==================== display_frame_writer
display_frame_writer/placement_by_type.png
The bar under the picture is 50 um long.
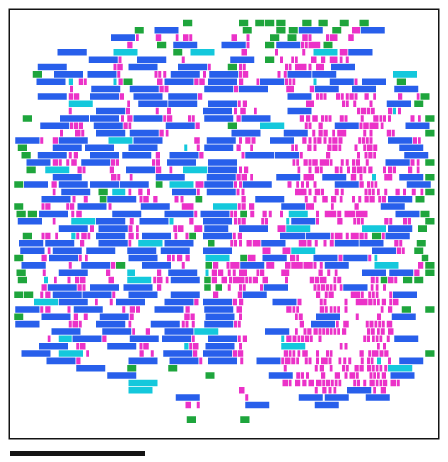
display_frame_writer/wires.png
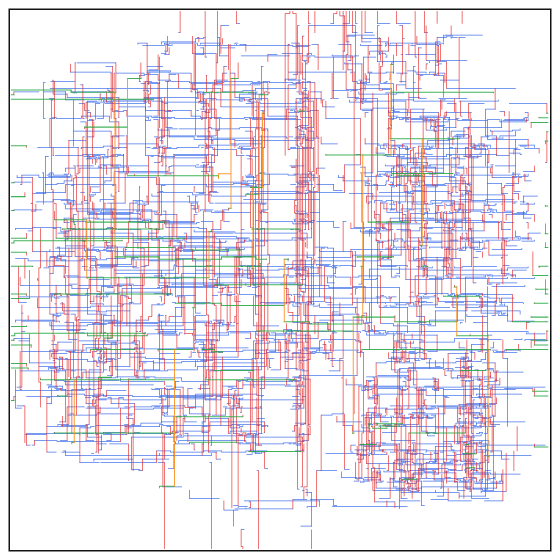
## config.mk

```make
export PLATFORM = sky130hd
export DESIGN_NAME = display_frame_writer
export DESIGN_NICKNAME = d
export VERILOG_FILES = /design/src/rtl/display_frame_writer.sv
export SDC_FILE = /design/constraint.sdc
export NUM_CORES = 1
export LEC_CHECK = 0
export ABC_AREA = 1
export CORE_UTILIZATION = 40
export CTS_CLUSTER_SIZE = 40
export DETAILED_ROUTE_END_ITERATION = 7
export HOLD_SLACK_MARGIN = 0.15
export PLACE_DENSITY = 0.6
export SYNTH_ARGS = -nofsm -noshare
export SYNTH_HDL_FRONTEND = slang
export SYNTH_SLANG_ARGS = --single-unit
```

## constraint.sdc

```tcl
create_clock -name clk -period 7.4 [get_ports clk]
set_input_delay 1.48 -clock clk [delete_from_list [all_inputs] [get_ports clk]]
set_output_delay 1.48 -clock clk [all_outputs]
set_load 0.02 [all_outputs]
```

## src/rtl/display_frame_writer.sv

```systemverilog
//==============================================================================
// Module  : display_frame_writer
// Purpose : Buffers a camera pixel stream and writes it into the frame buffer.
// Revision: 1.0 - initial release
//==============================================================================
`default_nettype none

module display_frame_writer #(
  parameter int FRAME_WORDS = 76800,
  parameter int FIFO_DEPTH  = 8,
  parameter int ADDR_W      = 17,
  parameter int DATA_W      = 16
) (
  input  logic              clk,
  input  logic              reset,
  input  logic              enable,
  input  logic              pix_valid,
  input  logic              pix_sof,
  input  logic [DATA_W-1:0] pix_data,
  input  logic              mem_grant,
  output logic [ADDR_W-1:0] address,
  output logic [1:0]        byteenable,
  output logic              chipselect,
  output logic              write,
  output logic [DATA_W-1:0] writedata,
  output logic              frame_done,
  output logic [7:0]        frame_count,
  output logic              overflow,
  input  logic              clear_overflow
);

  localparam int PTR_W = $clog2(FIFO_DEPTH);
  localparam int CNT_W = ADDR_W + 1;
  localparam logic [ADDR_W-1:0] c_last_addr   = ADDR_W'(FRAME_WORDS - 1);
  localparam logic [CNT_W-1:0]  c_frame_words = CNT_W'(FRAME_WORDS);

  typedef enum logic [1:0] {
    S_IDLE    = 2'd0,
    S_CAPTURE = 2'd1,
    S_DRAIN   = 2'd2
  } state_t;

  state_t              state_q, state_d;
  logic [CNT_W-1:0]    in_count_q, in_count_d;
  logic [ADDR_W-1:0]   wptr_q, wptr_d;
  logic [ADDR_W-1:0]   addr_hold_q;
  logic [DATA_W-1:0]   data_hold_q;
  logic [PTR_W:0]      wr_ptr_q, rd_ptr_q;
  logic [7:0]          frame_count_q;
  logic                overflow_q;
  logic [DATA_W:0]     mem_q [FIFO_DEPTH];

  logic                w_empty, w_full, w_pop, w_push, w_drop;
  logic                w_push_req, w_push_tag;
  logic [DATA_W:0]     w_head;
  logic [ADDR_W-1:0]   w_addr;

  // Extra pointer MSB distinguishes full from empty when the indices match.
  assign w_empty = (wr_ptr_q == rd_ptr_q);
  assign w_full  = (wr_ptr_q[PTR_W] != rd_ptr_q[PTR_W]) &&
                   (wr_ptr_q[PTR_W-1:0] == rd_ptr_q[PTR_W-1:0]);
  assign w_head  = mem_q[rd_ptr_q[PTR_W-1:0]];
  assign w_pop   = !w_empty && mem_grant;
  assign w_addr  = w_head[DATA_W] ? '0 : wptr_q;
  assign w_push  = w_push_req && (!w_full || w_pop);
  assign w_drop  = w_push_req && w_full && !w_pop;

  assign chipselect  = w_pop;
  assign write       = w_pop;
  assign byteenable  = w_pop ? 2'b11 : 2'b00;
  assign address     = w_pop ? w_addr : addr_hold_q;
  assign writedata   = w_pop ? w_head[DATA_W-1:0] : data_hold_q;
  assign frame_count = frame_count_q;
  assign overflow    = overflow_q;

  always_comb begin
    state_d    = state_q;
    in_count_d = in_count_q;
    w_push_req = 1'b0;
    w_push_tag = 1'b0;
    frame_done = 1'b0;
    case (state_q)
      S_IDLE: begin
        if (enable && pix_valid && pix_sof) begin
          w_push_req = 1'b1;
          w_push_tag = 1'b1;
          in_count_d = CNT_W'(1);
          state_d    = S_CAPTURE;
        end
      end
      S_CAPTURE: begin
        if (pix_valid) begin
          w_push_req = 1'b1;
          w_push_tag = pix_sof;
          in_count_d = pix_sof ? CNT_W'(1) : in_count_q + CNT_W'(1);
          if (in_count_d == c_frame_words) state_d = S_DRAIN;
        end
      end
      S_DRAIN: begin
        if (w_empty) begin
          frame_done = 1'b1;
          state_d    = S_IDLE;
        end
      end
      default: state_d = S_IDLE;
    endcase
  end

  always_comb begin
    wptr_d = wptr_q;
    if (w_pop) wptr_d = (w_addr == c_last_addr) ? '0 : w_addr + ADDR_W'(1);
  end

  always_ff @(posedge clk or posedge reset) begin
    if (reset) begin
      state_q       <= S_IDLE;
      in_count_q    <= '0;
      wptr_q        <= '0;
      addr_hold_q   <= '0;
      data_hold_q   <= '0;
      wr_ptr_q      <= '0;
      rd_ptr_q      <= '0;
      frame_count_q <= '0;
      overflow_q    <= 1'b0;
    end else begin
      state_q    <= state_d;
      in_count_q <= in_count_d;
      wptr_q     <= wptr_d;
      if (w_pop) begin
        addr_hold_q <= w_addr;
        data_hold_q <= w_head[DATA_W-1:0];
        rd_ptr_q    <= rd_ptr_q + (PTR_W+1)'(1);
      end
      if (w_push) wr_ptr_q <= wr_ptr_q + (PTR_W+1)'(1);
      if (frame_done) frame_count_q <= frame_count_q + 8'd1;
      if (w_drop) overflow_q <= 1'b1;
      else if (clear_overflow) overflow_q <= 1'b0;
    end
  end

  // Storage needs no reset: the pointers alone define which entries are valid.
  always_ff @(posedge clk) begin
    if (w_push) mem_q[wr_ptr_q[PTR_W-1:0]] <= {w_push_tag, pix_data};
  end

endmodule

`default_nettype wire
```

==> GITHUB_STEP_SUMMARY <==
### Yosys + OpenROAD results

| Metric | Value |
|---|---|
| Clock Path Buffers | 3 |
| Unique cell types | 38 |
| PwrDens | 353 mW/mm^2 |
| Place WS | 1.91 ns |
| Post-layout util | 48.6% |
| WHS Endpoint | frame_count[7] |
| Placed cell area | 0.0108 mm^2 |
| FILL cells | 2,176 |
| Least-Margin Pin Slew | 1.11 ns |
| CLK BUF | 33 |
| Max FFs per register | 136 |
| Top-area cell share | 41.7% |
| GRT met3 Usage | 3.27% |
| 1st-pass router iterations | 5 |
| First-pass GRT wire length | 34.7 mm |
| Setup TNS Final | 0 ns |
| Logic area | 0.00301 mm^2 |
| Status | finished clean |
| Peak VDD IR | 0.221 mV |
## Picture notes: display_frame_writer/placement_by_type.png
color	class	cells	share of their area
blue	flops	223	56%
cyan	clock drivers and dummy loads	45	7.0%
magenta	combinational and other logic	698	30%
green	other buffers and delay cells	82	7.1%

## Picture notes: display_frame_writer/wires.png
color	layer	wire length
green	metal 3	1,240 um
red	metal 2	9,910 um
orange	metal 4	524 um
blue	metal 1	10,100 um

[synthesized netlist by cell type, types with 9 or more instances]
cell and count:
nand3_1 53, edfxtp_1 136, xor2_1 12, dfrtp_1 87, o22ai_1 47, o21ai_1 14
a31oi_1 17, nand2_1 185, nor2_1 135, inv_1 72, nor2_2 11, o21ai_0 89
inv_2 9, nand4_1 12, clkbuf_1 27
[critical path, stage by stage]
cell and delay (ns):
clkdlybuf4s50_1 0.47, nand2_2 0.05, buf_4 0.27, inv_2 0.71, nor2_1 0.09, a31oi_1 0.24
clkdlybuf4s50_1 0.65

==================== alu_issue_flat
alu_issue_flat/power_grid.png
The bar under the picture is 20 um long. Pins as bars on the die edge. Tap cells in gray.
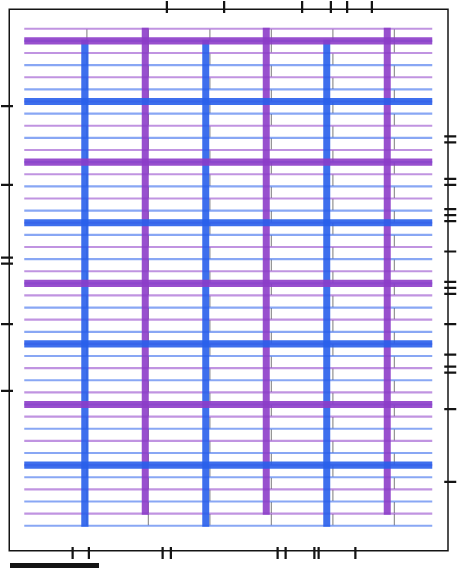
alu_issue_flat/placement_by_type.png
The bar under the picture is 20 um long.
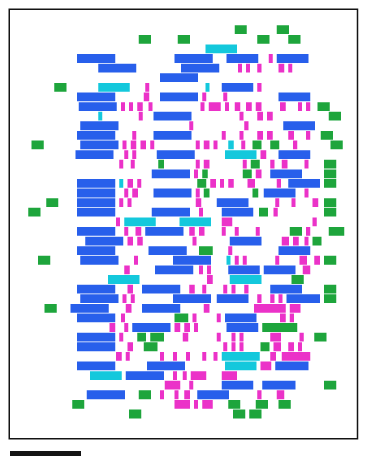
alu_issue_flat/clk_routes.png
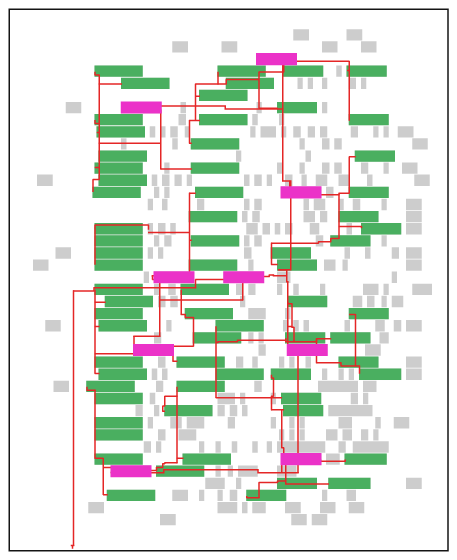
File: src/rtl/alu_issue_pkg.sv
// Shared definitions for the ALU issue sequencer: widths, opcodes, FSM states
// and the layout of a buffered command.
package alu_issue_pkg;

  localparam int W     = 4;
  localparam int DEPTH = 4;
  localparam int CNT_W = $clog2(DEPTH) + 1;

  localparam logic [1:0] OP_AND = 2'b00;
  localparam logic [1:0] OP_OR  = 2'b01;
  localparam logic [1:0] OP_XOR = 2'b10;
  localparam logic [1:0] OP_ADD = 2'b11;

  typedef enum logic [1:0] {
    IDLE  = 2'd0,
    ISSUE = 2'd1,
    HOLD  = 2'd2
  } state_e;

  // One buffered command; acc selects the accumulator in place of operand A.
  typedef struct packed {
    logic         acc;
    logic [1:0]   op;
    logic [W-1:0] a;
    logic [W-1:0] b;
  } cmd_t;

  localparam int CMD_W = $bits(cmd_t);

endpackage

File: src/rtl/alu_issue_if.sv
// Bundle of the command port, the ALU drive/answer signals and the result port.
// slave is the issue sequencer; master is the surrounding environment that
// issues commands, hosts the ALU and consumes results.
interface alu_issue_if;
  import alu_issue_pkg::*;

  logic             cmd_valid;
  logic             cmd_ready;
  logic [1:0]       cmd_op;
  logic [W-1:0]     cmd_a;
  logic [W-1:0]     cmd_b;
  logic             cmd_acc;

  logic [W-1:0]     alu_a;
  logic [W-1:0]     alu_b;
  logic [1:0]       alu_op;
  logic [W-1:0]     alu_ans;

  logic             res_valid;
  logic             res_ready;
  logic [W-1:0]     res_data;

  logic [CNT_W-1:0] count;

  modport slave (
    input  cmd_valid, cmd_op, cmd_a, cmd_b, cmd_acc, alu_ans, res_ready,
    output cmd_ready, alu_a, alu_b, alu_op, res_valid, res_data, count
  );

  modport master (
    output cmd_valid, cmd_op, cmd_a, cmd_b, cmd_acc, alu_ans, res_ready,
    input  cmd_ready, alu_a, alu_b, alu_op, res_valid, res_data, count
  );

endinterface

File: src/rtl/alu_issue_cmd_fifo.sv
// Small synchronous command FIFO. The head entry is always visible on dout_o
// so the consumer can load from it on the same edge it pops.
module alu_issue_cmd_fifo #(
  parameter  int DEPTH = 4,
  parameter  int WIDTH = 10,
  localparam int PTR_W = $clog2(DEPTH),
  localparam int CNT_W = PTR_W + 1
) (
  input  logic             clk,
  input  logic             rst_n,
  input  logic             push_i,
  input  logic             pop_i,
  input  logic [WIDTH-1:0] din_i,
  output logic [WIDTH-1:0] dout_o,
  output logic [CNT_W-1:0] count_o
);

  logic [WIDTH-1:0] mem_q [DEPTH];
  logic [PTR_W-1:0] wrPtr_q;
  logic [PTR_W-1:0] rdPtr_q;
  logic [CNT_W-1:0] count_q;

  // Storage needs no reset: entries are only read once count says they are valid.
  always_ff @(posedge clk) begin
    if (push_i) begin
      mem_q[wrPtr_q] <= din_i;
    end
  end

  // Pointers wrap naturally at the power-of-two depth; count tracks occupancy.
  always_ff @(posedge clk or negedge rst_n) begin
    if (!rst_n) begin
      wrPtr_q <= '0;
      rdPtr_q <= '0;
      count_q <= '0;
    end else begin
      if (push_i) begin
        wrPtr_q <= wrPtr_q + 1'b1;
      end
      if (pop_i) begin
        rdPtr_q <= rdPtr_q + 1'b1;
      end
      case ({push_i, pop_i})
        2'b10:   count_q <= count_q + 1'b1;
        2'b01:   count_q <= count_q - 1'b1;
        default: count_q <= count_q;
      endcase
    end
  end

  assign dout_o  = mem_q[rdPtr_q];
  assign count_o = count_q;

endmodule

File: src/rtl/alu_issue.sv
// Command buffer and issue sequencer feeding an external 4-bit combinational ALU.
// Commands are queued, issued one at a time through registered ALU operands,
// and each answer is held on the result port until the consumer takes it.
module alu_issue
  import alu_issue_pkg::*;
(
  input  logic       clk,
  input  logic       rst_n,
  alu_issue_if.slave bus
);

  state_e           state_q;
  logic [W-1:0]     aluA_q;
  logic [W-1:0]     aluB_q;
  logic [1:0]       aluOp_q;
  logic             resValid_q;
  logic [W-1:0]     resData_q;
  logic [W-1:0]     accReg_q;

  logic [CNT_W-1:0] fifoCount;
  cmd_t             cmdIn;
  cmd_t             headCmd;
  logic             pushEn;
  logic             popEn;

  assign cmdIn = '{acc: bus.cmd_acc, op: bus.cmd_op, a: bus.cmd_a, b: bus.cmd_b};

  // Ready depends only on the registered occupancy, so a push while full cannot happen.
  assign bus.cmd_ready = (fifoCount < CNT_W'(DEPTH));
  assign pushEn        = bus.cmd_valid && bus.cmd_ready;

  // Pop from IDLE, or on the result handshake edge so back-to-back results need two cycles.
  assign popEn = (fifoCount != '0) &&
                 ((state_q == IDLE) || ((state_q == HOLD) && bus.res_ready));

  alu_issue_cmd_fifo #(
    .DEPTH (DEPTH),
    .WIDTH (CMD_W)
  ) u_cmd_fifo (
    .clk     (clk),
    .rst_n   (rst_n),
    .push_i  (pushEn),
    .pop_i   (popEn),
    .din_i   (cmdIn),
    .dout_o  (headCmd),
    .count_o (fifoCount)
  );

  // Issue FSM: load operands on pop, capture the answer one cycle later, hold until taken.
  always_ff @(posedge clk or negedge rst_n) begin
    if (!rst_n) begin
      state_q    <= IDLE;
      aluA_q     <= '0;
      aluB_q     <= '0;
      aluOp_q    <= OP_AND;
      resValid_q <= 1'b0;
      resData_q  <= '0;
      accReg_q   <= '0;
    end else begin
      if (popEn) begin
        aluA_q  <= headCmd.acc ? accReg_q : headCmd.a;
        aluB_q  <= headCmd.b;
        aluOp_q <= headCmd.op;
      end
      case (state_q)
        IDLE: begin
          if (popEn) begin
            state_q <= ISSUE;
          end
        end
        ISSUE: begin
          resData_q  <= bus.alu_ans;
          accReg_q   <= bus.alu_ans;
          resValid_q <= 1'b1;
          state_q    <= HOLD;
        end
        HOLD: begin
          if (bus.res_ready) begin
            resValid_q <= 1'b0;
            state_q    <= popEn ? ISSUE : IDLE;
          end
        end
        default: begin
          state_q <= IDLE;
        end
      endcase
    end
  end

  assign bus.alu_a     = aluA_q;
  assign bus.alu_b     = aluB_q;
  assign bus.alu_op    = aluOp_q;
  assign bus.res_valid = resValid_q;
  assign bus.res_data  = resData_q;
  assign bus.count     = fifoCount;

endmodule

File: src/flat_wrapper.sv
// flat-port wrapper written by rule: the top's interface ports become plain ports
module alu_issue_flat import alu_issue_pkg::*;
  (clk, rst_n, bus_cmd_valid, bus_cmd_op, bus_cmd_a, bus_cmd_b, bus_cmd_acc, bus_alu_ans, bus_res_ready, bus_cmd_ready, bus_alu_a, bus_alu_b, bus_alu_op, bus_res_valid, bus_res_data, bus_count);
  alu_issue_if bus_i ();
  input  logic clk;
  input  logic rst_n;
  input wire logic [$bits(bus_i.cmd_valid)-1:0] bus_cmd_valid;
  input wire logic [$bits(bus_i.cmd_op)-1:0] bus_cmd_op;
  input wire logic [$bits(bus_i.cmd_a)-1:0] bus_cmd_a;
  input wire logic [$bits(bus_i.cmd_b)-1:0] bus_cmd_b;
  input wire logic [$bits(bus_i.cmd_acc)-1:0] bus_cmd_acc;
  input wire logic [$bits(bus_i.alu_ans)-1:0] bus_alu_ans;
  input wire logic [$bits(bus_i.res_ready)-1:0] bus_res_ready;
  output wire logic [$bits(bus_i.cmd_ready)-1:0] bus_cmd_ready;
  output wire logic [$bits(bus_i.alu_a)-1:0] bus_alu_a;
  output wire logic [$bits(bus_i.alu_b)-1:0] bus_alu_b;
  output wire logic [$bits(bus_i.alu_op)-1:0] bus_alu_op;
  output wire logic [$bits(bus_i.res_valid)-1:0] bus_res_valid;
  output wire logic [$bits(bus_i.res_data)-1:0] bus_res_data;
  output wire logic [$bits(bus_i.count)-1:0] bus_count;
  assign bus_i.cmd_valid = bus_cmd_valid;
  assign bus_i.cmd_op = bus_cmd_op;
  assign bus_i.cmd_a = bus_cmd_a;
  assign bus_i.cmd_b = bus_cmd_b;
  assign bus_i.cmd_acc = bus_cmd_acc;
  assign bus_i.alu_ans = bus_alu_ans;
  assign bus_i.res_ready = bus_res_ready;
  assign bus_cmd_ready = bus_i.cmd_ready;
  assign bus_alu_a = bus_i.alu_a;
  assign bus_alu_b = bus_i.alu_b;
  assign bus_alu_op = bus_i.alu_op;
  assign bus_res_valid = bus_i.res_valid;
  assign bus_res_data = bus_i.res_data;
  assign bus_count = bus_i.count;
  alu_issue u_core (.clk(clk), .rst_n(rst_n), .bus(bus_i));
endmodule
File: config.mk
export PLATFORM = sky130hd
export DESIGN_NAME = alu_issue_flat
export DESIGN_NICKNAME = d
export VERILOG_FILES = /design/src/rtl/alu_issue_pkg.sv /design/src/rtl/alu_issue_if.sv /design/src/rtl/alu_issue_cmd_fifo.sv /design/src/rtl/alu_issue.sv /design/src/flat_wrapper.sv
export SDC_FILE = /design/constraint.sdc
export NUM_CORES = 1
export LEC_CHECK = 0
export ABC_AREA = 1
export CAP_MARGIN = 20
export CELL_PAD_IN_SITES_DETAIL_PLACEMENT = 1
export CELL_PAD_IN_SITES_GLOBAL_PLACEMENT = 1
export CORE_ASPECT_RATIO = 1.25
export CORE_MARGIN = 3
export CORE_UTILIZATION = 26
export CTS_CLUSTER_DIAMETER = 120
export CTS_CLUSTER_SIZE = 30
export DETAILED_ROUTE_END_ITERATION = 8
export GPL_TIMING_DRIVEN = 0
export PLACE_DENSITY = 0.54
export SETUP_SLACK_MARGIN = 0.02
export SYNTH_ARGS = -nofsm -noshare
export SYNTH_HDL_FRONTEND = slang
export SYNTH_SLANG_ARGS = --single-unit
File: constraint.sdc
create_clock -name clk -period 2 [get_ports clk]
set_clock_uncertainty 0.05 [all_clocks]
set_input_delay 0.3 -clock clk [delete_from_list [all_inputs] [get_ports clk]]
set_output_delay 0.3 -clock clk [all_outputs]
set_load 0.02 [all_outputs]
==> GITHUB_STEP_SUMMARY <==
### Yosys + OpenROAD results

| Metric | Value |
|---|---|
| Clock Path Buffers | 2 |
| # IOs | 38 |
| Die Area | 0.0119 mm^2 |
| Inverters | 21 |
| Xor/xnor share | 1.27% |
| Post-route worst setup slack | 0.133 ns |
| Top cell type by instance count after synthesis | nand2_1 |
| Logic share of the area | 19.7% |
| CTS root buf | clkbuf_16 |
| Core area | 0.0102 mm^2 |
| Critical Path Slowest Stage Cell | dfrtp_1 |
| Hold buffer count at cts | 0 |
| Top non-seq family | simple AND/OR/NAND/NOR gates |
| # resized after CTS | 2 |
| Type of the most critical hold path | in2async |
| FILL cells | 1,125 |
| Status | finished clean |
| Global placement routability congestion | 0.684 |
| Post-layout util | 36.4% |
| Ys flops | 68 |
| Sequential fraction of design power | 34.4% |
| Worst setup EP type | flop |
| Mean Syn Cell Area | 11.3 um^2 |
| Total power | 6.18 mW |
| FP Util | 27.0% |
| Basic Gates by Area | 16.3% |
| Comb power | 2.58 mW |
| Critical path launch point type | flop |
| Routed Antenna Nets | 0 |
| CP max stage delay | 0.39 ns |
| Crit path to | u_core.u_cmd_fifo.count_o[2] |
| Post-synth ARST share | 35.3% |
| RSZ-0062 raised after global routing | true |
| IO buf count | 37 |
| Floorplan net count | 270 |
| OpenROAD warning count | 30 |
| Die W | 98.1 um |
| Final hold slack | 0.219 ns |
| NumNets Final | 329 |
| Max cap viols | 0 |
| GRT overflow | 0 |
| Worst Path Required | 2.16 ns |
| Synth Warn # | 0 |
| Final min period | 1.87 ns |
| Critical path origin | u_core.state_q[1] |
| Die height | 121 um |
| Metal-1 WL | 2.63 mm |
| Initial antenna violation count | 0 |
| NetSw | 2.24 mW |
| First-pass GRT wire length | 10.1 mm |
| CTS tree | built |
| Unique cell types | 20 |
| Adder share | 2.99% |
| Clk sinks | 68 |
| Sequential logic power | 2.13 mW |
| GRT met3 Usage | 3.62% |
| Internal power | 3.94 mW |
| Met3 wire len | 288 um |
| Rows | 41 |
| Total Wirelength | 6.29 mm |
| Reg-to-reg setup timing slack | 0.13 ns |
| Post-Syn Area | 0.00276 mm^2 |
| # setup viols final | 0 |
Notes on alu_issue_flat/power_grid.png above:
color	net
blue	VSS
purple	VDD
met4 straps	6
signal pins	38
rows	41
met5 straps	8

Notes on alu_issue_flat/placement_by_type.png above:
color	class	cells	share of their area
blue	flops	68	54%
green	other buffers and delay cells	55	15%
magenta	combinational and other logic	170	23%
cyan	clock drivers and dummy loads	15	7.7%

Notes on alu_issue_flat/clk_routes.png above:
[green] flip-flops | count: 68
[magenta] clock drivers | count: 9
[red] clock wires | length: 906 um
routed clock nets	10
Clk power: 1.47 mW
clock power share: 23.9%

## placed cells by master (no fill, tap or decap), types with 4 or more instances in the layout
| cell type | instances |
|---|---|
| nand2_1 | 62 |
| buf_2 | 4 |
| inv_1 | 15 |
| ha_1 | 4 |
| o21ai_1 | 14 |
| buf_6 | 4 |
| o21ai_0 | 12 |
| clkdlybuf4s50_1 | 36 |
| edfxtp_1 | 44 |
| clkbuf_16 | 9 |
| buf_4 | 9 |
| nand3_1 | 20 |
| nor2_1 | 24 |
| dfrtp_1 | 21 |

==================== motor_cmd_decode
motor_cmd_decode/placement_by_type.png
The bar under the picture is 20 um long.
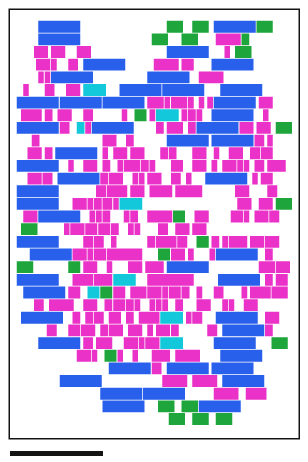
motor_cmd_decode/wires.png
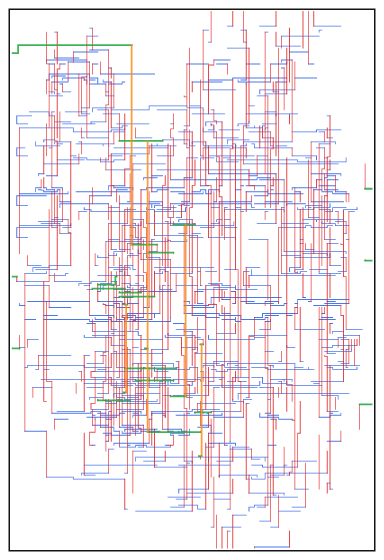
`config.mk`:
```
export PLATFORM = sky130hd
export DESIGN_NAME = motor_cmd_decode
export DESIGN_NICKNAME = d
export VERILOG_FILES = /design/src/rtl/motor_cmd_decode.sv
export SDC_FILE = /design/constraint.sdc
export NUM_CORES = 1
export LEC_CHECK = 0
export CORE_ASPECT_RATIO = 1.5
export CORE_UTILIZATION = 53
export DETAILED_ROUTE_END_ITERATION = 6
export PLACE_DENSITY_LB_ADDON = 0.3
export SYNTH_ARGS = -nofsm -noshare
export SYNTH_HDL_FRONTEND = slang
export SYNTH_SLANG_ARGS = --single-unit
```
`constraint.sdc`:
```
create_clock -name clk -period 3.7 [get_ports clk]
set_input_delay 0.555 -clock clk [delete_from_list [all_inputs] [get_ports clk]]
set_output_delay 0.555 -clock clk [all_outputs]
set_load 0.005 [all_outputs]
```
`src/rtl/motor_cmd_decode.sv`:
```
// Decodes a forward/reverse PWM pair into a signed 11-bit motor command,
// evaluated over free-running 1024-cycle windows.
module motor_cmd_decode #(
  parameter int unsigned SYNC_STAGES = 2
) (
  input  logic        clk,
  input  logic        rst_n,
  input  logic        fwd_in,
  input  logic        rev_in,
  output logic [10:0] cmd,
  output logic        vld,
  output logic        brake,
  output logic        err
);

  logic [SYNC_STAGES-1:0] r_fwd_sync;
  logic [SYNC_STAGES-1:0] r_rev_sync;
  logic                   w_s_fwd;
  logic                   w_s_rev;

  logic [9:0]  r_wcnt;
  logic [10:0] r_fcnt;
  logic [10:0] r_rcnt;
  logic [10:0] w_fc;
  logic [10:0] w_rc;
  logic [10:0] w_fc_sat;
  logic [10:0] w_rc_sat;
  logic        w_win_end;

  logic [10:0] w_cmd_nxt;
  logic        w_brake_nxt;
  logic        w_err_nxt;

  logic [10:0] r_cmd;
  logic        r_vld;
  logic        r_brake;
  logic        r_err;

  always_ff @(posedge clk or negedge rst_n) begin
    if (!rst_n) begin
      r_fwd_sync <= '0;
      r_rev_sync <= '0;
    end else begin
      r_fwd_sync[0] <= fwd_in;
      r_rev_sync[0] <= rev_in;
      for (int unsigned i = 1; i < SYNC_STAGES; i++) begin
        r_fwd_sync[i] <= r_fwd_sync[i-1];
        r_rev_sync[i] <= r_rev_sync[i-1];
      end
    end
  end

  assign w_s_fwd   = r_fwd_sync[SYNC_STAGES-1];
  assign w_s_rev   = r_rev_sync[SYNC_STAGES-1];
  assign w_win_end = (r_wcnt == 10'd1023);

  // Final counts include the sample taken on the last window cycle.
  assign w_fc     = r_fcnt + {10'd0, w_s_fwd};
  assign w_rc     = r_rcnt + {10'd0, w_s_rev};
  assign w_fc_sat = w_fc[10] ? 11'd1023 : w_fc;
  assign w_rc_sat = w_rc[10] ? 11'd1023 : w_rc;

  always_ff @(posedge clk or negedge rst_n) begin
    if (!rst_n) begin
      r_wcnt <= '0;
      r_fcnt <= '0;
      r_rcnt <= '0;
    end else begin
      r_wcnt <= r_wcnt + 10'd1;
      if (w_win_end) begin
        r_fcnt <= '0;
        r_rcnt <= '0;
      end else begin
        r_fcnt <= w_fc;
        r_rcnt <= w_rc;
      end
    end
  end

  always_comb begin
    w_cmd_nxt   = r_cmd;
    w_brake_nxt = 1'b0;
    w_err_nxt   = 1'b0;
    if (w_fc == 11'd1024 && w_rc == 11'd1024) begin
      w_cmd_nxt   = '0;
      w_brake_nxt = 1'b1;
    end else if (w_fc == '0 && w_rc == '0) begin
      w_cmd_nxt = '0;
    end else if (w_rc == '0) begin
      w_cmd_nxt = w_fc_sat;
    end else if (w_fc == '0) begin
      w_cmd_nxt = 11'd0 - w_rc_sat;
    end else begin
      w_err_nxt = 1'b1;
    end
  end

  always_ff @(posedge clk or negedge rst_n) begin
    if (!rst_n) begin
      r_cmd   <= '0;
      r_vld   <= 1'b0;
      r_brake <= 1'b0;
      r_err   <= 1'b0;
    end else begin
      r_vld <= w_win_end;
      if (w_win_end) begin
        r_cmd   <= w_cmd_nxt;
        r_brake <= w_brake_nxt;
        r_err   <= w_err_nxt;
      end
    end
  end

  assign cmd   = r_cmd;
  assign vld   = r_vld;
  assign brake = r_brake;
  assign err   = r_err;

endmodule
```
==> GITHUB_STEP_SUMMARY <==
### Yosys + OpenROAD results

| Metric | Value |
|---|---|
| Floorplan net count | 288 |
| Post-CTS setup buffer count | 0 |
| First-pass GRT wire length | 9.12 mm |
| Clk power | 0.326 mW |
| # setup viols final | 0 |
| OpenROAD warning count | 26 |
| Worst setup EP type | flop |
| Share of post-route cells with drive strength above 1 | 12.6% |
| Sw Share | 37.1% |
| FP Util | 55.4% |
| Crit path to | cmd[8] |
| Critical setup path kind | reg2reg |
| Diode count | 0 |
| Top cells by area, synth | dfrtp_1 (44%), xnor2_1 (6.4%), xor2_1 (4.9%) |
| Seq/Total Area, Yosys | 43.7% |
| PwrDens | 539 mW/mm^2 |
| Sequential fraction of design power | 42.2% |
| Status | finished clean |
| Critical Path Slowest Stage Cell | or4b_2 |
| Min-delay src | r_fwd_sync[0] |
| Unique cell types | 56 |
| R2R Path End | cmd[8] |
| Synth Warn # | 0 |
| Critical path launch point type | flop |
| CP Data Arrival Time | 3.61 ns |
| # IOs | 18 |
| NetSw | 0.635 mW |
| WHS Endpoint | r_fwd_sync[1] |
## Picture notes: motor_cmd_decode/placement_by_type.png
color	class	cells	share of their area
magenta	combinational and other logic	212	49%
green	other buffers and delay cells	24	7.1%
blue	flops	50	41%
cyan	clock drivers and dummy loads	8	3.1%
flop share of the area: 39.5%
post-layout util: 61.4%
Rows: 32
Design Area, Final: 0.00317 mm^2
core area: 0.00516 mm^2

## Picture notes: motor_cmd_decode/wires.png
color	layer	wire length
red	metal 2	2,800 um
green	metal 3	103 um
orange	metal 4	147 um
blue	metal 1	2,310 um

==> kinds of logic (layout without fill, tap and decap cells) <==
family / count (synthesis) / count (layout) / synth area share, %
mux: 12 / 12 / 5.51
flops: 50 / 50 / 43.7
xor+xnor: 38 / 38 / 12.3
buf+inv: 21 / 37 / 3.85
fa+ha+maj: 6 / 6 / 2.62
compound gates: 39 / 39 / 10.4
simple gates: 112 / 112 / 21.6
==> through the flow <==
step	total power [mW]	hold WS (ns)
6_report	1.71	0.362
5_1_grt	1.83	0.370
2_1_floorplan	1.25	0.259
3_3_place_gp	1.37	0.337
4_1_cts	1.72	0.365
3_5_place_dp	1.39	0.340

==================== load_store_unit
$ cat src/rtl/lsu_pkg.sv
// lsu_pkg: shared encodings for the load/store unit.
//   - access size encodings carried on req_size
//   - FSM state encoding (also exported on the debug state port)
//   - per-lane write strobe constants (lane 0 = bits 7:0 ... lane 3 = bits 31:24)
//   - misalignment predicate used when LSU_MISALIGN_EXC_EN is defined
package lsu_pkg;

  localparam logic [1:0] SZ_BYTE = 2'b00;
  localparam logic [1:0] SZ_HALF = 2'b01;
  localparam logic [1:0] SZ_WORD = 2'b10;
  localparam logic [1:0] SZ_BAD  = 2'b11;

  typedef enum logic [2:0] {
    ST_IDLE = 3'd0,
    ST_WR   = 3'd1,
    ST_RD1  = 3'd2,
    ST_RD2  = 3'd3,
    ST_RESP = 3'd4
  } lsu_state_e;

  localparam logic [3:0] STRB_NONE    = 4'b0000;
  localparam logic [3:0] STRB_BYTE0   = 4'b0001;
  localparam logic [3:0] STRB_HALF_LO = 4'b0011;
  localparam logic [3:0] STRB_HALF_HI = 4'b1100;
  localparam logic [3:0] STRB_WORD    = 4'b1111;

  // True for a request that cannot be served by one naturally aligned access.
  function automatic logic is_misaligned(input logic [1:0] size, input logic [1:0] addr_lo);
    logic bad;
    bad = 1'b0;
    case (size)
      SZ_HALF: bad = addr_lo[0];
      SZ_WORD: bad = (addr_lo != 2'b00);
      SZ_BAD:  bad = 1'b1;
      default: bad = 1'b0;
    endcase
    return bad;
  endfunction

endpackage

$ cat src/rtl/lsu_lane_align.sv
// lsu_lane_align: purely combinational lane steering for the load/store unit.
// Store side: replicates right-justified store data across the byte lanes and
//   builds the per-lane write strobe from size and the low address bits.
// Load side: picks the addressed byte/half out of the bank word and sign- or
//   zero-extends it; word loads pass through.
// Ports:
//   st_size, st_addr_lo, st_wdata -> st_lanes, st_strb   (store steering)
//   ld_size, ld_addr_lo, ld_signed, ld_word -> ld_data   (load extraction)
// Sizes/offsets arrive already normalised (alignment forced, size 11 folded).
module lsu_lane_align
  import lsu_pkg::*;
(
  input  logic [1:0]  st_size,
  input  logic [1:0]  st_addr_lo,
  input  logic [31:0] st_wdata,
  output logic [31:0] st_lanes,
  output logic [3:0]  st_strb,
  input  logic [1:0]  ld_size,
  input  logic [1:0]  ld_addr_lo,
  input  logic        ld_signed,
  input  logic [31:0] ld_word,
  output logic [31:0] ld_data
);

  logic [7:0]  ld_byte;
  logic [15:0] ld_half;

  always_comb begin
    st_lanes = st_wdata;
    st_strb  = STRB_WORD;
    case (st_size)
      SZ_BYTE: begin
        st_lanes = {4{st_wdata[7:0]}};
        st_strb  = STRB_BYTE0 << st_addr_lo;
      end
      SZ_HALF: begin
        st_lanes = {2{st_wdata[15:0]}};
        st_strb  = st_addr_lo[1] ? STRB_HALF_HI : STRB_HALF_LO;
      end
      default: ;
    endcase
  end

  always_comb begin
    case (ld_addr_lo)
      2'd0:    ld_byte = ld_word[7:0];
      2'd1:    ld_byte = ld_word[15:8];
      2'd2:    ld_byte = ld_word[23:16];
      default: ld_byte = ld_word[31:24];
    endcase
    ld_half = ld_addr_lo[1] ? ld_word[31:16] : ld_word[15:0];
    ld_data = ld_word;
    case (ld_size)
      SZ_BYTE: ld_data = {{24{ld_signed & ld_byte[7]}}, ld_byte};
      SZ_HALF: ld_data = {{16{ld_signed & ld_half[15]}}, ld_half};
      default: ;
    endcase
  end

endmodule

$ cat src/rtl/load_store_unit.sv
// load_store_unit: data-memory access stage in front of four 8-bit byte-lane
// banks with 1-cycle synchronous read latency. One request in flight at a time.
// Optional feature macro: LSU_MISALIGN_EXC_EN (misaligned / size-11 requests
// complete with rsp_err=1 and no bank access). Without it, misaligned low
// address bits are forced to alignment and size 11 behaves as a word.
// Ports:
//   clk, nrst                      clock, async active-low reset
//   req_valid/req_ready + req_*    request channel
//   mem_addr, mem_wr, mem_wdata    bank word address, lane strobes, lane data
//   mem_rdata                      bank read data (valid the cycle after address)
//   rsp_valid, rsp_rdata, rsp_rd, rsp_err   one-cycle completion, never stalled
//   dbg_state                      current FSM state (lsu_state_e encoding)
//
// Handshake: a request transfers on a rising edge where req_valid & req_ready
// are both high; req_ready is high only in IDLE (and out of reset), so a
// requester may hold req_valid and wait. rsp_valid is a single-cycle pulse
// with no back-pressure.
module load_store_unit
  import lsu_pkg::*;
#(
  parameter int ADDR_W = 6
) (
  input  logic              clk,
  input  logic              nrst,
  input  logic              req_valid,
  output logic              req_ready,
  input  logic              req_we,
  input  logic [1:0]        req_size,
  input  logic              req_signed,
  input  logic [31:0]       req_addr,
  input  logic [31:0]       req_wdata,
  input  logic [4:0]        req_rd,
  output logic [ADDR_W-1:0] mem_addr,
  output logic [3:0]        mem_wr,
  output logic [31:0]       mem_wdata,
  input  logic [31:0]       mem_rdata,
  output logic              rsp_valid,
  output logic [31:0]       rsp_rdata,
  output logic [4:0]        rsp_rd,
  output logic              rsp_err,
  output logic [2:0]        dbg_state
);

  lsu_state_e state, state_nxt;

  logic              accept;
  logic [1:0]        n_size;
  logic [1:0]        n_lo;
  logic              n_err;
  logic [31:0]       st_lanes;
  logic [3:0]        st_strb;
  logic [31:0]       ld_data;

  logic              we_q;
  logic [1:0]        size_q;
  logic [1:0]        lo_q;
  logic              sgn_q;
  logic [4:0]        rd_q;
  logic [ADDR_W-1:0] mem_addr_q;
  logic [31:0]       mem_wdata_q;
  logic [3:0]        strb_q;
  logic [31:0]       rdata_q;

  // Upper byte-address bits beyond the bank depth are ignored.
  logic unused_addr_bits;
  assign unused_addr_bits = ^req_addr[31:ADDR_W+2];

  assign req_ready = nrst & (state == ST_IDLE);
  assign accept    = req_valid & req_ready;
  assign dbg_state = state;

  // Normalise the request before steering so store strobes and the latched
  // load offset always describe an aligned access.
  always_comb begin
    n_size = req_size;
    n_lo   = req_addr[1:0];
`ifdef LSU_MISALIGN_EXC_EN
    n_err  = is_misaligned(req_size, req_addr[1:0]);
`else
    n_err  = 1'b0;
    if (req_size == SZ_BAD) n_size = SZ_WORD;
`endif
    if (n_size == SZ_WORD) n_lo = 2'b00;
    if (n_size == SZ_HALF) n_lo[0] = 1'b0;
  end

  lsu_lane_align u_align (
    .st_size    (n_size),
    .st_addr_lo (n_lo),
    .st_wdata   (req_wdata),
    .st_lanes   (st_lanes),
    .st_strb    (st_strb),
    .ld_size    (size_q),
    .ld_addr_lo (lo_q),
    .ld_signed  (sgn_q),
    .ld_word    (mem_rdata),
    .ld_data    (ld_data)
  );

  always_ff @(posedge clk or negedge nrst) begin
    if (!nrst) begin
      state <= ST_IDLE;
    end else begin
      state <= state_nxt;
    end
  end

  always_ff @(posedge clk or negedge nrst) begin
    if (!nrst) begin
      we_q        <= 1'b0;
      size_q      <= SZ_BYTE;
      lo_q        <= 2'b00;
      sgn_q       <= 1'b0;
      rd_q        <= '0;
      mem_addr_q  <= '0;
      mem_wdata_q <= '0;
      strb_q      <= STRB_NONE;
      rdata_q     <= '0;
    end else begin
      if (accept) begin
        we_q        <= req_we;
        size_q      <= n_size;
        lo_q        <= n_lo;
        sgn_q       <= req_signed;
        rd_q        <= req_rd;
        mem_addr_q  <= req_addr[ADDR_W+1:2];
        mem_wdata_q <= st_lanes;
        strb_q      <= st_strb;
        rdata_q     <= '0;
      end else if (state == ST_RD2) begin
        // Bank sampled the address at the end of RD1; its data is valid now.
        rdata_q <= ld_data;
      end
    end
  end

`ifdef LSU_MISALIGN_EXC_EN
  logic err_q;
  always_ff @(posedge clk or negedge nrst) begin
    if (!nrst) begin
      err_q <= 1'b0;
    end else if (accept) begin
      err_q <= n_err;
    end
  end
`endif

  always_comb begin
    state_nxt = state;
    mem_wr    = STRB_NONE;
    rsp_valid = 1'b0;
    rsp_rdata = '0;
    rsp_rd    = '0;
    rsp_err   = 1'b0;
    case (state)
      ST_IDLE: begin
        if (accept) begin
          if (n_err)       state_nxt = ST_RESP;
          else if (req_we) state_nxt = ST_WR;
          else             state_nxt = ST_RD1;
        end
      end
      ST_WR: begin
        // Strobes decode from state so an asynchronous reset kills the write
        // in the same cycle.
        mem_wr    = strb_q;
        state_nxt = ST_RESP;
      end
      ST_RD1: state_nxt = ST_RD2;
      ST_RD2: state_nxt = ST_RESP;
      ST_RESP: begin
        rsp_valid = 1'b1;
        rsp_rdata = rdata_q;
        rsp_rd    = we_q ? 5'd0 : rd_q;
`ifdef LSU_MISALIGN_EXC_EN
        rsp_err   = err_q;
`endif
        state_nxt = ST_IDLE;
      end
      default: state_nxt = ST_IDLE;
    endcase
  end

  assign mem_addr  = mem_addr_q;
  assign mem_wdata = mem_wdata_q;

endmodule

$ cat config.mk
export PLATFORM = sky130hd
export DESIGN_NAME = load_store_unit
export DESIGN_NICKNAME = d
export VERILOG_FILES = /design/src/rtl/lsu_pkg.sv /design/src/rtl/lsu_lane_align.sv /design/src/rtl/load_store_unit.sv
export SDC_FILE = /design/constraint.sdc
export NUM_CORES = 1
export LEC_CHECK = 0
export CORE_ASPECT_RATIO = 0.9
export CORE_UTILIZATION = 43
export DETAILED_ROUTE_END_ITERATION = 10
export GPL_TIMING_DRIVEN = 1
export PLACE_DENSITY = 0.8
export SLEW_MARGIN = 20
export SYNTH_ARGS = -nofsm -noshare
export SYNTH_HDL_FRONTEND = slang
export SYNTH_SLANG_ARGS = --single-unit
$ cat constraint.sdc
create_clock -name clk -period 2.45 [get_ports clk]
set_clock_uncertainty 0.1 [all_clocks]
set_input_delay 0.49 -clock clk [delete_from_list [all_inputs] [get_ports clk]]
set_output_delay 0.49 -clock clk [all_outputs]
set_load 0.02 [all_outputs]
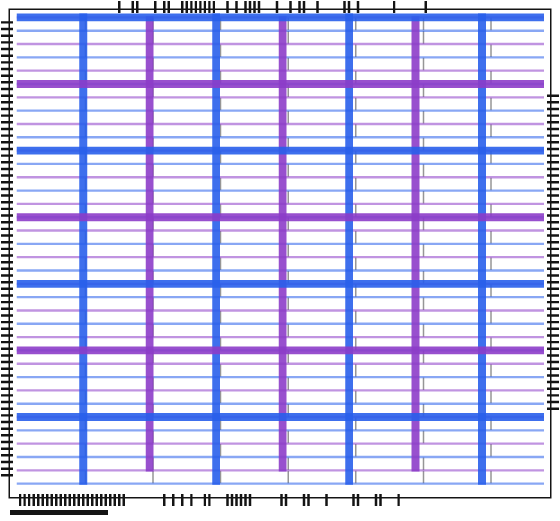
load_store_unit/power_grid.png
The bar under the picture is 20 um long. Pins as bars on the die edge. Tap cells in gray.
color	net
blue	VSS
purple	VDD
met1 rails	36
rows	35
met4 straps	7
met5 straps	7
tap cells	129

==> GITHUB_STEP_SUMMARY <==
### Yosys + OpenROAD results

| Metric | Value |
|---|---|
| Status | finished clean |
| Sw Share | 36.6% |
| CP Data Arrival Time | 1.76 ns |
| Clk power | 1.48 mW |
| Post-layout util | 64.4% |
| Worst Path Required | 1.86 ns |
| Basic Gates by Area | 17.0% |
| Combinational share of power | 44.2% |
| Busiest layer in global routing | met2 |
| Internal power | 4.62 mW |
| Seq/Total Area, Yosys | 48.6% |
| Seq. cell area | 0.00220 mm^2 |
| Top cells by area, synth | dfrtp_1 (49%), mux2i_1 (6.8%), mux2_2 (6.7%) |
| Die Area | 0.0110 mm^2 |
| Area leader, netlist | dfrtp_1 |
| Adder share | 0% |
| Synthesis area per yosys | 0.00454 mm^2 |
| Floorplan net count | 537 |
| Design Area, Final | 0.00660 mm^2 |
| Post-CTS setup buffer count | 0 |
| Via count | 3,846 |
| CLK BUF | 12 |
| Comb power | 3.22 mW |
| Total power | 7.29 mW |
| Total Wirelength | 12.7 mm |
| GRT overflow | 0 |
| Top cell type by instance count after synthesis | dfrtp_1 |
| Critical Path Slowest Stage Cell | dfrtp_1 |
| Die height | 99.4 um |
| Flop share of the area | 33.4% |
| Fraction of the cycle the final worst path needs | 95.8% |
| Inverters | 7 |
| First-pass GRT wire length | 20.4 mm |
| Sequential fraction of design power | 35.4% |
| Total CTS buffers | 9 |
| Unique cell types | 46 |
| DP Cell Count | 706 |
| # setup viols final | 0 |
| Place WS | 0.0341 ns |
| Initial antenna violation count | 0 |
| WL/cell | 17.6 um |
| Top-area cell share | 48.6% |
| Most used logic cell in the final layout | clkdlybuf4s50_1 |
| CTS root buf | clkbuf_16 |
| # resized after CTS | 42 |
| Top non-seq family | simple AND/OR/NAND/NOR gates |
| Primary FF master, synth | dfrtp_1 |
| Clock Path Buffers | 2 |
| Final hold viol count | 0 |
| Top delay family on crit path | buffers and inverters |
| Remaining DRCs | 0 |
| Ys flops | 88 |
| Signal buffers | 183 |
| Clock power share | 20.4% |
| Mux share | 14.3% |
| 1st-pass router iterations | 4 |
| FILL cells | 842 |
| CTS clk-pin slew, worst paths | 0.06 ns |
| Xor/xnor share | 0% |
| FP Util | 44.3% |
| AND-OR/OR-AND share of the synthesized area | 15.0% |
| Sequential logic power | 2.58 mW |
| Initial detailed-routing violation count | 184 |
| Met2 usage | 41.5% |
| GRT met3 Usage | 7.73% |
| WL met2 | 6.22 mm |
| Setup TNS Final | 0 ns |
| Worst-path fanout max | 33 |
| NumNets Final | 696 |
| NetSw | 2.67 mW |
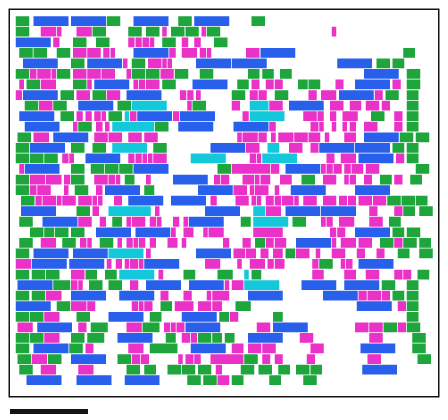
load_store_unit/placement_by_type.png
The bar under the picture is 20 um long.
color	class	cells	share of their area
blue	flops	88	34%
magenta	combinational and other logic	306	33%
green	other buffers and delay cells	183	28%
cyan	clock drivers and dummy loads	16	5.0%

## worst paths after layout
| check | endpoint | slack (ns) | depth (start not counted) |
|---|---|---|---|
| max | rsp_rdata[27] | 0.10 | 4 |
| min | rdata_q[17] | 0.01 | 2 |
| max reg2reg | rdata_q[30] | 0.33 | 4 |
| min reg2reg | strb_q[2] | 0.38 | 2 |
| max in group asynchronous | mem_addr[1] | 1.30 | 3 |
| min in group clk | strb_q[2] | 0.38 | 2 |
## kinds of logic after synthesis
logic type	after synthesis
other	1
buffers and inverters	42
and+or+nand+nor	144
DFF	88
AOI/OAI and AO/OA	93
muxes	61

==================== bitrev_reorder_buf
bitrev_reorder_buf/clk_routes.png
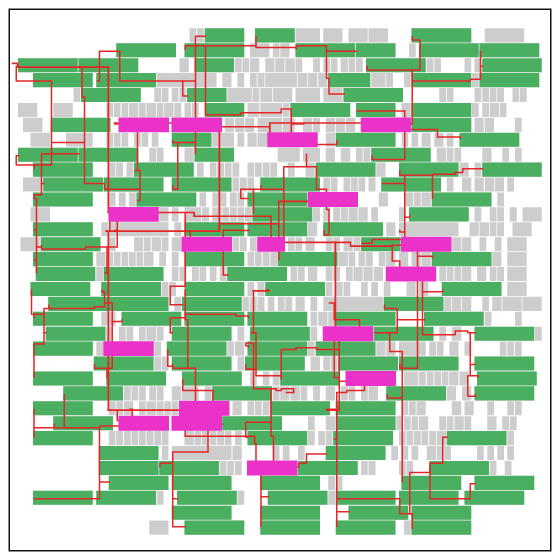
bitrev_reorder_buf/placement_by_type.png
The bar under the picture is 20 um long.
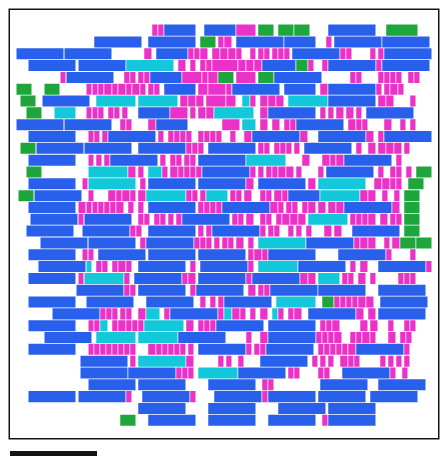
$ cat src/rtl/bitrev_reorder_buf.sv
// bitrev_reorder_buf: ping-pong frame buffer, natural order in, bit-reversed out.
// Define BITREV_BYPASS_EN to add a per-frame natural-order bypass input.
module bitrev_reorder_buf #(
  parameter int LOG_N = 3,
  parameter int W     = 8
) (
  input  logic         clk,
  input  logic         rst_n,
`ifdef BITREV_BYPASS_EN
  input  logic         bypass,
`endif
  input  logic         s_valid,
  output logic         s_ready,
  input  logic [W-1:0] s_data,
  output logic         m_valid,
  input  logic         m_ready,
  output logic [W-1:0] m_data,
  output logic         m_last
);

  localparam int N = 1 << LOG_N;

  typedef logic [LOG_N-1:0] idx_t;

  localparam idx_t IDX_LAST = '1;

  logic [W-1:0] mem [2][N];
  logic [1:0]   full;
  logic         wr_sel;
  logic         rd_sel;
  idx_t         wr_idx;
  idx_t         rd_idx;
  idx_t         rd_addr;
  logic         wr_fire;
  logic         rd_fire;
  logic         wr_done;
  logic         rd_done;
  logic         rd_nat;

  function automatic idx_t bitrev(input idx_t i);
    idx_t r;
    r = '0;
    for (int k = 0; k < LOG_N; k++) r[k] = i[LOG_N-1-k];
    return r;
  endfunction

  assign s_ready = rst_n & ~full[wr_sel];
  assign m_valid = full[rd_sel];
  assign wr_fire = s_valid & s_ready;
  assign rd_fire = m_valid & m_ready;
  assign wr_done = wr_fire & (wr_idx == IDX_LAST);
  assign rd_done = rd_fire & (rd_idx == IDX_LAST);

`ifdef BITREV_BYPASS_EN
  logic [1:0] mode;

  // latch each bank's order mode on the first coefficient of its frame
  always_ff @(posedge clk) begin
    if (!rst_n) begin
      mode <= '0;
    end else if (wr_fire && wr_idx == '0) begin
      mode[wr_sel] <= bypass;
    end
  end

  assign rd_nat = mode[rd_sel];
`else
  assign rd_nat = 1'b0;
`endif

  assign rd_addr = rd_nat ? rd_idx : bitrev(rd_idx);
  assign m_data  = m_valid ? mem[rd_sel][rd_addr] : '0;
  assign m_last  = m_valid & (rd_idx == IDX_LAST);

  // coefficient storage, written in arrival order, never reset
  always_ff @(posedge clk) begin
    if (wr_fire) begin
      mem[wr_sel][wr_idx] <= s_data;
    end
  end

  // write pointer: fill a bank, then hand it to the reader
  always_ff @(posedge clk) begin
    if (!rst_n) begin
      wr_sel <= 1'b0;
      wr_idx <= '0;
    end else if (wr_fire) begin
      wr_idx <= wr_idx + idx_t'(1);
      if (wr_done) wr_sel <= ~wr_sel;
    end
  end

  // read pointer: drain a bank, then hand it back to the writer
  always_ff @(posedge clk) begin
    if (!rst_n) begin
      rd_sel <= 1'b0;
      rd_idx <= '0;
    end else if (rd_fire) begin
      rd_idx <= rd_idx + idx_t'(1);
      if (rd_done) rd_sel <= ~rd_sel;
    end
  end

  // bank ownership flags; fill and drain always hit different banks
  always_ff @(posedge clk) begin
    if (!rst_n) begin
      full <= 2'b00;
    end else begin
      if (wr_done) full[wr_sel] <= 1'b1;
      if (rd_done) full[rd_sel] <= 1'b0;
    end
  end

endmodule

$ cat config.mk
export PLATFORM = sky130hd
export DESIGN_NAME = bitrev_reorder_buf
export DESIGN_NICKNAME = d
export VERILOG_FILES = /design/src/rtl/bitrev_reorder_buf.sv
export SDC_FILE = /design/constraint.sdc
export NUM_CORES = 1
export LEC_CHECK = 0
export ABC_AREA = 1
export CAP_MARGIN = 20
export CORE_MARGIN = 1
export CORE_UTILIZATION = 65
export DETAILED_ROUTE_END_ITERATION = 6
export PLACE_DENSITY = 0.85
export SYNTH_ARGS = -nofsm -noshare
export SYNTH_HDL_FRONTEND = slang
export SYNTH_SLANG_ARGS = --single-unit
$ cat constraint.sdc
create_clock -name clk -period 4.8 [get_ports clk]
set_input_delay 0.48 -clock clk [delete_from_list [all_inputs] [get_ports clk]]
set_output_delay 0.48 -clock clk [all_outputs]
set_load 0.005 [all_outputs]
==> GITHUB_STEP_SUMMARY <==
### Yosys + OpenROAD results

| Metric | Value |
|---|---|
| CLK BUF | 21 |
| WL/cell | 19.8 um |
| H-tree levels | 4 |
| Failing checks | design-rule violations |
| Max FFs per register | 128 |
| Floorplan net count | 610 |
| Slew Limit Headroom | 39.3% |
| Top cell category | registers |
| Clock Path Buffers | 2 |
| Metal-1 WL | 5.31 mm |
| Final min period | 3.51 ns |
| Hold buffer count at cts | 0 |
| Flip-flops with a built-in enable | 128 |
| PwrDens | 406 mW/mm^2 |
| Post-route worst setup slack | 1.29 ns |
| FP Util | 68.4% |
| Number of global-route vias before repair | 4,244 |
| Status | finished, violations left |
| FILL cells | 512 |
| First-pass GRT wire length | 22.6 mm |
| Diode count | 0 |
| Reg-to-reg setup timing slack | 2.25 ns |
| CP Data Arrival Time | 3.03 ns |
| CTS tree | built |
| Via count | 4,416 |
| Worst setup EP type | output pin |
| Remaining DRCs | 2 |
| Top cells by count | nand2_1 (206), edfxtp_1 (128), nand3_1 (80) |
| Combinational share of power | 2.3% |
| #MultiIn Comb | 347 |
| Post-CTS setup buffer count | 0 |
| Reg2reg path depth | 6 |
| Biggest register | mem |
| R2R Path End | mem[0][62] |
| FF+latch count | 139 |
| Crit path to | m_data[1] |
| Pwr top | the clock network |
| Final hold viol count | 0 |
| Inverters | 81 |
| GRT met3 Usage | 8.58% |
| Peak VDD IR | 0.296 mV |
| WL met2 | 7.08 mm |
| Top non-seq family | simple AND/OR/NAND/NOR gates |
| Critical setup path kind | reg2out |
## Picture notes: bitrev_reorder_buf/clk_routes.png
[red] clock wires | length: 1,490 um
[green] flip-flops | count: 139
[magenta] clock drivers | count: 17
flops lie	widely spread
routed clock nets	18
clock power share: 50.1%
Clk power: 1.41 mW
Clock Skews: 0.00787 ns
clock latency on the worst-skew pair: 0.52 ns

## Picture notes: bitrev_reorder_buf/placement_by_type.png
color	class	cells	share of their area
cyan	clock drivers and dummy loads	32	9.4%
green	other buffers and delay cells	25	3.8%
magenta	combinational and other logic	428	27%
blue	flops	139	60%
Design Area, Final: 0.00691 mm^2
flop share of the area: 58.8%
core area: 0.00885 mm^2
Rows: 34

## metrics by stage
stage	hold WS, ns	cells	power, mW	instance area (um^2)
6_report	0.510	732	2.81	6910
5_1_grt	0.524	732	2.86	6910
4_1_cts	0.498	731	2.81	6890
3_5_place_dp	0.490	699	1.42	6250
3_3_place_gp	0.467	699	1.42	6250
2_1_floorplan	0.446	594	1.39	6050
## worst max-delay path, stage by stage (launching register included)
cell	delay [ns]
dfxtp_1	0.45
buf_4	0.31
inv_2	0.52
nand3_1	0.18
nand3_1	0.16
nand3_1	0.15
a21oi_1	0.21
clkdlybuf4s50_1	0.53

==================== weight_load_seq_flat
weight_load_seq_flat/power_grid.png
The bar under the picture is 20 um long. Pins as bars on the die edge. Tap cells in gray.
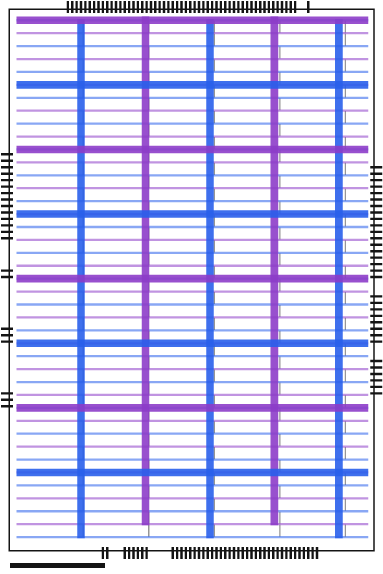
weight_load_seq_flat/placement_by_type.png
The bar under the picture is 20 um long.
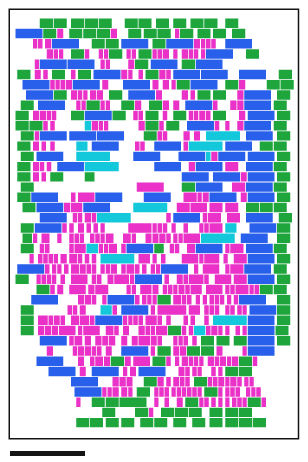
weight_load_seq_flat/clk_routes.png
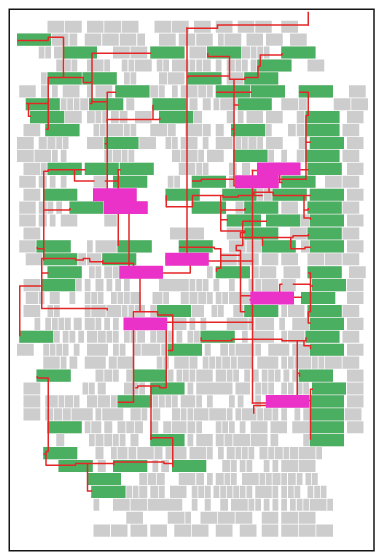
File: config.mk
export PLATFORM = sky130hd
export DESIGN_NAME = weight_load_seq_flat
export DESIGN_NICKNAME = d
export VERILOG_FILES = /design/src/rtl/weight_load_seq_if.sv /design/src/rtl/weight_load_seq.sv /design/src/flat_wrapper.sv
export SDC_FILE = /design/constraint.sdc
export NUM_CORES = 1
export LEC_CHECK = 0
export ABC_AREA = 1
export CAP_MARGIN = 20
export CORE_ASPECT_RATIO = 1.5
export CORE_MARGIN = 1
export CORE_UTILIZATION = 48
export DETAILED_ROUTE_END_ITERATION = 16
export PLACE_DENSITY = 0.95
export SYNTH_ARGS = -nofsm -noshare
export SYNTH_HDL_FRONTEND = slang
export SYNTH_SLANG_ARGS = --single-unit
File: constraint.sdc
create_clock -name clk -period 3.7 [get_ports clk]
set_input_delay 0.74 -clock clk [delete_from_list [all_inputs] [get_ports clk]]
set_output_delay 0.74 -clock clk [all_outputs]
set_load 0.1 [all_outputs]
File: src/rtl/weight_load_seq_if.sv
// Weight stream and filter-FIFO write bundle for weight_load_seq.
// The sequencer takes the slave side; the stream source / FIFO bank take master.
interface weight_load_seq_if #(
  parameter int MAX_FILTERS = 32,
  parameter int DATA_W      = 16
);
  logic [2*DATA_W-1:0]    s_data_i;
  logic                   s_valid_i;
  logic                   s_ready_o;
  logic [MAX_FILTERS-1:0] fifo_full_i;
  logic [MAX_FILTERS-1:0] weight_en_o;
  logic [2*DATA_W-1:0]    wdata_o;
  logic [1:0]             lane_vld_o;

  modport slave (
    input  s_data_i, s_valid_i, fifo_full_i,
    output s_ready_o, weight_en_o, wdata_o, lane_vld_o
  );

  modport master (
    output s_data_i, s_valid_i, fifo_full_i,
    input  s_ready_o, weight_en_o, wdata_o, lane_vld_o
  );
endinterface

File: src/rtl/weight_load_seq.sv
// Steers 2-element weight beats into per-filter FIFOs, filter by filter.
// Each filter starts on a fresh beat; an odd tail writes lane0 only.
module weight_load_seq #(
  parameter int MAX_FILTERS = 32,
  parameter int DATA_W      = 16
) (
  input  logic       clk,
  input  logic       rst,
  input  logic       start_i,
  input  logic [5:0] num_filt_i,
  input  logic [4:0] num_elem_i,
  input  logic       abort_i,
  weight_load_seq_if.slave wl,
  output logic       busy_o,
  output logic       done_o,
  output logic       cfg_err_o
);
  localparam int FW = (MAX_FILTERS > 1) ? $clog2(MAX_FILTERS) : 1;

  typedef enum logic [1:0] {IDLE, LOAD, DONE} state_e;

  state_e                 state_q, state_d;
  logic [FW-1:0]          filt_idx_q, filt_idx_d;
  logic [4:0]             elem_cnt_q, elem_cnt_d;
  logic [5:0]             nf_q, nf_d;
  logic [4:0]             ne_q, ne_d;
  logic [MAX_FILTERS-1:0] weight_en_q, weight_en_d;
  logic [2*DATA_W-1:0]    wdata_q, wdata_d;
  logic [1:0]             lane_vld_q, lane_vld_d;
  logic                   cfg_err_q, cfg_err_d;

  logic s_ready;
  logic accept;
  logic last_beat;
  logic last_filt;
  logic cfg_ok;

  assign cfg_ok = (num_filt_i != 6'd0)
                && ({1'b0, num_filt_i} <= 7'(MAX_FILTERS))
                && (num_elem_i != 5'd0);

  assign s_ready = (state_q == LOAD)
                 && !wl.fifo_full_i[filt_idx_q]
                 && !abort_i;
  assign accept  = s_ready && wl.s_valid_i;

  assign last_beat = ({1'b0, elem_cnt_q} + 6'd2)
                   >= {1'b0, ne_q};
  assign last_filt = 6'(filt_idx_q) == (nf_q - 6'd1);

  always_comb begin
    state_d     = state_q;
    filt_idx_d  = filt_idx_q;
    elem_cnt_d  = elem_cnt_q;
    nf_d        = nf_q;
    ne_d        = ne_q;
    weight_en_d = '0;
    wdata_d     = wdata_q;
    lane_vld_d  = 2'b00;
    cfg_err_d   = 1'b0;

    // Write side lags acceptance by one cycle.
    if (accept) begin
      weight_en_d = {{(MAX_FILTERS-1){1'b0}}, 1'b1} << filt_idx_q;
      wdata_d     = wl.s_data_i;
      lane_vld_d  = (last_beat && ne_q[0]) ? 2'b01 : 2'b11;
    end

    unique case (state_q)
      IDLE: begin
        if (start_i) begin
          if (cfg_ok) begin
            nf_d       = num_filt_i;
            ne_d       = num_elem_i;
            filt_idx_d = '0;
            elem_cnt_d = '0;
            state_d    = LOAD;
          end else begin
            cfg_err_d = 1'b1;
          end
        end
      end
      LOAD: begin
        if (abort_i) begin
          state_d    = IDLE;
          filt_idx_d = '0;
          elem_cnt_d = '0;
        end else if (accept) begin
          if (last_beat) begin
            elem_cnt_d = '0;
            if (last_filt) state_d = DONE;
            else filt_idx_d = filt_idx_q + 1'b1;
          end else begin
            elem_cnt_d = elem_cnt_q + 5'd2;
          end
        end
      end
      DONE: begin
        state_d    = IDLE;
        filt_idx_d = '0;
        elem_cnt_d = '0;
      end
      default: state_d = IDLE;
    endcase
  end

  always_ff @(posedge clk) begin
    if (rst) begin
      state_q     <= IDLE;
      filt_idx_q  <= '0;
      elem_cnt_q  <= '0;
      nf_q        <= '0;
      ne_q        <= '0;
      weight_en_q <= '0;
      wdata_q     <= '0;
      lane_vld_q  <= 2'b00;
      cfg_err_q   <= 1'b0;
    end else begin
      state_q     <= state_d;
      filt_idx_q  <= filt_idx_d;
      elem_cnt_q  <= elem_cnt_d;
      nf_q        <= nf_d;
      ne_q        <= ne_d;
      weight_en_q <= weight_en_d;
      wdata_q     <= wdata_d;
      lane_vld_q  <= lane_vld_d;
      cfg_err_q   <= cfg_err_d;
    end
  end

  assign wl.s_ready_o   = s_ready;
  assign wl.weight_en_o = weight_en_q;
  assign wl.wdata_o     = wdata_q;
  assign wl.lane_vld_o  = lane_vld_q;
  assign busy_o         = state_q != IDLE;
  // An abort landing on the DONE cycle suppresses the completion pulse.
  assign done_o         = (state_q == DONE) && !abort_i;
  assign cfg_err_o      = cfg_err_q;
endmodule
File: src/flat_wrapper.sv
// flat-port wrapper written by rule: the top's interface ports become plain ports
module weight_load_seq_flat 
#(
  parameter int MAX_FILTERS = 32,
  parameter int DATA_W      = 16
)
  (clk, rst, start_i, num_filt_i, num_elem_i, abort_i, busy_o, done_o, cfg_err_o, wl_s_data_i, wl_s_valid_i, wl_fifo_full_i, wl_s_ready_o, wl_weight_en_o, wl_wdata_o, wl_lane_vld_o);
  weight_load_seq_if #(.MAX_FILTERS(MAX_FILTERS), .DATA_W(DATA_W)) wl_i ();
  input  logic clk;
  input  logic rst;
  input  logic start_i;
  input  logic [5:0] num_filt_i;
  input  logic [4:0] num_elem_i;
  input  logic abort_i;
  output logic busy_o;
  output logic done_o;
  output logic cfg_err_o;
  input wire logic [$bits(wl_i.s_data_i)-1:0] wl_s_data_i;
  input wire logic [$bits(wl_i.s_valid_i)-1:0] wl_s_valid_i;
  input wire logic [$bits(wl_i.fifo_full_i)-1:0] wl_fifo_full_i;
  output wire logic [$bits(wl_i.s_ready_o)-1:0] wl_s_ready_o;
  output wire logic [$bits(wl_i.weight_en_o)-1:0] wl_weight_en_o;
  output wire logic [$bits(wl_i.wdata_o)-1:0] wl_wdata_o;
  output wire logic [$bits(wl_i.lane_vld_o)-1:0] wl_lane_vld_o;
  assign wl_i.s_data_i = wl_s_data_i;
  assign wl_i.s_valid_i = wl_s_valid_i;
  assign wl_i.fifo_full_i = wl_fifo_full_i;
  assign wl_s_ready_o = wl_i.s_ready_o;
  assign wl_weight_en_o = wl_i.weight_en_o;
  assign wl_wdata_o = wl_i.wdata_o;
  assign wl_lane_vld_o = wl_i.lane_vld_o;
  weight_load_seq #(.MAX_FILTERS(MAX_FILTERS), .DATA_W(DATA_W)) u_core (.clk(clk), .rst(rst), .start_i(start_i), .num_filt_i(num_filt_i), .num_elem_i(num_elem_i), .abort_i(abort_i), .wl(wl_i), .busy_o(busy_o), .done_o(done_o), .cfg_err_o(cfg_err_o));
endmodule
==> GITHUB_STEP_SUMMARY <==
### Yosys + OpenROAD results

| Metric | Value |
|---|---|
| Least-Margin Pin Slew | 1.02 ns |
| Max cap viols | 0 |
| Flop share of the area | 30.7% |
| Die W | 76.5 um |
| Final hold slack | 0.481 ns |
| Design Area, Final | 0.00580 mm^2 |
| Status | finished clean |
| First-pass GRT wire length | 17.0 mm |
| GRT overflow | 0 |
| Tapcells | 105 |
| #MultiIn Comb | 368 |
| Floorplan net count | 632 |
| Sw Share | 37.6% |
| Finished Layout Cells | 791 |
| Adder share | 3.76% |
| Yosys cell count | 540 |
| Post-synth ARST share | 0% |
| Non-clock buffer share | 26.1% |
| CTS tree | built |
| Share of post-route cells with drive strength above 1 | 7.14% |
## Picture notes: weight_load_seq_flat/power_grid.png
color	net
purple	VDD
blue	VSS
signal pins	150
met4 straps	5
met5 straps	8
tap cells	105

## Picture notes: weight_load_seq_flat/placement_by_type.png
color	class	cells	share of their area
blue	flops	89	31%
magenta	combinational and other logic	430	37%
cyan	clock drivers and dummy loads	16	4.9%
green	other buffers and delay cells	151	27%
core area: 0.00806 mm^2
post-layout util: 72.0%

## Picture notes: weight_load_seq_flat/clk_routes.png
[red] clock wires | length: 981 um
[magenta] clock drivers | count: 9
[green] flip-flops | count: 89
routed clock nets	10

-- synthesized netlist by cell type (2+ instances only) --
master    instances  area (um^2)
a21oi_1          17         85.1
buf_2             6         30.0
buf_6             3         33.8
clkbuf_1         10         37.5
dfxtp_1          89         1780
ha_1             12          150
inv_1            58          218
inv_2             4         15.0
nand2_1         101          379
nand2_4           3         33.8
nand3_1          20          100
nand4_1           8         50.1
nor2_1          107          402
nor3_1           16         80.1
nor3_2           14          140
o21ai_0          46          230
o21ai_1           4         20.0
o21ai_2           2         17.5
xnor2_1           3         26.3
xor2_1            4         35.0

==================== vstore_sequencer_flat
<file path="config.mk">
export PLATFORM = sky130hd
export DESIGN_NAME = vstore_sequencer_flat
export DESIGN_NICKNAME = d
export VERILOG_FILES = /design/src/rtl/core_pkg.sv /design/src/rtl/vstore_sequencer_pkg.sv /design/src/rtl/vstore_sequencer_if.sv /design/src/rtl/vstore_sequencer.sv /design/src/flat_wrapper.sv
export SDC_FILE = /design/constraint.sdc
export NUM_CORES = 1
export LEC_CHECK = 0
export CORE_UTILIZATION = 38
export CTS_BUF_LIST = sky130_fd_sc_hd__clkbuf_4 sky130_fd_sc_hd__clkbuf_8 sky130_fd_sc_hd__clkbuf_16
export CTS_CLUSTER_DIAMETER = 120
export DETAILED_ROUTE_END_ITERATION = 8
export GPL_ROUTABILITY_DRIVEN = 0
export PLACE_DENSITY_LB_ADDON = 0.12
export RECOVER_POWER = 100
export SLEW_MARGIN = 25
export SYNTH_ARGS = -nofsm -noshare
export SYNTH_HDL_FRONTEND = slang
export SYNTH_SLANG_ARGS = --single-unit
</file>
<file path="constraint.sdc">
create_clock -name clk_i -period 3 [get_ports clk_i]
set_input_delay 0.6 -clock clk_i [delete_from_list [all_inputs] [get_ports clk_i]]
set_output_delay 0.6 -clock clk_i [all_outputs]
set_load 0.01 [all_outputs]
</file>
<file path="src/rtl/core_pkg.sv">
// Shared core types: instruction ids, vector lengths and VRF word data.
// Pure type/constant package, no logic.
// No flow control of its own.
package core_pkg;

   localparam int unsigned VRFWordWidthB = 8;

   typedef logic [3:0]                   insn_id_t;
   typedef logic [15:0]                  vlen_t;
   typedef logic [8*VRFWordWidthB-1:0]   vrf_data_t;

endpackage

</file>
<file path="src/rtl/vstore_sequencer_pkg.sv">
// Helpers for the vector store sequencer: beat size constants and strobe builder.
// Pure combinational helpers, no latency.
// No flow control of its own.
package vstore_sequencer_pkg;

   import core_pkg::*;

   localparam int unsigned WordOffW  = $clog2(VRFWordWidthB);
   localparam vlen_t       BeatBytes = vlen_t'(VRFWordWidthB);

   typedef logic [VRFWordWidthB-1:0] strb_t;

   // Byte i is written when it lies below the remaining byte count, which
   // yields all ones for any full beat and a low-aligned mask for the tail.
   function automatic strb_t beat_strb(input vlen_t remaining);
      strb_t s;
      s = '0;
      for (int i = 0; i < VRFWordWidthB; i++) begin
         s[i] = (vlen_t'(i) < remaining);
      end
      return s;
   endfunction

endpackage

</file>
<file path="src/rtl/vstore_sequencer_if.sv">
// Bundle of command, operand, memory-write and completion handshakes.
// Wires only, no latency.
// Each channel carries its own valid/ready (or valid/gnt) pair.
interface vstore_sequencer_if
   import core_pkg::*, vstore_sequencer_pkg::*;
#(
   parameter int unsigned AddrWidth = 32
);
   // store command
   logic                 req_valid_i;
   logic                 req_ready_o;
   insn_id_t             req_insn_id_i;
   logic [AddrWidth-1:0] req_base_addr_i;
   vlen_t                req_vlB_i;
   // operand beats
   logic                 op_valid_i;
   logic                 op_gnt_o;
   vrf_data_t            op_i;
   // memory writes and responses
   logic                 mem_req_valid_o;
   logic                 mem_req_ready_i;
   logic [AddrWidth-1:0] mem_addr_o;
   vrf_data_t            mem_wdata_o;
   strb_t                mem_strb_o;
   logic                 mem_rsp_valid_i;
   logic                 mem_rsp_err_i;
   // completion
   logic                 done_o;
   logic                 done_gnt_i;
   insn_id_t             done_insn_id_o;
   logic                 done_err_o;

   // sequencer side
   modport slave (
      input  req_valid_i, req_insn_id_i, req_base_addr_i, req_vlB_i,
      output req_ready_o,
      input  op_valid_i, op_i,
      output op_gnt_o,
      output mem_req_valid_o, mem_addr_o, mem_wdata_o, mem_strb_o,
      input  mem_req_ready_i, mem_rsp_valid_i, mem_rsp_err_i,
      output done_o, done_insn_id_o, done_err_o,
      input  done_gnt_i
   );

   // environment side
   modport master (
      output req_valid_i, req_insn_id_i, req_base_addr_i, req_vlB_i,
      input  req_ready_o,
      output op_valid_i, op_i,
      input  op_gnt_o,
      input  mem_req_valid_o, mem_addr_o, mem_wdata_o, mem_strb_o,
      output mem_req_ready_i, mem_rsp_valid_i, mem_rsp_err_i,
      input  done_o, done_insn_id_o, done_err_o,
      output done_gnt_i
   );

endinterface

</file>
<file path="src/rtl/vstore_sequencer.sv">
// Vector store sequencer: splits one store command into word-sized memory writes.
// Operand-to-memory path is zero latency; first write the cycle after capture.
// Writes stall on operand/memory backpressure or MaxOutstanding; done held until granted.
module vstore_sequencer
   import core_pkg::*, vstore_sequencer_pkg::*;
#(
   parameter int unsigned AddrWidth      = 32,
   parameter int unsigned MaxOutstanding = 4
) (
   input logic          clk_i,
   input logic          rst_i,
   vstore_sequencer_if.slave bus
);

   localparam int unsigned CntW = $clog2(MaxOutstanding + 1);

   typedef enum logic [1:0] {IDLE, ISSUE, DRAIN, DONE} state_e;

   state_e               state_q, state_d;
   logic [AddrWidth-1:0] addr_q;
   vlen_t                rem_q;
   insn_id_t             id_q;
   logic                 err_q;
   logic [CntW-1:0]      out_cnt_q;

   logic req_ready, mem_req_valid, op_gnt, done;
   logic capture, beat_acc, rsp_cnt, can_issue, last_beat;

   assign capture   = bus.req_valid_i && req_ready;
   assign beat_acc  = op_gnt;
   // a response with nothing outstanding belongs to an abandoned command
   assign rsp_cnt   = bus.mem_rsp_valid_i && (out_cnt_q != '0);
   assign can_issue = out_cnt_q < CntW'(MaxOutstanding);
   assign last_beat = rem_q <= BeatBytes;

   // Next-state and handshake outputs.
   always_comb begin
      state_d       = state_q;
      req_ready     = 1'b0;
      mem_req_valid = 1'b0;
      op_gnt        = 1'b0;
      done          = 1'b0;
      case (state_q)
         IDLE: begin
            req_ready = 1'b1;
            if (bus.req_valid_i) begin
               state_d = (bus.req_vlB_i == '0) ? DONE : ISSUE;
            end
         end
         ISSUE: begin
            mem_req_valid = bus.op_valid_i && can_issue;
            op_gnt        = mem_req_valid && bus.mem_req_ready_i;
            if (op_gnt && last_beat) begin
               state_d = DRAIN;
            end
         end
         DRAIN: begin
            if (out_cnt_q == '0) begin
               state_d = DONE;
            end
         end
         DONE: begin
            done = 1'b1;
            if (bus.done_gnt_i) begin
               state_d = IDLE;
            end
         end
         default: state_d = IDLE;
      endcase
   end

   // State, outstanding counter and sticky error flag.
   always_ff @(posedge clk_i) begin
      if (rst_i) begin
         state_q   <= IDLE;
         out_cnt_q <= '0;
         err_q     <= 1'b0;
      end else begin
         state_q <= state_d;
         if (beat_acc && !rsp_cnt) begin
            out_cnt_q <= out_cnt_q + 1'b1;
         end else if (!beat_acc && rsp_cnt) begin
            out_cnt_q <= out_cnt_q - 1'b1;
         end
         if (capture) begin
            err_q <= 1'b0;
         end else if (rsp_cnt) begin
            err_q <= err_q | bus.mem_rsp_err_i;
         end
      end
   end

   // Command registers: word-aligned address, remaining bytes and id.
   always_ff @(posedge clk_i) begin
      if (capture) begin
         addr_q <= {bus.req_base_addr_i[AddrWidth-1:WordOffW], {WordOffW{1'b0}}};
         rem_q  <= bus.req_vlB_i;
         id_q   <= bus.req_insn_id_i;
      end else if (beat_acc) begin
         addr_q <= addr_q + AddrWidth'(VRFWordWidthB);
         rem_q  <= last_beat ? '0 : rem_q - BeatBytes;
      end
   end

   assign bus.req_ready_o     = req_ready;
   assign bus.mem_req_valid_o = mem_req_valid;
   assign bus.op_gnt_o        = op_gnt;
   assign bus.mem_addr_o      = addr_q;
   assign bus.mem_wdata_o     = bus.op_i;
   assign bus.mem_strb_o      = beat_strb(rem_q);
   assign bus.done_o          = done;
   assign bus.done_insn_id_o  = id_q;
   assign bus.done_err_o      = err_q;

endmodule

</file>
<file path="src/flat_wrapper.sv">
// flat-port wrapper written by rule: the top's interface ports become plain ports
module vstore_sequencer_flat import core_pkg::*, vstore_sequencer_pkg::*;
#(
   parameter int unsigned AddrWidth      = 32,
   parameter int unsigned MaxOutstanding = 4
)
  (clk_i, rst_i, bus_req_valid_i, bus_req_insn_id_i, bus_req_base_addr_i, bus_req_vlB_i, bus_req_ready_o, bus_op_valid_i, bus_op_i, bus_op_gnt_o, bus_mem_req_valid_o, bus_mem_addr_o, bus_mem_wdata_o, bus_mem_strb_o, bus_mem_req_ready_i, bus_mem_rsp_valid_i, bus_mem_rsp_err_i, bus_done_o, bus_done_insn_id_o, bus_done_err_o, bus_done_gnt_i);
  vstore_sequencer_if #(.AddrWidth(AddrWidth)) bus_i ();
  input logic clk_i;
  input logic rst_i;
  input wire logic [$bits(bus_i.req_valid_i)-1:0] bus_req_valid_i;
  input wire logic [$bits(bus_i.req_insn_id_i)-1:0] bus_req_insn_id_i;
  input wire logic [$bits(bus_i.req_base_addr_i)-1:0] bus_req_base_addr_i;
  input wire logic [$bits(bus_i.req_vlB_i)-1:0] bus_req_vlB_i;
  output wire logic [$bits(bus_i.req_ready_o)-1:0] bus_req_ready_o;
  input wire logic [$bits(bus_i.op_valid_i)-1:0] bus_op_valid_i;
  input wire logic [$bits(bus_i.op_i)-1:0] bus_op_i;
  output wire logic [$bits(bus_i.op_gnt_o)-1:0] bus_op_gnt_o;
  output wire logic [$bits(bus_i.mem_req_valid_o)-1:0] bus_mem_req_valid_o;
  output wire logic [$bits(bus_i.mem_addr_o)-1:0] bus_mem_addr_o;
  output wire logic [$bits(bus_i.mem_wdata_o)-1:0] bus_mem_wdata_o;
  output wire logic [$bits(bus_i.mem_strb_o)-1:0] bus_mem_strb_o;
  input wire logic [$bits(bus_i.mem_req_ready_i)-1:0] bus_mem_req_ready_i;
  input wire logic [$bits(bus_i.mem_rsp_valid_i)-1:0] bus_mem_rsp_valid_i;
  input wire logic [$bits(bus_i.mem_rsp_err_i)-1:0] bus_mem_rsp_err_i;
  output wire logic [$bits(bus_i.done_o)-1:0] bus_done_o;
  output wire logic [$bits(bus_i.done_insn_id_o)-1:0] bus_done_insn_id_o;
  output wire logic [$bits(bus_i.done_err_o)-1:0] bus_done_err_o;
  input wire logic [$bits(bus_i.done_gnt_i)-1:0] bus_done_gnt_i;
  assign bus_i.req_valid_i = bus_req_valid_i;
  assign bus_i.req_insn_id_i = bus_req_insn_id_i;
  assign bus_i.req_base_addr_i = bus_req_base_addr_i;
  assign bus_i.req_vlB_i = bus_req_vlB_i;
  assign bus_req_ready_o = bus_i.req_ready_o;
  assign bus_i.op_valid_i = bus_op_valid_i;
  assign bus_i.op_i = bus_op_i;
  assign bus_op_gnt_o = bus_i.op_gnt_o;
  assign bus_mem_req_valid_o = bus_i.mem_req_valid_o;
  assign bus_mem_addr_o = bus_i.mem_addr_o;
  assign bus_mem_wdata_o = bus_i.mem_wdata_o;
  assign bus_mem_strb_o = bus_i.mem_strb_o;
  assign bus_i.mem_req_ready_i = bus_mem_req_ready_i;
  assign bus_i.mem_rsp_valid_i = bus_mem_rsp_valid_i;
  assign bus_i.mem_rsp_err_i = bus_mem_rsp_err_i;
  assign bus_done_o = bus_i.done_o;
  assign bus_done_insn_id_o = bus_i.done_insn_id_o;
  assign bus_done_err_o = bus_i.done_err_o;
  assign bus_i.done_gnt_i = bus_done_gnt_i;
  vstore_sequencer #(.AddrWidth(AddrWidth), .MaxOutstanding(MaxOutstanding)) u_core (.clk_i(clk_i), .rst_i(rst_i), .bus(bus_i));
endmodule
</file>
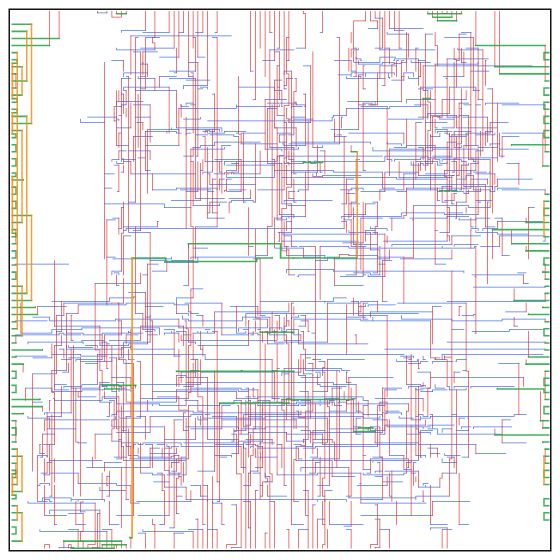
vstore_sequencer_flat/wires.png
color	layer	wire length
red	metal 2	4,800 um
blue	metal 1	4,510 um
green	metal 3	505 um
orange	metal 4	299 um

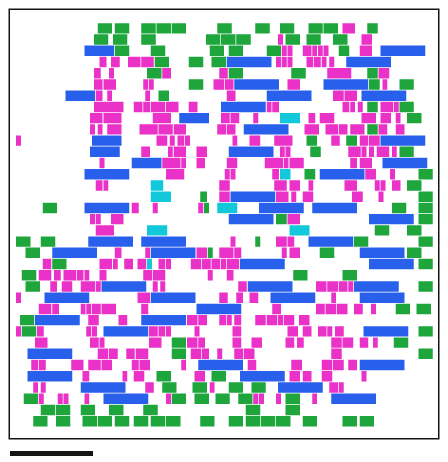
vstore_sequencer_flat/placement_by_type.png
The bar under the picture is 20 um long.
color	class	cells	share of their area
blue	flops	55	35%
magenta	combinational and other logic	289	39%
cyan	clock drivers and dummy loads	8	1.9%
green	other buffers and delay cells	118	25%

==> GITHUB_STEP_SUMMARY <==
### Yosys + OpenROAD results

| Metric | Value |
|---|---|
| Status | finished clean |
| Total Routing Usage GR | 18.8% |
| Seq. cell area | 0.00159 mm^2 |
| Share of post-route cells with drive strength above 1 | 6.60% |
| Hold path cells | 2 |
| Slew Limit Headroom | 23.3% |
| Least-Margin Pin Slew | 1.15 ns |
| CTS tree | built |
| Top-area cell share | 37.4% |
| Crit path to | bus_mem_strb_o[1] |
| Pins Over Slew Limit | 0 |
| Area delta synth->final | 21.0% |
| Yosys cell count | 424 |
| RSZ-0062 raised after global routing | false |
| Seq/Total Area, Yosys | 40.5% |
| Critical setup path kind | reg2out |
| CP Buf/Inv Count | 2 |
| Mean Syn Cell Area | 9.27 um^2 |
| DP Cell Count | 588 |
| 1st-pass router iterations | 5 |
| Worst Path Required | 2.40 ns |
| Place WS | 0.252 ns |
| Metal-1 WL | 4.51 mm |
| CP max stage delay | 0.48 ns |
| Diode count | 0 |
| Max cap viols | 0 |
| Total Wirelength | 10.1 mm |
| Detailed placement HPWL | 7.38 mm |
| CTS root buf | clkbuf_8 |
| Min-delay src | u_core.bus.done_err_o |
| Logic area | 0.00174 mm^2 |
| GRT met3 Usage | 3.02% |
| Most used logic cell in the final layout | clkdlybuf4s50_1 |
| Post-synth ARST share | 0% |
| Met2 usage | 30.5% |
| Cell chain of the critical path | nor3_2, nand4_1, nor3_4, inv_1, or3_1, clkdlybuf4s50_1 |
| Hold buffer count at cts | 0 |
| Clock Path Buffers | 2 |
| Ys flops | 55 |
| Via count | 3,285 |
| Critical path launch point type | flop |
| Initial detailed-routing violation count | 117 |
| Worst setup EP type | output pin |
| CP Data Arrival Time | 2.30 ns |
| Reg2reg path depth | 6 |
| Peak VDD IR | 0.348 mV |
| Most instantiated logic cells after routing | clkdlybuf4s50_1 (58), nand2_1 (51), edfxtp_1 (49) |
| Synth Warn # | 0 |
| Max Clk Rate | 345 MHz |
| H-tree levels | 2 |
| Placed cell area | 0.00464 mm^2 |
| Unique cell types | 52 |
| Vias per cell | 5.45 |
| Synthesis area per yosys | 0.00393 mm^2 |
| Fraction of the cycle the final worst path needs | 96.7% |
| Worst-path fanout max | 5 |
| Syn Inst Count | 424 |
| Initial antenna violation count | 0 |
| CTS clk-pin slew, worst paths | 0.11 ns |
| Top cells by area, synth | edfxtp_1 (37%), buf_4 (13%), nand2_1 (4.9%) |
| # IOs | 237 |
| Top delay family on crit path | simple AND/OR/NAND/NOR gates |
| Top cell type by instance count after synthesis | buf_4 |
| Top cells by count | buf_4 (68), nand2_1 (51), edfxtp_1 (49) |
| WL met2 | 4.80 mm |
| Die W | 104 um |
| WHS Endpoint | u_core.bus.done_err_o |
kinds of logic after synthesis:
family          share of synthesized area (%)
other cells                            0.0954
simple gates                             23.6
compound gates                           11.4
xor+xnor                                 4.90
buf+inv                                  15.7
mux                                     0.764
fa+ha+maj                                3.05
flops                                    40.5
cell type report:
type                    count  share of cell area (%)
clock buffers               6                    1.60
clock inverters             2                   0.263
inverters                  12                   0.947
multi-input cells         277                    36.5
flip-flops and latches     55                    33.5
well taps                 133                    3.50
repair buffers            118                    23.7
where the power goes:
group / switching [mW] / internal, mW
sequential: 0.417 / 1.32
clock: 0.258 / 0.174
combinational: 0.905 / 0.843

==================== serial_frame_receiver
serial_frame_receiver/power_grid.png
The bar under the picture is 20 um long. Pins as bars on the die edge. Tap cells in gray.
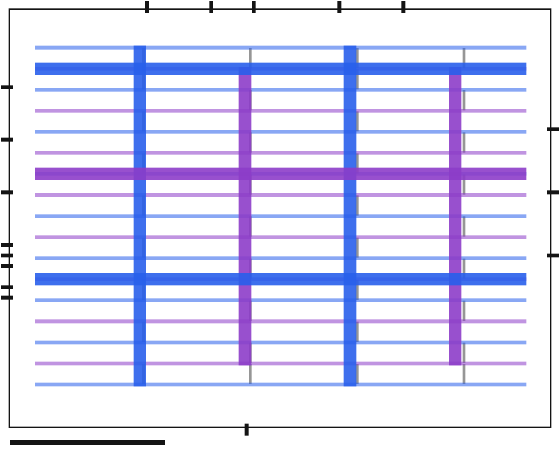
serial_frame_receiver/placement_by_type.png
The bar under the picture is 20 um long.
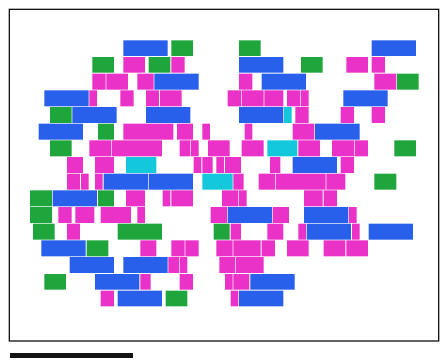
===== config.mk =====
export PLATFORM = sky130hd
export DESIGN_NAME = serial_frame_receiver
export DESIGN_NICKNAME = d
export VERILOG_FILES = /design/src/rtl/serial_frame_receiver.sv
export SDC_FILE = /design/constraint.sdc
export NUM_CORES = 1
export LEC_CHECK = 0
export CAP_MARGIN = 25
export CORE_ASPECT_RATIO = 0.75
export CORE_MARGIN = 3
export CORE_UTILIZATION = 40
export DETAILED_ROUTE_END_ITERATION = 8
export SYNTH_ARGS = -nofsm -noshare
export SYNTH_HDL_FRONTEND = slang
export SYNTH_SLANG_ARGS = --single-unit

===== constraint.sdc =====
create_clock -name clk -period 2.1 [get_ports clk]
set_input_delay 0.21 -clock clk [delete_from_list [all_inputs] [get_ports clk]]
set_output_delay 0.21 -clock clk [all_outputs]
set_load 0.005 [all_outputs]

===== src/rtl/serial_frame_receiver.sv =====
// Serial deframer: start bit 1, 8 data bits LSB first, optional parity, stop bit 0.
// Good bytes are held on a valid/ready output register; errors pulse for one cycle.
module serial_frame_receiver #(
   parameter bit PARITY_EN  = 1'b1,
   parameter bit ODD_PARITY = 1'b0
) (
   input  logic       clk,
   input  logic       rst,
   input  logic       serIn,
   input  logic       byteReady,
   output logic [7:0] byteOut,
   output logic       byteValid,
   output logic       parityErr,
   output logic       frameErr,
   output logic       overrun,
   output logic       busy
);

   localparam int unsigned DATA_W = 8;
   localparam int unsigned CNT_W  = 3;

   typedef enum logic [1:0] {
      IDLE   = 2'd0,
      DATA   = 2'd1,
      PARITY = 2'd2,
      STOP   = 2'd3
   } state_t;

   state_t             state;
   state_t             next_state;
   logic [CNT_W-1:0]   count;
   logic [DATA_W-1:0]  shreg;
   logic               par_bit;

   logic               start_c;
   logic               shift_c;
   logic               cap_par_c;
   logic               eval_c;
   logic               par_bad_c;
   logic               stop_bad_c;
   logic               good_c;
   logic               load_c;
   logic               accept_c;

   // State register
   always_ff @(posedge clk) begin
      if (rst) state <= IDLE;
      else     state <= next_state;
   end

   // Next-state logic
   always_comb begin
      next_state = state;
      case (state)
         IDLE:    if (serIn) next_state = DATA;
         DATA:    if (count == CNT_W'(DATA_W - 1)) next_state = PARITY_EN ? PARITY : STOP;
         PARITY:  next_state = STOP;
         STOP:    next_state = IDLE;
         default: next_state = IDLE;
      endcase
   end

   // Per-state control and frame evaluation
   always_comb begin
      start_c    = 1'b0;
      shift_c    = 1'b0;
      cap_par_c  = 1'b0;
      eval_c     = 1'b0;
      case (state)
         IDLE:    start_c   = serIn;
         DATA:    shift_c   = 1'b1;
         PARITY:  cap_par_c = 1'b1;
         STOP:    eval_c    = 1'b1;
         default: ;
      endcase
      par_bad_c  = PARITY_EN && ((^shreg ^ par_bit) != ODD_PARITY);
      stop_bad_c = serIn;
      good_c     = eval_c && !stop_bad_c && !par_bad_c;
      accept_c   = byteValid && byteReady;
      load_c     = good_c && (!byteValid || byteReady);
   end

   // Receive datapath
   always_ff @(posedge clk) begin
      if (rst) begin
         count   <= '0;
         shreg   <= '0;
         par_bit <= 1'b0;
      end else begin
         if (start_c)        count <= '0;
         else if (shift_c)   count <= count + CNT_W'(1);
         if (shift_c)        shreg[count] <= serIn;
         if (cap_par_c)      par_bit <= serIn;
      end
   end

   // Output register and status pulses
   always_ff @(posedge clk) begin
      if (rst) begin
         byteOut   <= '0;
         byteValid <= 1'b0;
         parityErr <= 1'b0;
         frameErr  <= 1'b0;
         overrun   <= 1'b0;
         busy      <= 1'b0;
      end else begin
         parityErr <= eval_c && par_bad_c;
         frameErr  <= eval_c && stop_bad_c;
         overrun   <= good_c && byteValid && !byteReady;
         busy      <= (next_state != IDLE);
         if (load_c) begin
            byteOut   <= shreg;
            byteValid <= 1'b1;
         end else if (accept_c) begin
            byteValid <= 1'b0;
         end
      end
   end

endmodule


==> GITHUB_STEP_SUMMARY <==
### Yosys + OpenROAD results

| Metric | Value |
|---|---|
| CLK BUF | 4 |
| Max cap viols | 0 |
| Placed cell area | 0.00143 mm^2 |
| Met2 usage | 22.7% |
| Top cell category | combinational gates |
| Area delta synth->final | 22.2% |
| Top layer in use | met4 |
| Inverters | 1 |
| Final hold viol count | 0 |
| First-pass GRT wire length | 3.81 mm |
| Die W | 69.8 um |
| Clock latency on the worst-skew pair | 0.27 ns |
| Top non-seq family | simple AND/OR/NAND/NOR gates |
| Status | finished clean |
| NetSw | 0.190 mW |
| Finished Layout Cells | 175 |
| Setup TNS Final | 0 ns |
| Top cells by area, synth | dfxtp_1 (44%), mux2i_1 (13%), nand2b_1 (8.7%) |
## Picture notes: serial_frame_receiver/power_grid.png
color	net
blue	VSS
purple	VDD
met1 rails	17
rows	16
met5 straps	3
signal pins	17
Peak VDD IR: 0.322 mV
die height: 53.8 um

## Picture notes: serial_frame_receiver/placement_by_type.png
color	class	cells	share of their area
blue	flops	27	37%
green	other buffers and delay cells	20	14%
cyan	clock drivers and dummy loads	4	3.1%
magenta	combinational and other logic	88	45%
flop share of the area: 36.3%
post-layout util: 53.9%
core area: 0.00276 mm^2
Rows: 16
Design Area, Final: 0.00149 mm^2

power groups by stage:
| stage | registers [mW] | clock network [mW] | logic (mW) |
|---|---|---|---|
| after floorplan | 0.536 | 0 | 0.0414 |
| after global placement | 0.538 | 0 | 0.0620 |
| after detailed placement | 0.538 | 0 | 0.0634 |
| after CTS | 0.526 | 0.299 | 0.0634 |
| after global routing | 0.528 | 0.325 | 0.0700 |
| final | 0.526 | 0.288 | 0.0628 |
registers in the layout, summed over array words and instances, names as in the netlist:
name	count
busy	1
byteOut	8
byteValid	1
count	3
frameErr	1
overrun	1
par_bit	1
parityErr	1
shreg	8
state	2

==================== interrupt_controller
===== src/rtl/intc_pkg.sv =====
// Shared types and constants for the interrupt controller: FSM states,
// source indices and the source-to-exception-code mapping.
package intc_pkg;

  localparam int NUM_SRC = 7;
  localparam int SEL_W   = 3;

  localparam logic [3:0] EXC_RESET    = 4'd0;
  localparam logic [3:0] EXC_MMU      = 4'd2;
  localparam logic [3:0] EXC_TIMER0   = 4'd3;
  localparam logic [3:0] EXC_TIMER1   = 4'd4;
  localparam logic [3:0] EXC_TIMER2   = 4'd5;
  localparam logic [3:0] EXC_TIMER3   = 4'd6;
  localparam logic [3:0] EXC_UART0_RX = 4'd7;
  localparam logic [3:0] EXC_UART0_TX = 4'd8;

  localparam int SRC_MMU      = 0;
  localparam int SRC_UART0_TX = 1;
  localparam int SRC_UART0_RX = 2;
  localparam int SRC_TIMER0   = 3;
  localparam int SRC_TIMER1   = 4;
  localparam int SRC_TIMER2   = 5;
  localparam int SRC_TIMER3   = 6;

  typedef enum logic [1:0] {
    IDLE,
    REQ,
    INSERVICE
  } intc_state_e;

  // Indexed by source bit position (bit 0 = MMU ... bit 6 = TIMER3).
  localparam logic [3:0] SRC_CODE [0:NUM_SRC-1] = '{
    EXC_MMU, EXC_UART0_TX, EXC_UART0_RX,
    EXC_TIMER0, EXC_TIMER1, EXC_TIMER2, EXC_TIMER3
  };

  function automatic logic [3:0] exc_code(input logic [SEL_W-1:0] idx);
    if (int'(idx) < NUM_SRC) return SRC_CODE[idx];
    return EXC_RESET;
  endfunction

endpackage


===== src/rtl/intc_prio_sel.sv =====
// Combinational priority select: reports whether any request is set and
// the index of the highest set bit.
module intc_prio_sel #(
  parameter int N = 7,
  parameter int W = 3
) (
  input  logic [N-1:0] req,
  output logic         valid,
  output logic [W-1:0] idx
);

  always_comb begin
    valid = |req;
    idx   = '0;
    // Ascending scan so the highest set bit is the last one written.
    for (int i = 0; i < N; i++) begin
      if (req[i]) idx = W'(i);
    end
  end

endmodule


===== src/rtl/interrupt_controller.sv =====
// Captures peripheral interrupt edges, masks them and delivers the
// highest-priority one to the CPU through a req/ack/eoi handshake.
module interrupt_controller
  import intc_pkg::*;
#(
  parameter int NSRC = NUM_SRC
) (
  input  logic            clk_i,
  input  logic            rst_i,
  input  logic [3:0]      timer_in,
  input  logic [1:0]      serial0_in,
  input  logic            mmu,
  input  logic            enabled,
  input  logic            cfg_we,
  input  logic [NSRC-1:0] cfg_mask,
  input  logic            cpu_ack,
  input  logic            cpu_eoi,
  output logic            cpu_irq,
  output logic [3:0]      cpu_exception,
  output logic [NSRC-1:0] pending,
  output logic [NSRC-1:0] mask,
  output logic            in_service
);

  logic [NSRC-1:0] src;
  logic [NSRC-1:0] rise;
  logic [NSRC-1:0] eligible;
  logic [NSRC-1:0] clr;
  logic            win_valid;
  logic [SEL_W-1:0] win_idx;

  intc_state_e      state_q, state_d;
  logic [SEL_W-1:0] sel_q, sel_d;
  logic             irq_q, irq_d;
  logic [3:0]       exc_q, exc_d;
  logic             insvc_q, insvc_d;
  logic [NSRC-1:0]  pending_q, pending_d;
  logic [NSRC-1:0]  mask_q, mask_d;
  logic [NSRC-1:0]  src_q, src_d;

  assign src      = {timer_in, serial0_in, mmu};
  assign rise     = src & ~src_q;
  assign eligible = pending_q & mask_q;

  intc_prio_sel #(
    .N(NSRC),
    .W(SEL_W)
  ) u_prio_sel (
    .req  (eligible),
    .valid(win_valid),
    .idx  (win_idx)
  );

  always_comb begin
    state_d = state_q;
    sel_d   = sel_q;
    irq_d   = irq_q;
    exc_d   = exc_q;
    insvc_d = insvc_q;
    src_d   = src;
    mask_d  = cfg_we ? cfg_mask : mask_q;
    clr     = '0;

    case (state_q)
      IDLE: begin
        if (enabled && win_valid) begin
          state_d = REQ;
          sel_d   = win_idx;
          irq_d   = 1'b1;
          exc_d   = exc_code(win_idx);
        end else begin
          irq_d = 1'b0;
          exc_d = EXC_RESET;
        end
      end
      REQ: begin
        // Ack takes precedence over a simultaneous drop of enabled.
        if (cpu_ack) begin
          state_d = INSERVICE;
          clr     = NSRC'(1) << sel_q;
          irq_d   = 1'b0;
          insvc_d = 1'b1;
        end else if (!enabled) begin
          state_d = IDLE;
          irq_d   = 1'b0;
          exc_d   = EXC_RESET;
        end
      end
      INSERVICE: begin
        if (cpu_eoi) begin
          state_d = IDLE;
          insvc_d = 1'b0;
          exc_d   = EXC_RESET;
        end
      end
      default: begin
        state_d = IDLE;
        irq_d   = 1'b0;
        exc_d   = EXC_RESET;
        insvc_d = 1'b0;
      end
    endcase

    // A fresh edge on the granted source survives its own ack.
    pending_d = (pending_q & ~clr) | rise;
  end

  always_ff @(posedge clk_i or posedge rst_i) begin
    if (rst_i) begin
      state_q   <= IDLE;
      sel_q     <= '0;
      irq_q     <= 1'b0;
      exc_q     <= EXC_RESET;
      insvc_q   <= 1'b0;
      pending_q <= '0;
      mask_q    <= '0;
      src_q     <= '0;
    end else begin
      state_q   <= state_d;
      sel_q     <= sel_d;
      irq_q     <= irq_d;
      exc_q     <= exc_d;
      insvc_q   <= insvc_d;
      pending_q <= pending_d;
      mask_q    <= mask_d;
      src_q     <= src_d;
    end
  end

  assign cpu_irq       = irq_q;
  assign cpu_exception = exc_q;
  assign pending       = pending_q;
  assign mask          = mask_q;
  assign in_service    = insvc_q;

endmodule


===== config.mk =====
export PLATFORM = sky130hd
export DESIGN_NAME = interrupt_controller
export DESIGN_NICKNAME = d
export VERILOG_FILES = /design/src/rtl/intc_pkg.sv /design/src/rtl/intc_prio_sel.sv /design/src/rtl/interrupt_controller.sv
export SDC_FILE = /design/constraint.sdc
export NUM_CORES = 1
export LEC_CHECK = 0
export CAP_MARGIN = 20
export CELL_PAD_IN_SITES_DETAIL_PLACEMENT = 1
export CELL_PAD_IN_SITES_GLOBAL_PLACEMENT = 1
export CORE_AREA = 2 2 89 57
export CTS_CLUSTER_SIZE = 25
export DETAILED_ROUTE_END_ITERATION = 16
export DIE_AREA = 0 0 91 59
export GPL_ROUTABILITY_DRIVEN = 1
export GPL_TIMING_DRIVEN = 0
export PLACE_DENSITY = 0.75
export SETUP_SLACK_MARGIN = 0.4
export SLEW_MARGIN = 0
export SYNTH_ARGS = -nofsm -noshare
export SYNTH_HDL_FRONTEND = slang
export SYNTH_SLANG_ARGS = --single-unit

===== constraint.sdc =====
create_clock -name clk_i -period 1.5 [get_ports clk_i]
set_input_delay 0.3 -clock clk_i [delete_from_list [all_inputs] [get_ports clk_i]]
set_output_delay 0.3 -clock clk_i [all_outputs]
set_load 0.03 [all_outputs]

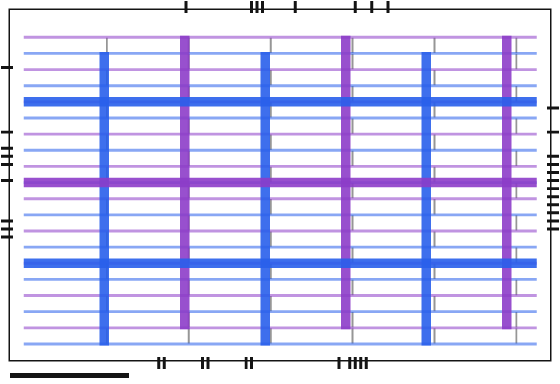
interrupt_controller/power_grid.png
The bar under the picture is 20 um long. Pins as bars on the die edge. Tap cells in gray.
color	net
blue	VSS
purple	VDD
met4 straps	6
signal pins	40
met1 rails	20
met5 straps	3

==> GITHUB_STEP_SUMMARY <==
### Yosys + OpenROAD results

| Metric | Value |
|---|---|
| Least-Margin Pin Slew | 0.706 ns |
| Logic share of the area | 24.9% |
| Flip-flops with a built-in enable | 0 |
| Status | finished, violations left |
| GRT met3 Usage | 5.85% |
| Leak | 0.949 nW |
| Global placement routability congestion | 0.743 |
| Slew Limit Headroom | 52.9% |
| Most used logic cell in the final layout | buf_6 |
| CTS root buf | clkbuf_8 |
| Non-clock buffer share | 27.8% |
| Synthesis area per yosys | 0.00132 mm^2 |
| Top cell category | registers |
| Post-route worst setup slack | -0.160 ns |
| RSZ-0062 raised after global routing | true |
| Remaining DRCs | 0 |
| # setup viols final | 8 |
| Floorplan net count | 133 |
| FF+latch count | 32 |
| Max Clk Rate | 602 MHz |
| Total power | 3.20 mW |
| Xor/xnor share | 0% |
| Initial detailed-routing violation count | 58 |
| AND-OR/OR-AND share of the synthesized area | 19.1% |
| Setup TNS Final | -0.735 ns |
| Tapcells | 63 |
| Detailed placement HPWL | 2.79 mm |
| 1st-pass router iterations | 4 |
| Seq. cell area | 816 um^2 |
| Mux share | 7.87% |
| NumNets Final | 198 |
| Failing checks | negative setup slack |
| H-tree levels | 2 |
| Routed Antenna Nets | 0 |
| Metal-1 WL | 1.81 mm |
| Post-Syn Area | 0.00132 mm^2 |
| Initial antenna violation count | 0 |
| Finished Layout Cells | 242 |
| WHS Endpoint | pending[6] |
| CP Data Arrival Time | 1.84 ns |
| CP Buf/Inv Count | 0 |
| Worst-path fanout max | 7 |
| Pins Over Slew Limit | 0 |
| Die W | 91 um |
| Type of the most critical hold path | reg2reg |
| Critical Path Slowest Stage Cell | dfrtp_2 |
| CP max stage delay | 0.48 ns |
| Vias per cell | 4.89 |
| Seq/Total Area, Yosys | 60.7% |
| Sequential logic power | 1.24 mW |
| Final hold viol count | 0 |
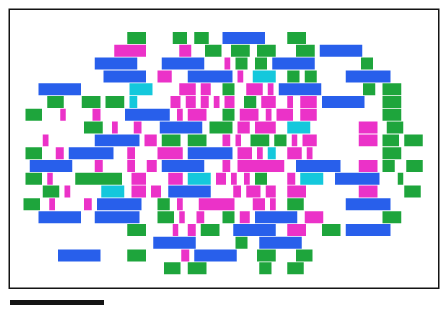
interrupt_controller/placement_by_type.png
The bar under the picture is 20 um long.
color	class	cells	share of their area
blue	flops	32	39%
green	other buffers and delay cells	60	29%
magenta	combinational and other logic	79	28%
cyan	clock drivers and dummy loads	8	4.4%
flop share of the area: 37.7%
Design Area, Final: 0.00216 mm^2
post-layout util: 48.4%

==> timing repair <==
item                                   4_1_cts  5_1_grt
resized                                    146       23
hold buffers                                 0        0
pin swaps                                    7        7
endpoints found under the hold margin        0        0
cloned                                       0        0
setup endpoints to repair                   36       38
setup buffers                               15        4
==> through the flow <==
stage          cell area (um^2)  setup slack [ns]  util (%)
5_1_grt                    2160            -0.186      48.4
3_5_place_dp               1830            -0.556      41.0
4_1_cts                    2070            -0.109      46.3
2_1_floorplan              1340            -0.199         -
3_3_place_gp               1800            -0.549      40.3
6_report                   2160            -0.160      48.4

==================== dmem_arbiter
dmem_arbiter/placement_by_type.png
The bar under the picture is 50 um long.
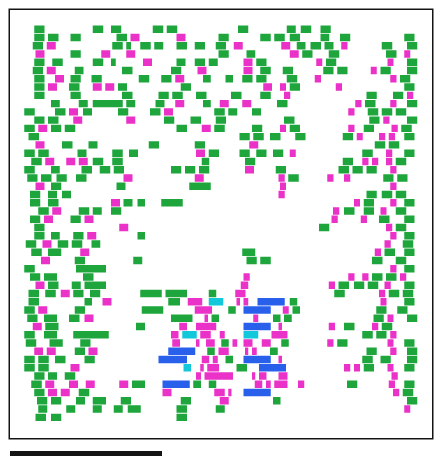
dmem_arbiter/clk_routes.png
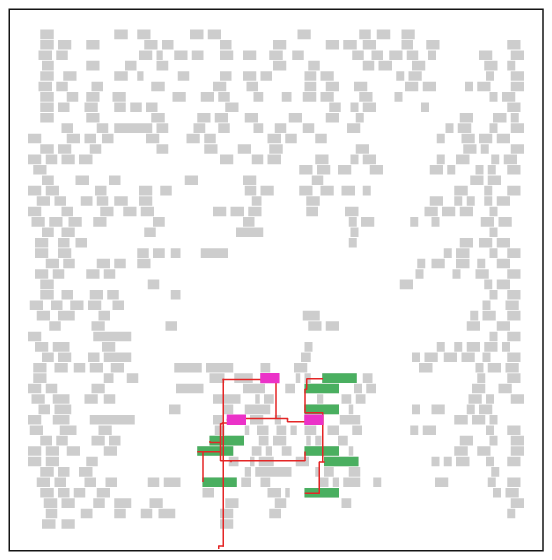
`config.mk`:
```
export PLATFORM = sky130hd
export DESIGN_NAME = dmem_arbiter
export DESIGN_NICKNAME = d
export VERILOG_FILES = /design/src/rtl/dmem_arbiter_pkg.sv /design/src/rtl/dmem_arbiter_rd_tag_pipe.sv /design/src/rtl/dmem_arbiter.sv
export SDC_FILE = /design/constraint.sdc
export NUM_CORES = 1
export LEC_CHECK = 0
export CELL_PAD_IN_SITES_DETAIL_PLACEMENT = 1
export CELL_PAD_IN_SITES_GLOBAL_PLACEMENT = 2
export CORE_AREA = 4 4 135 137
export CTS_BUF_LIST = sky130_fd_sc_hd__clkbuf_4 sky130_fd_sc_hd__clkbuf_8
export DETAILED_ROUTE_END_ITERATION = 12
export DIE_AREA = 0 0 139 141
export GPL_ROUTABILITY_DRIVEN = 0
export MAX_ROUTING_LAYER = met4
export PLACE_DENSITY_LB_ADDON = 0.1
export SLEW_MARGIN = 25
export SYNTH_ARGS = -nofsm -noshare
export SYNTH_HDL_FRONTEND = slang
export SYNTH_SLANG_ARGS = --single-unit
```
`constraint.sdc`:
```
create_clock -name clk -period 2.8 [get_ports clk]
set_clock_uncertainty 0.1 [all_clocks]
set_input_delay 0.28 -clock clk [delete_from_list [all_inputs] [get_ports clk]]
set_output_delay 0.28 -clock clk [all_outputs]
set_load 0.005 [all_outputs]
```
`src/rtl/dmem_arbiter_pkg.sv`:
```
// dmem_arbiter_pkg: shared port ids, read-tag type and parameter range checks
package dmem_arbiter_pkg;

    localparam logic PORT_CORE = 1'b0;
    localparam logic PORT_DBG  = 1'b1;

    localparam int RD_LAT_MIN   = 1;
    localparam int RD_LAT_MAX   = 4;
    localparam int LOCK_MAX_MIN = 1;
    localparam int LOCK_MAX_MAX = 15;

    typedef struct packed {
        logic valid;
        logic port;
    } rd_tag_t;

    function automatic bit cfg_ok(input int rd_lat, input int lock_max);
        return rd_lat >= RD_LAT_MIN && rd_lat <= RD_LAT_MAX &&
               lock_max >= LOCK_MAX_MIN && lock_max <= LOCK_MAX_MAX;
    endfunction

endpackage

```
`src/rtl/dmem_arbiter_rd_tag_pipe.sv`:
```
// rd_tag_pipe: DEPTH-deep shift register of read tags matching memory read latency
module rd_tag_pipe
    import dmem_arbiter_pkg::*;
#(
    parameter int DEPTH = 1
) (
    input  logic    clk,
    input  logic    reset_n,
    input  rd_tag_t tag_in,
    output rd_tag_t tag_out,
    output logic    any_valid
);

    rd_tag_t stage [DEPTH];

    // shift a tag in every cycle; reset drops every in-flight read
    always_ff @(posedge clk or negedge reset_n) begin
        if (!reset_n) begin
            for (int i = 0; i < DEPTH; i++) stage[i] <= '0;
        end else begin
            stage[0] <= tag_in;
            for (int i = 1; i < DEPTH; i++) stage[i] <= stage[i-1];
        end
    end

    // head of the pipe lines up with mem_rdata; any valid stage means a read is pending
    always_comb begin
        tag_out   = stage[DEPTH-1];
        any_valid = 1'b0;
        for (int i = 0; i < DEPTH; i++) any_valid = any_valid | stage[i].valid;
    end

endmodule

```
`src/rtl/dmem_arbiter.sv`:
```
// dmem_arbiter: round-robin arbiter with bounded lock sharing one data memory between two ports
module dmem_arbiter
    import dmem_arbiter_pkg::*;
#(
    parameter int ADDR_W   = 32,
    parameter int DATA_W   = 32,
    parameter int RD_LAT   = 1,
    parameter int LOCK_MAX = 4
) (
    input  logic              clk,
    input  logic              reset_n,
    input  logic              m0_req,
    input  logic              m0_we,
    input  logic              m0_lock,
    input  logic [ADDR_W-1:0] m0_addr,
    input  logic [DATA_W-1:0] m0_wdata,
    output logic              m0_gnt,
    output logic              m0_rvalid,
    output logic [DATA_W-1:0] m0_rdata,
    input  logic              m1_req,
    input  logic              m1_we,
    input  logic              m1_lock,
    input  logic [ADDR_W-1:0] m1_addr,
    input  logic [DATA_W-1:0] m1_wdata,
    output logic              m1_gnt,
    output logic              m1_rvalid,
    output logic [DATA_W-1:0] m1_rdata,
    output logic              mem_we,
    output logic [ADDR_W-1:0] mem_addr,
    output logic [DATA_W-1:0] mem_wdata,
    input  logic [DATA_W-1:0] mem_rdata,
    output logic              busy
);

    if (!cfg_ok(RD_LAT, LOCK_MAX)) begin : g_cfg_err
        $error("dmem_arbiter: RD_LAT must be 1..4 and LOCK_MAX 1..15");
    end

    logic [1:0] req;
    logic [1:0] we;
    logic [1:0] lock;
    logic       any_req;
    logic       win;
    logic       at_max;
    logic       force_own;
    logic       last_gnt;
    logic       lock_vld;
    logic       lock_port;
    logic [3:0] lock_cnt;
    logic       pipe_busy;
    rd_tag_t    tag_in;
    rd_tag_t    tag_head;

    // pick the winner: held lock first (unless its quota is spent and the other port waits), then round-robin
    always_comb begin
        req       = {m1_req, m0_req};
        we        = {m1_we, m0_we};
        lock      = {m1_lock, m0_lock};
        any_req   = reset_n && (m0_req || m1_req);
        at_max    = lock_cnt == 4'(LOCK_MAX);
        force_own = lock_vld && req[lock_port] && !(at_max && req[~lock_port]);
        win       = force_own ? lock_port : (&req) ? ~last_gnt : req[1];
        m0_gnt    = any_req && win == PORT_CORE;
        m1_gnt    = any_req && win == PORT_DBG;
        mem_we    = any_req && we[win];
        mem_addr  = !any_req ? '0 : win ? m1_addr : m0_addr;
        mem_wdata = !any_req ? '0 : win ? m1_wdata : m0_wdata;
        tag_in    = '{valid: any_req && !we[win], port: win};
        m0_rvalid = tag_head.valid && tag_head.port == PORT_CORE;
        m1_rvalid = tag_head.valid && tag_head.port == PORT_DBG;
        m0_rdata  = m0_rvalid ? mem_rdata : '0;
        m1_rdata  = m1_rvalid ? mem_rdata : '0;
        busy      = pipe_busy || lock_vld;
    end

    // track the last winner and the lock owner; a lock at its quota restarts when the owner keeps winning
    always_ff @(posedge clk or negedge reset_n) begin
        if (!reset_n) begin
            last_gnt  <= 1'b1;
            lock_vld  <= 1'b0;
            lock_port <= 1'b0;
            lock_cnt  <= 4'd0;
        end else if (any_req) begin
            last_gnt  <= win;
            lock_vld  <= lock[win];
            lock_port <= win;
            lock_cnt  <= !lock[win] ? 4'd0 :
                         (lock_vld && lock_port == win && !at_max) ? lock_cnt + 4'd1 : 4'd1;
        end else begin
            lock_vld  <= 1'b0;
            lock_cnt  <= 4'd0;
        end
    end

    rd_tag_pipe #(.DEPTH(RD_LAT)) u_rd_tag_pipe (
        .clk       (clk),
        .reset_n   (reset_n),
        .tag_in    (tag_in),
        .tag_out   (tag_head),
        .any_valid (pipe_busy)
    );

endmodule

```
==> GITHUB_STEP_SUMMARY <==
### Yosys + OpenROAD results

| Metric | Value |
|---|---|
| Basic Gates by Area | 31.6% |
| 1st-pass router iterations | 4 |
| Reg-to-reg setup timing slack | 0.89 ns |
| Worst Path Required | 2.42 ns |
| Total power | 1.25 mW |
| Initial detailed-routing violation count | 33 |
| Top-area cell share | 34.2% |
| Area leader, netlist | a22o_1 |
| DP Cell Count | 723 |
| Final hold viol count | 0 |
| # IOs | 302 |
| Clock power share | 13.0% |
| Seq/Total Area, Yosys | 13.6% |
| Top cell type by instance count after synthesis | a22o_1 |
| First-pass GRT wire length | 19.7 mm |
| Via count | 3,058 |
| Sequential fraction of design power | 12.5% |
| Biggest register | lock_cnt |
| Final hold slack | 0.153 ns |
| # resized after CTS | 60 |
| Status | finished clean |
| PwrDens | 237 mW/mm^2 |
| Slew Limit Headroom | 68.2% |
| WP depth | 10 |
| Max Clk Rate | 368 MHz |
| H-tree levels | 1 |
| Clock-cell share | 0.928% |
| Sequential logic power | 0.156 mW |
| Unique cell types | 35 |
| Remaining DRCs | 0 |
| Comb power | 0.930 mW |
| Placed cell area | 0.00499 mm^2 |
| Synth Warn # | 0 |
| Mean Syn Cell Area | 8.12 um^2 |
| CP most frequent cell | buf_12 |
About dmem_arbiter/placement_by_type.png:
color	class	cells	share of their area
cyan	clock drivers and dummy loads	4	0.98%
green	other buffers and delay cells	334	68%
magenta	combinational and other logic	173	26%
blue	flops	9	4.5%
Rows: 48
flop share of the area: 4.31%
Design Area, Final: 0.00526 mm^2
core area: 0.0171 mm^2
post-layout util: 30.8%

About dmem_arbiter/clk_routes.png:
[red] clock wires | length: 190 um
[magenta] clock drivers | count: 3
[green] flip-flops | count: 9
routed clock nets	4
flops lie	south

==> how the worst max path moves through the flow <==
stage	slack [ns]	to
after floorplan	0.73	mem_addr[13]
after global routing	-0.02	mem_addr[28]
after detailed placement	-0.02	mem_wdata[0]
after CTS	-0.08	mem_addr[9]
final	0.08	mem_wdata[19]
after global placement	0.008	mem_addr[27]
==> metal layers <==
layer / wire length [um] / share of wire (%)
met1: 5170 / 38
met2: 7230 / 53
met3: 1220 / 8.8
met4: 127 / 0.92
met5: 0 / 0


==> layout pictures side by side <==
Routed metal, one color a layer.
panel A
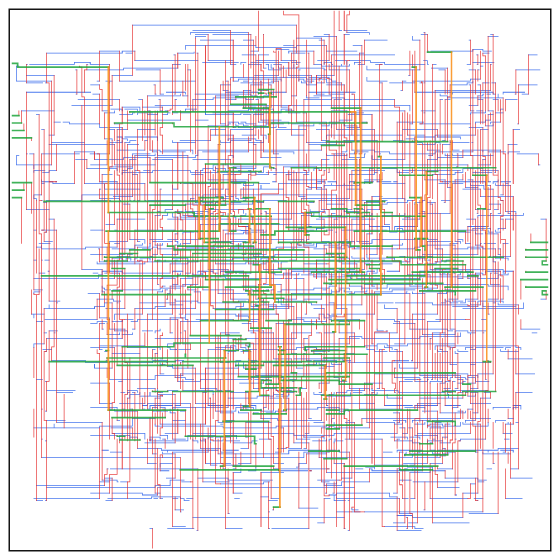
panel B
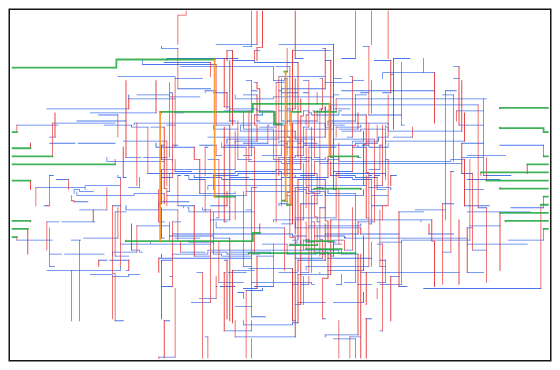
panel C
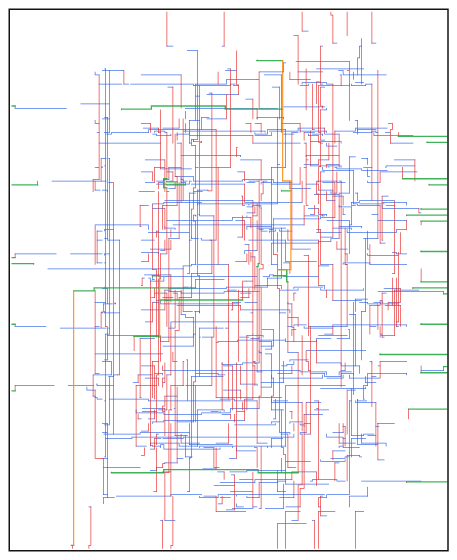
panel D
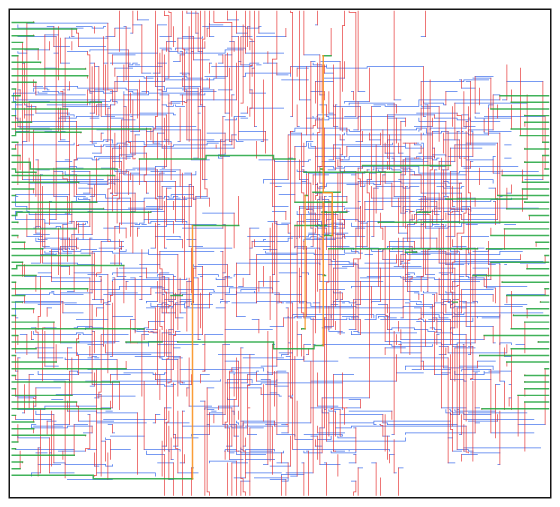
panel E
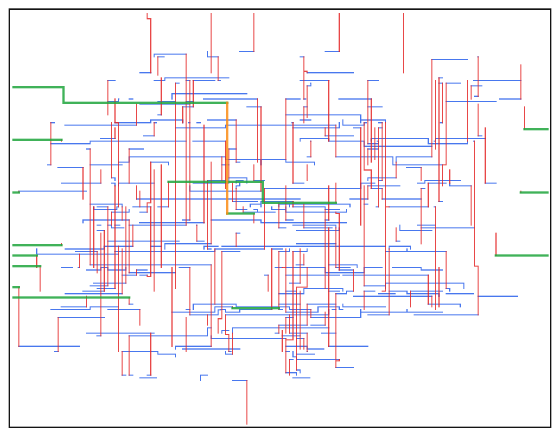
panel F
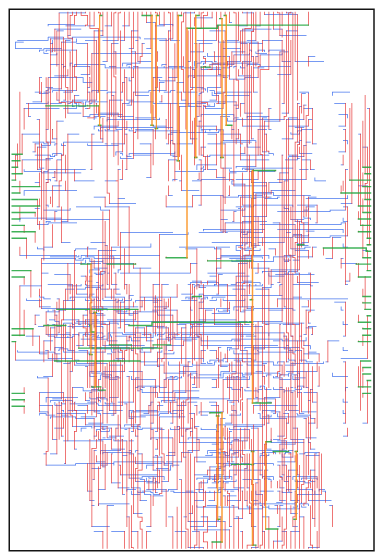
| from | picture |
|---|---|
| weight_load_seq_flat | panel F |
| bitrev_reorder_buf | panel A |
| alu_issue_flat | panel C |
| load_store_unit | panel D |
| serial_frame_receiver | panel E |
| interrupt_controller | panel B |


==> notes/layouts.md <==
Pictures saved along the way, in no particular order.

Track usage over the die.
(a)
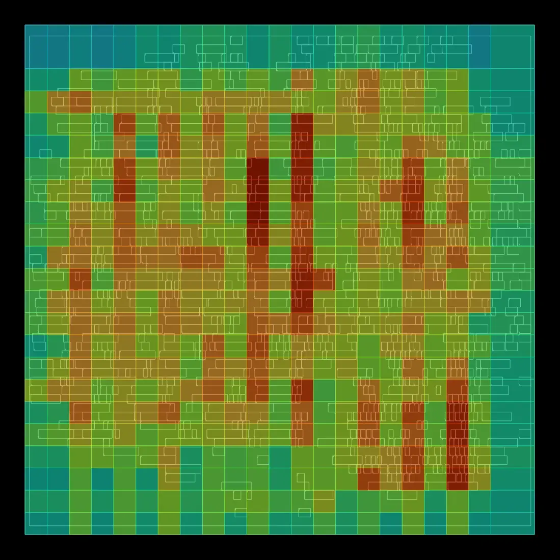
(b)
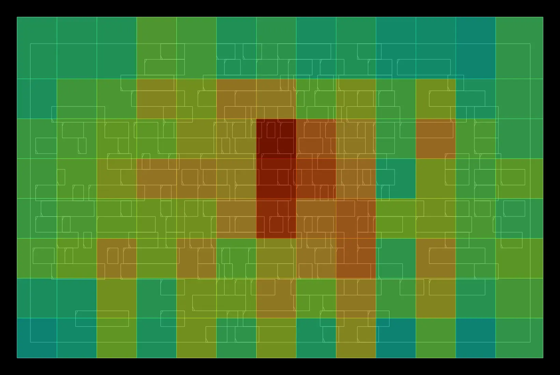
(c)
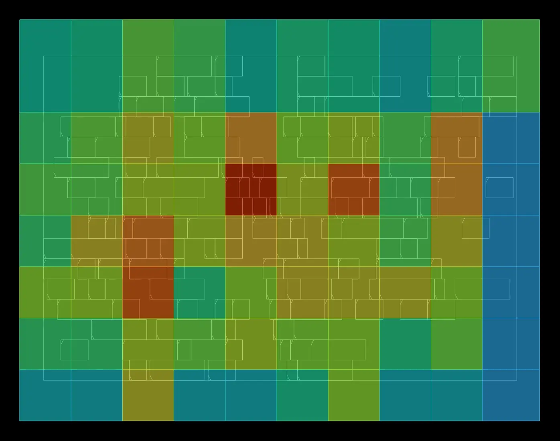
(d)
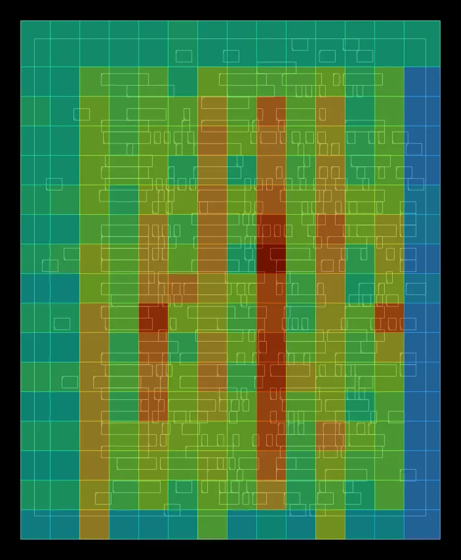
(e)
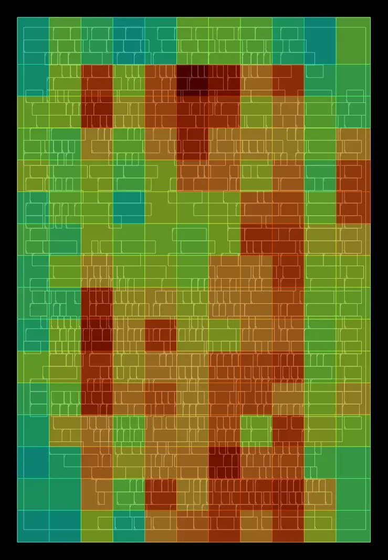
(f)
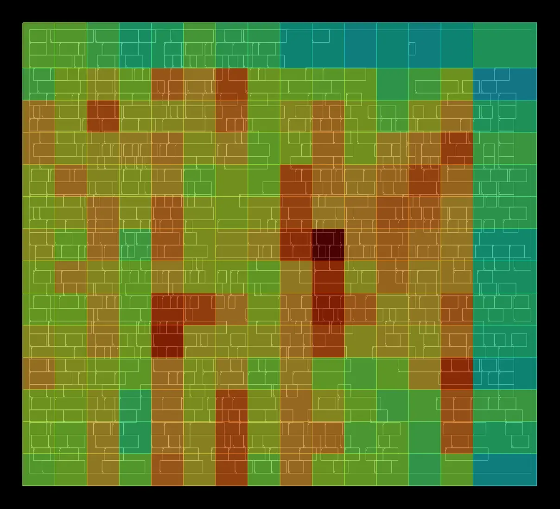
(b): interrupt_controller
(f): load_store_unit
(a): display_frame_writer
(c): serial_frame_receiver
(d): alu_issue_flat
(e): weight_load_seq_flat

No activity file was given, so power comes from the tool's default toggle rates.
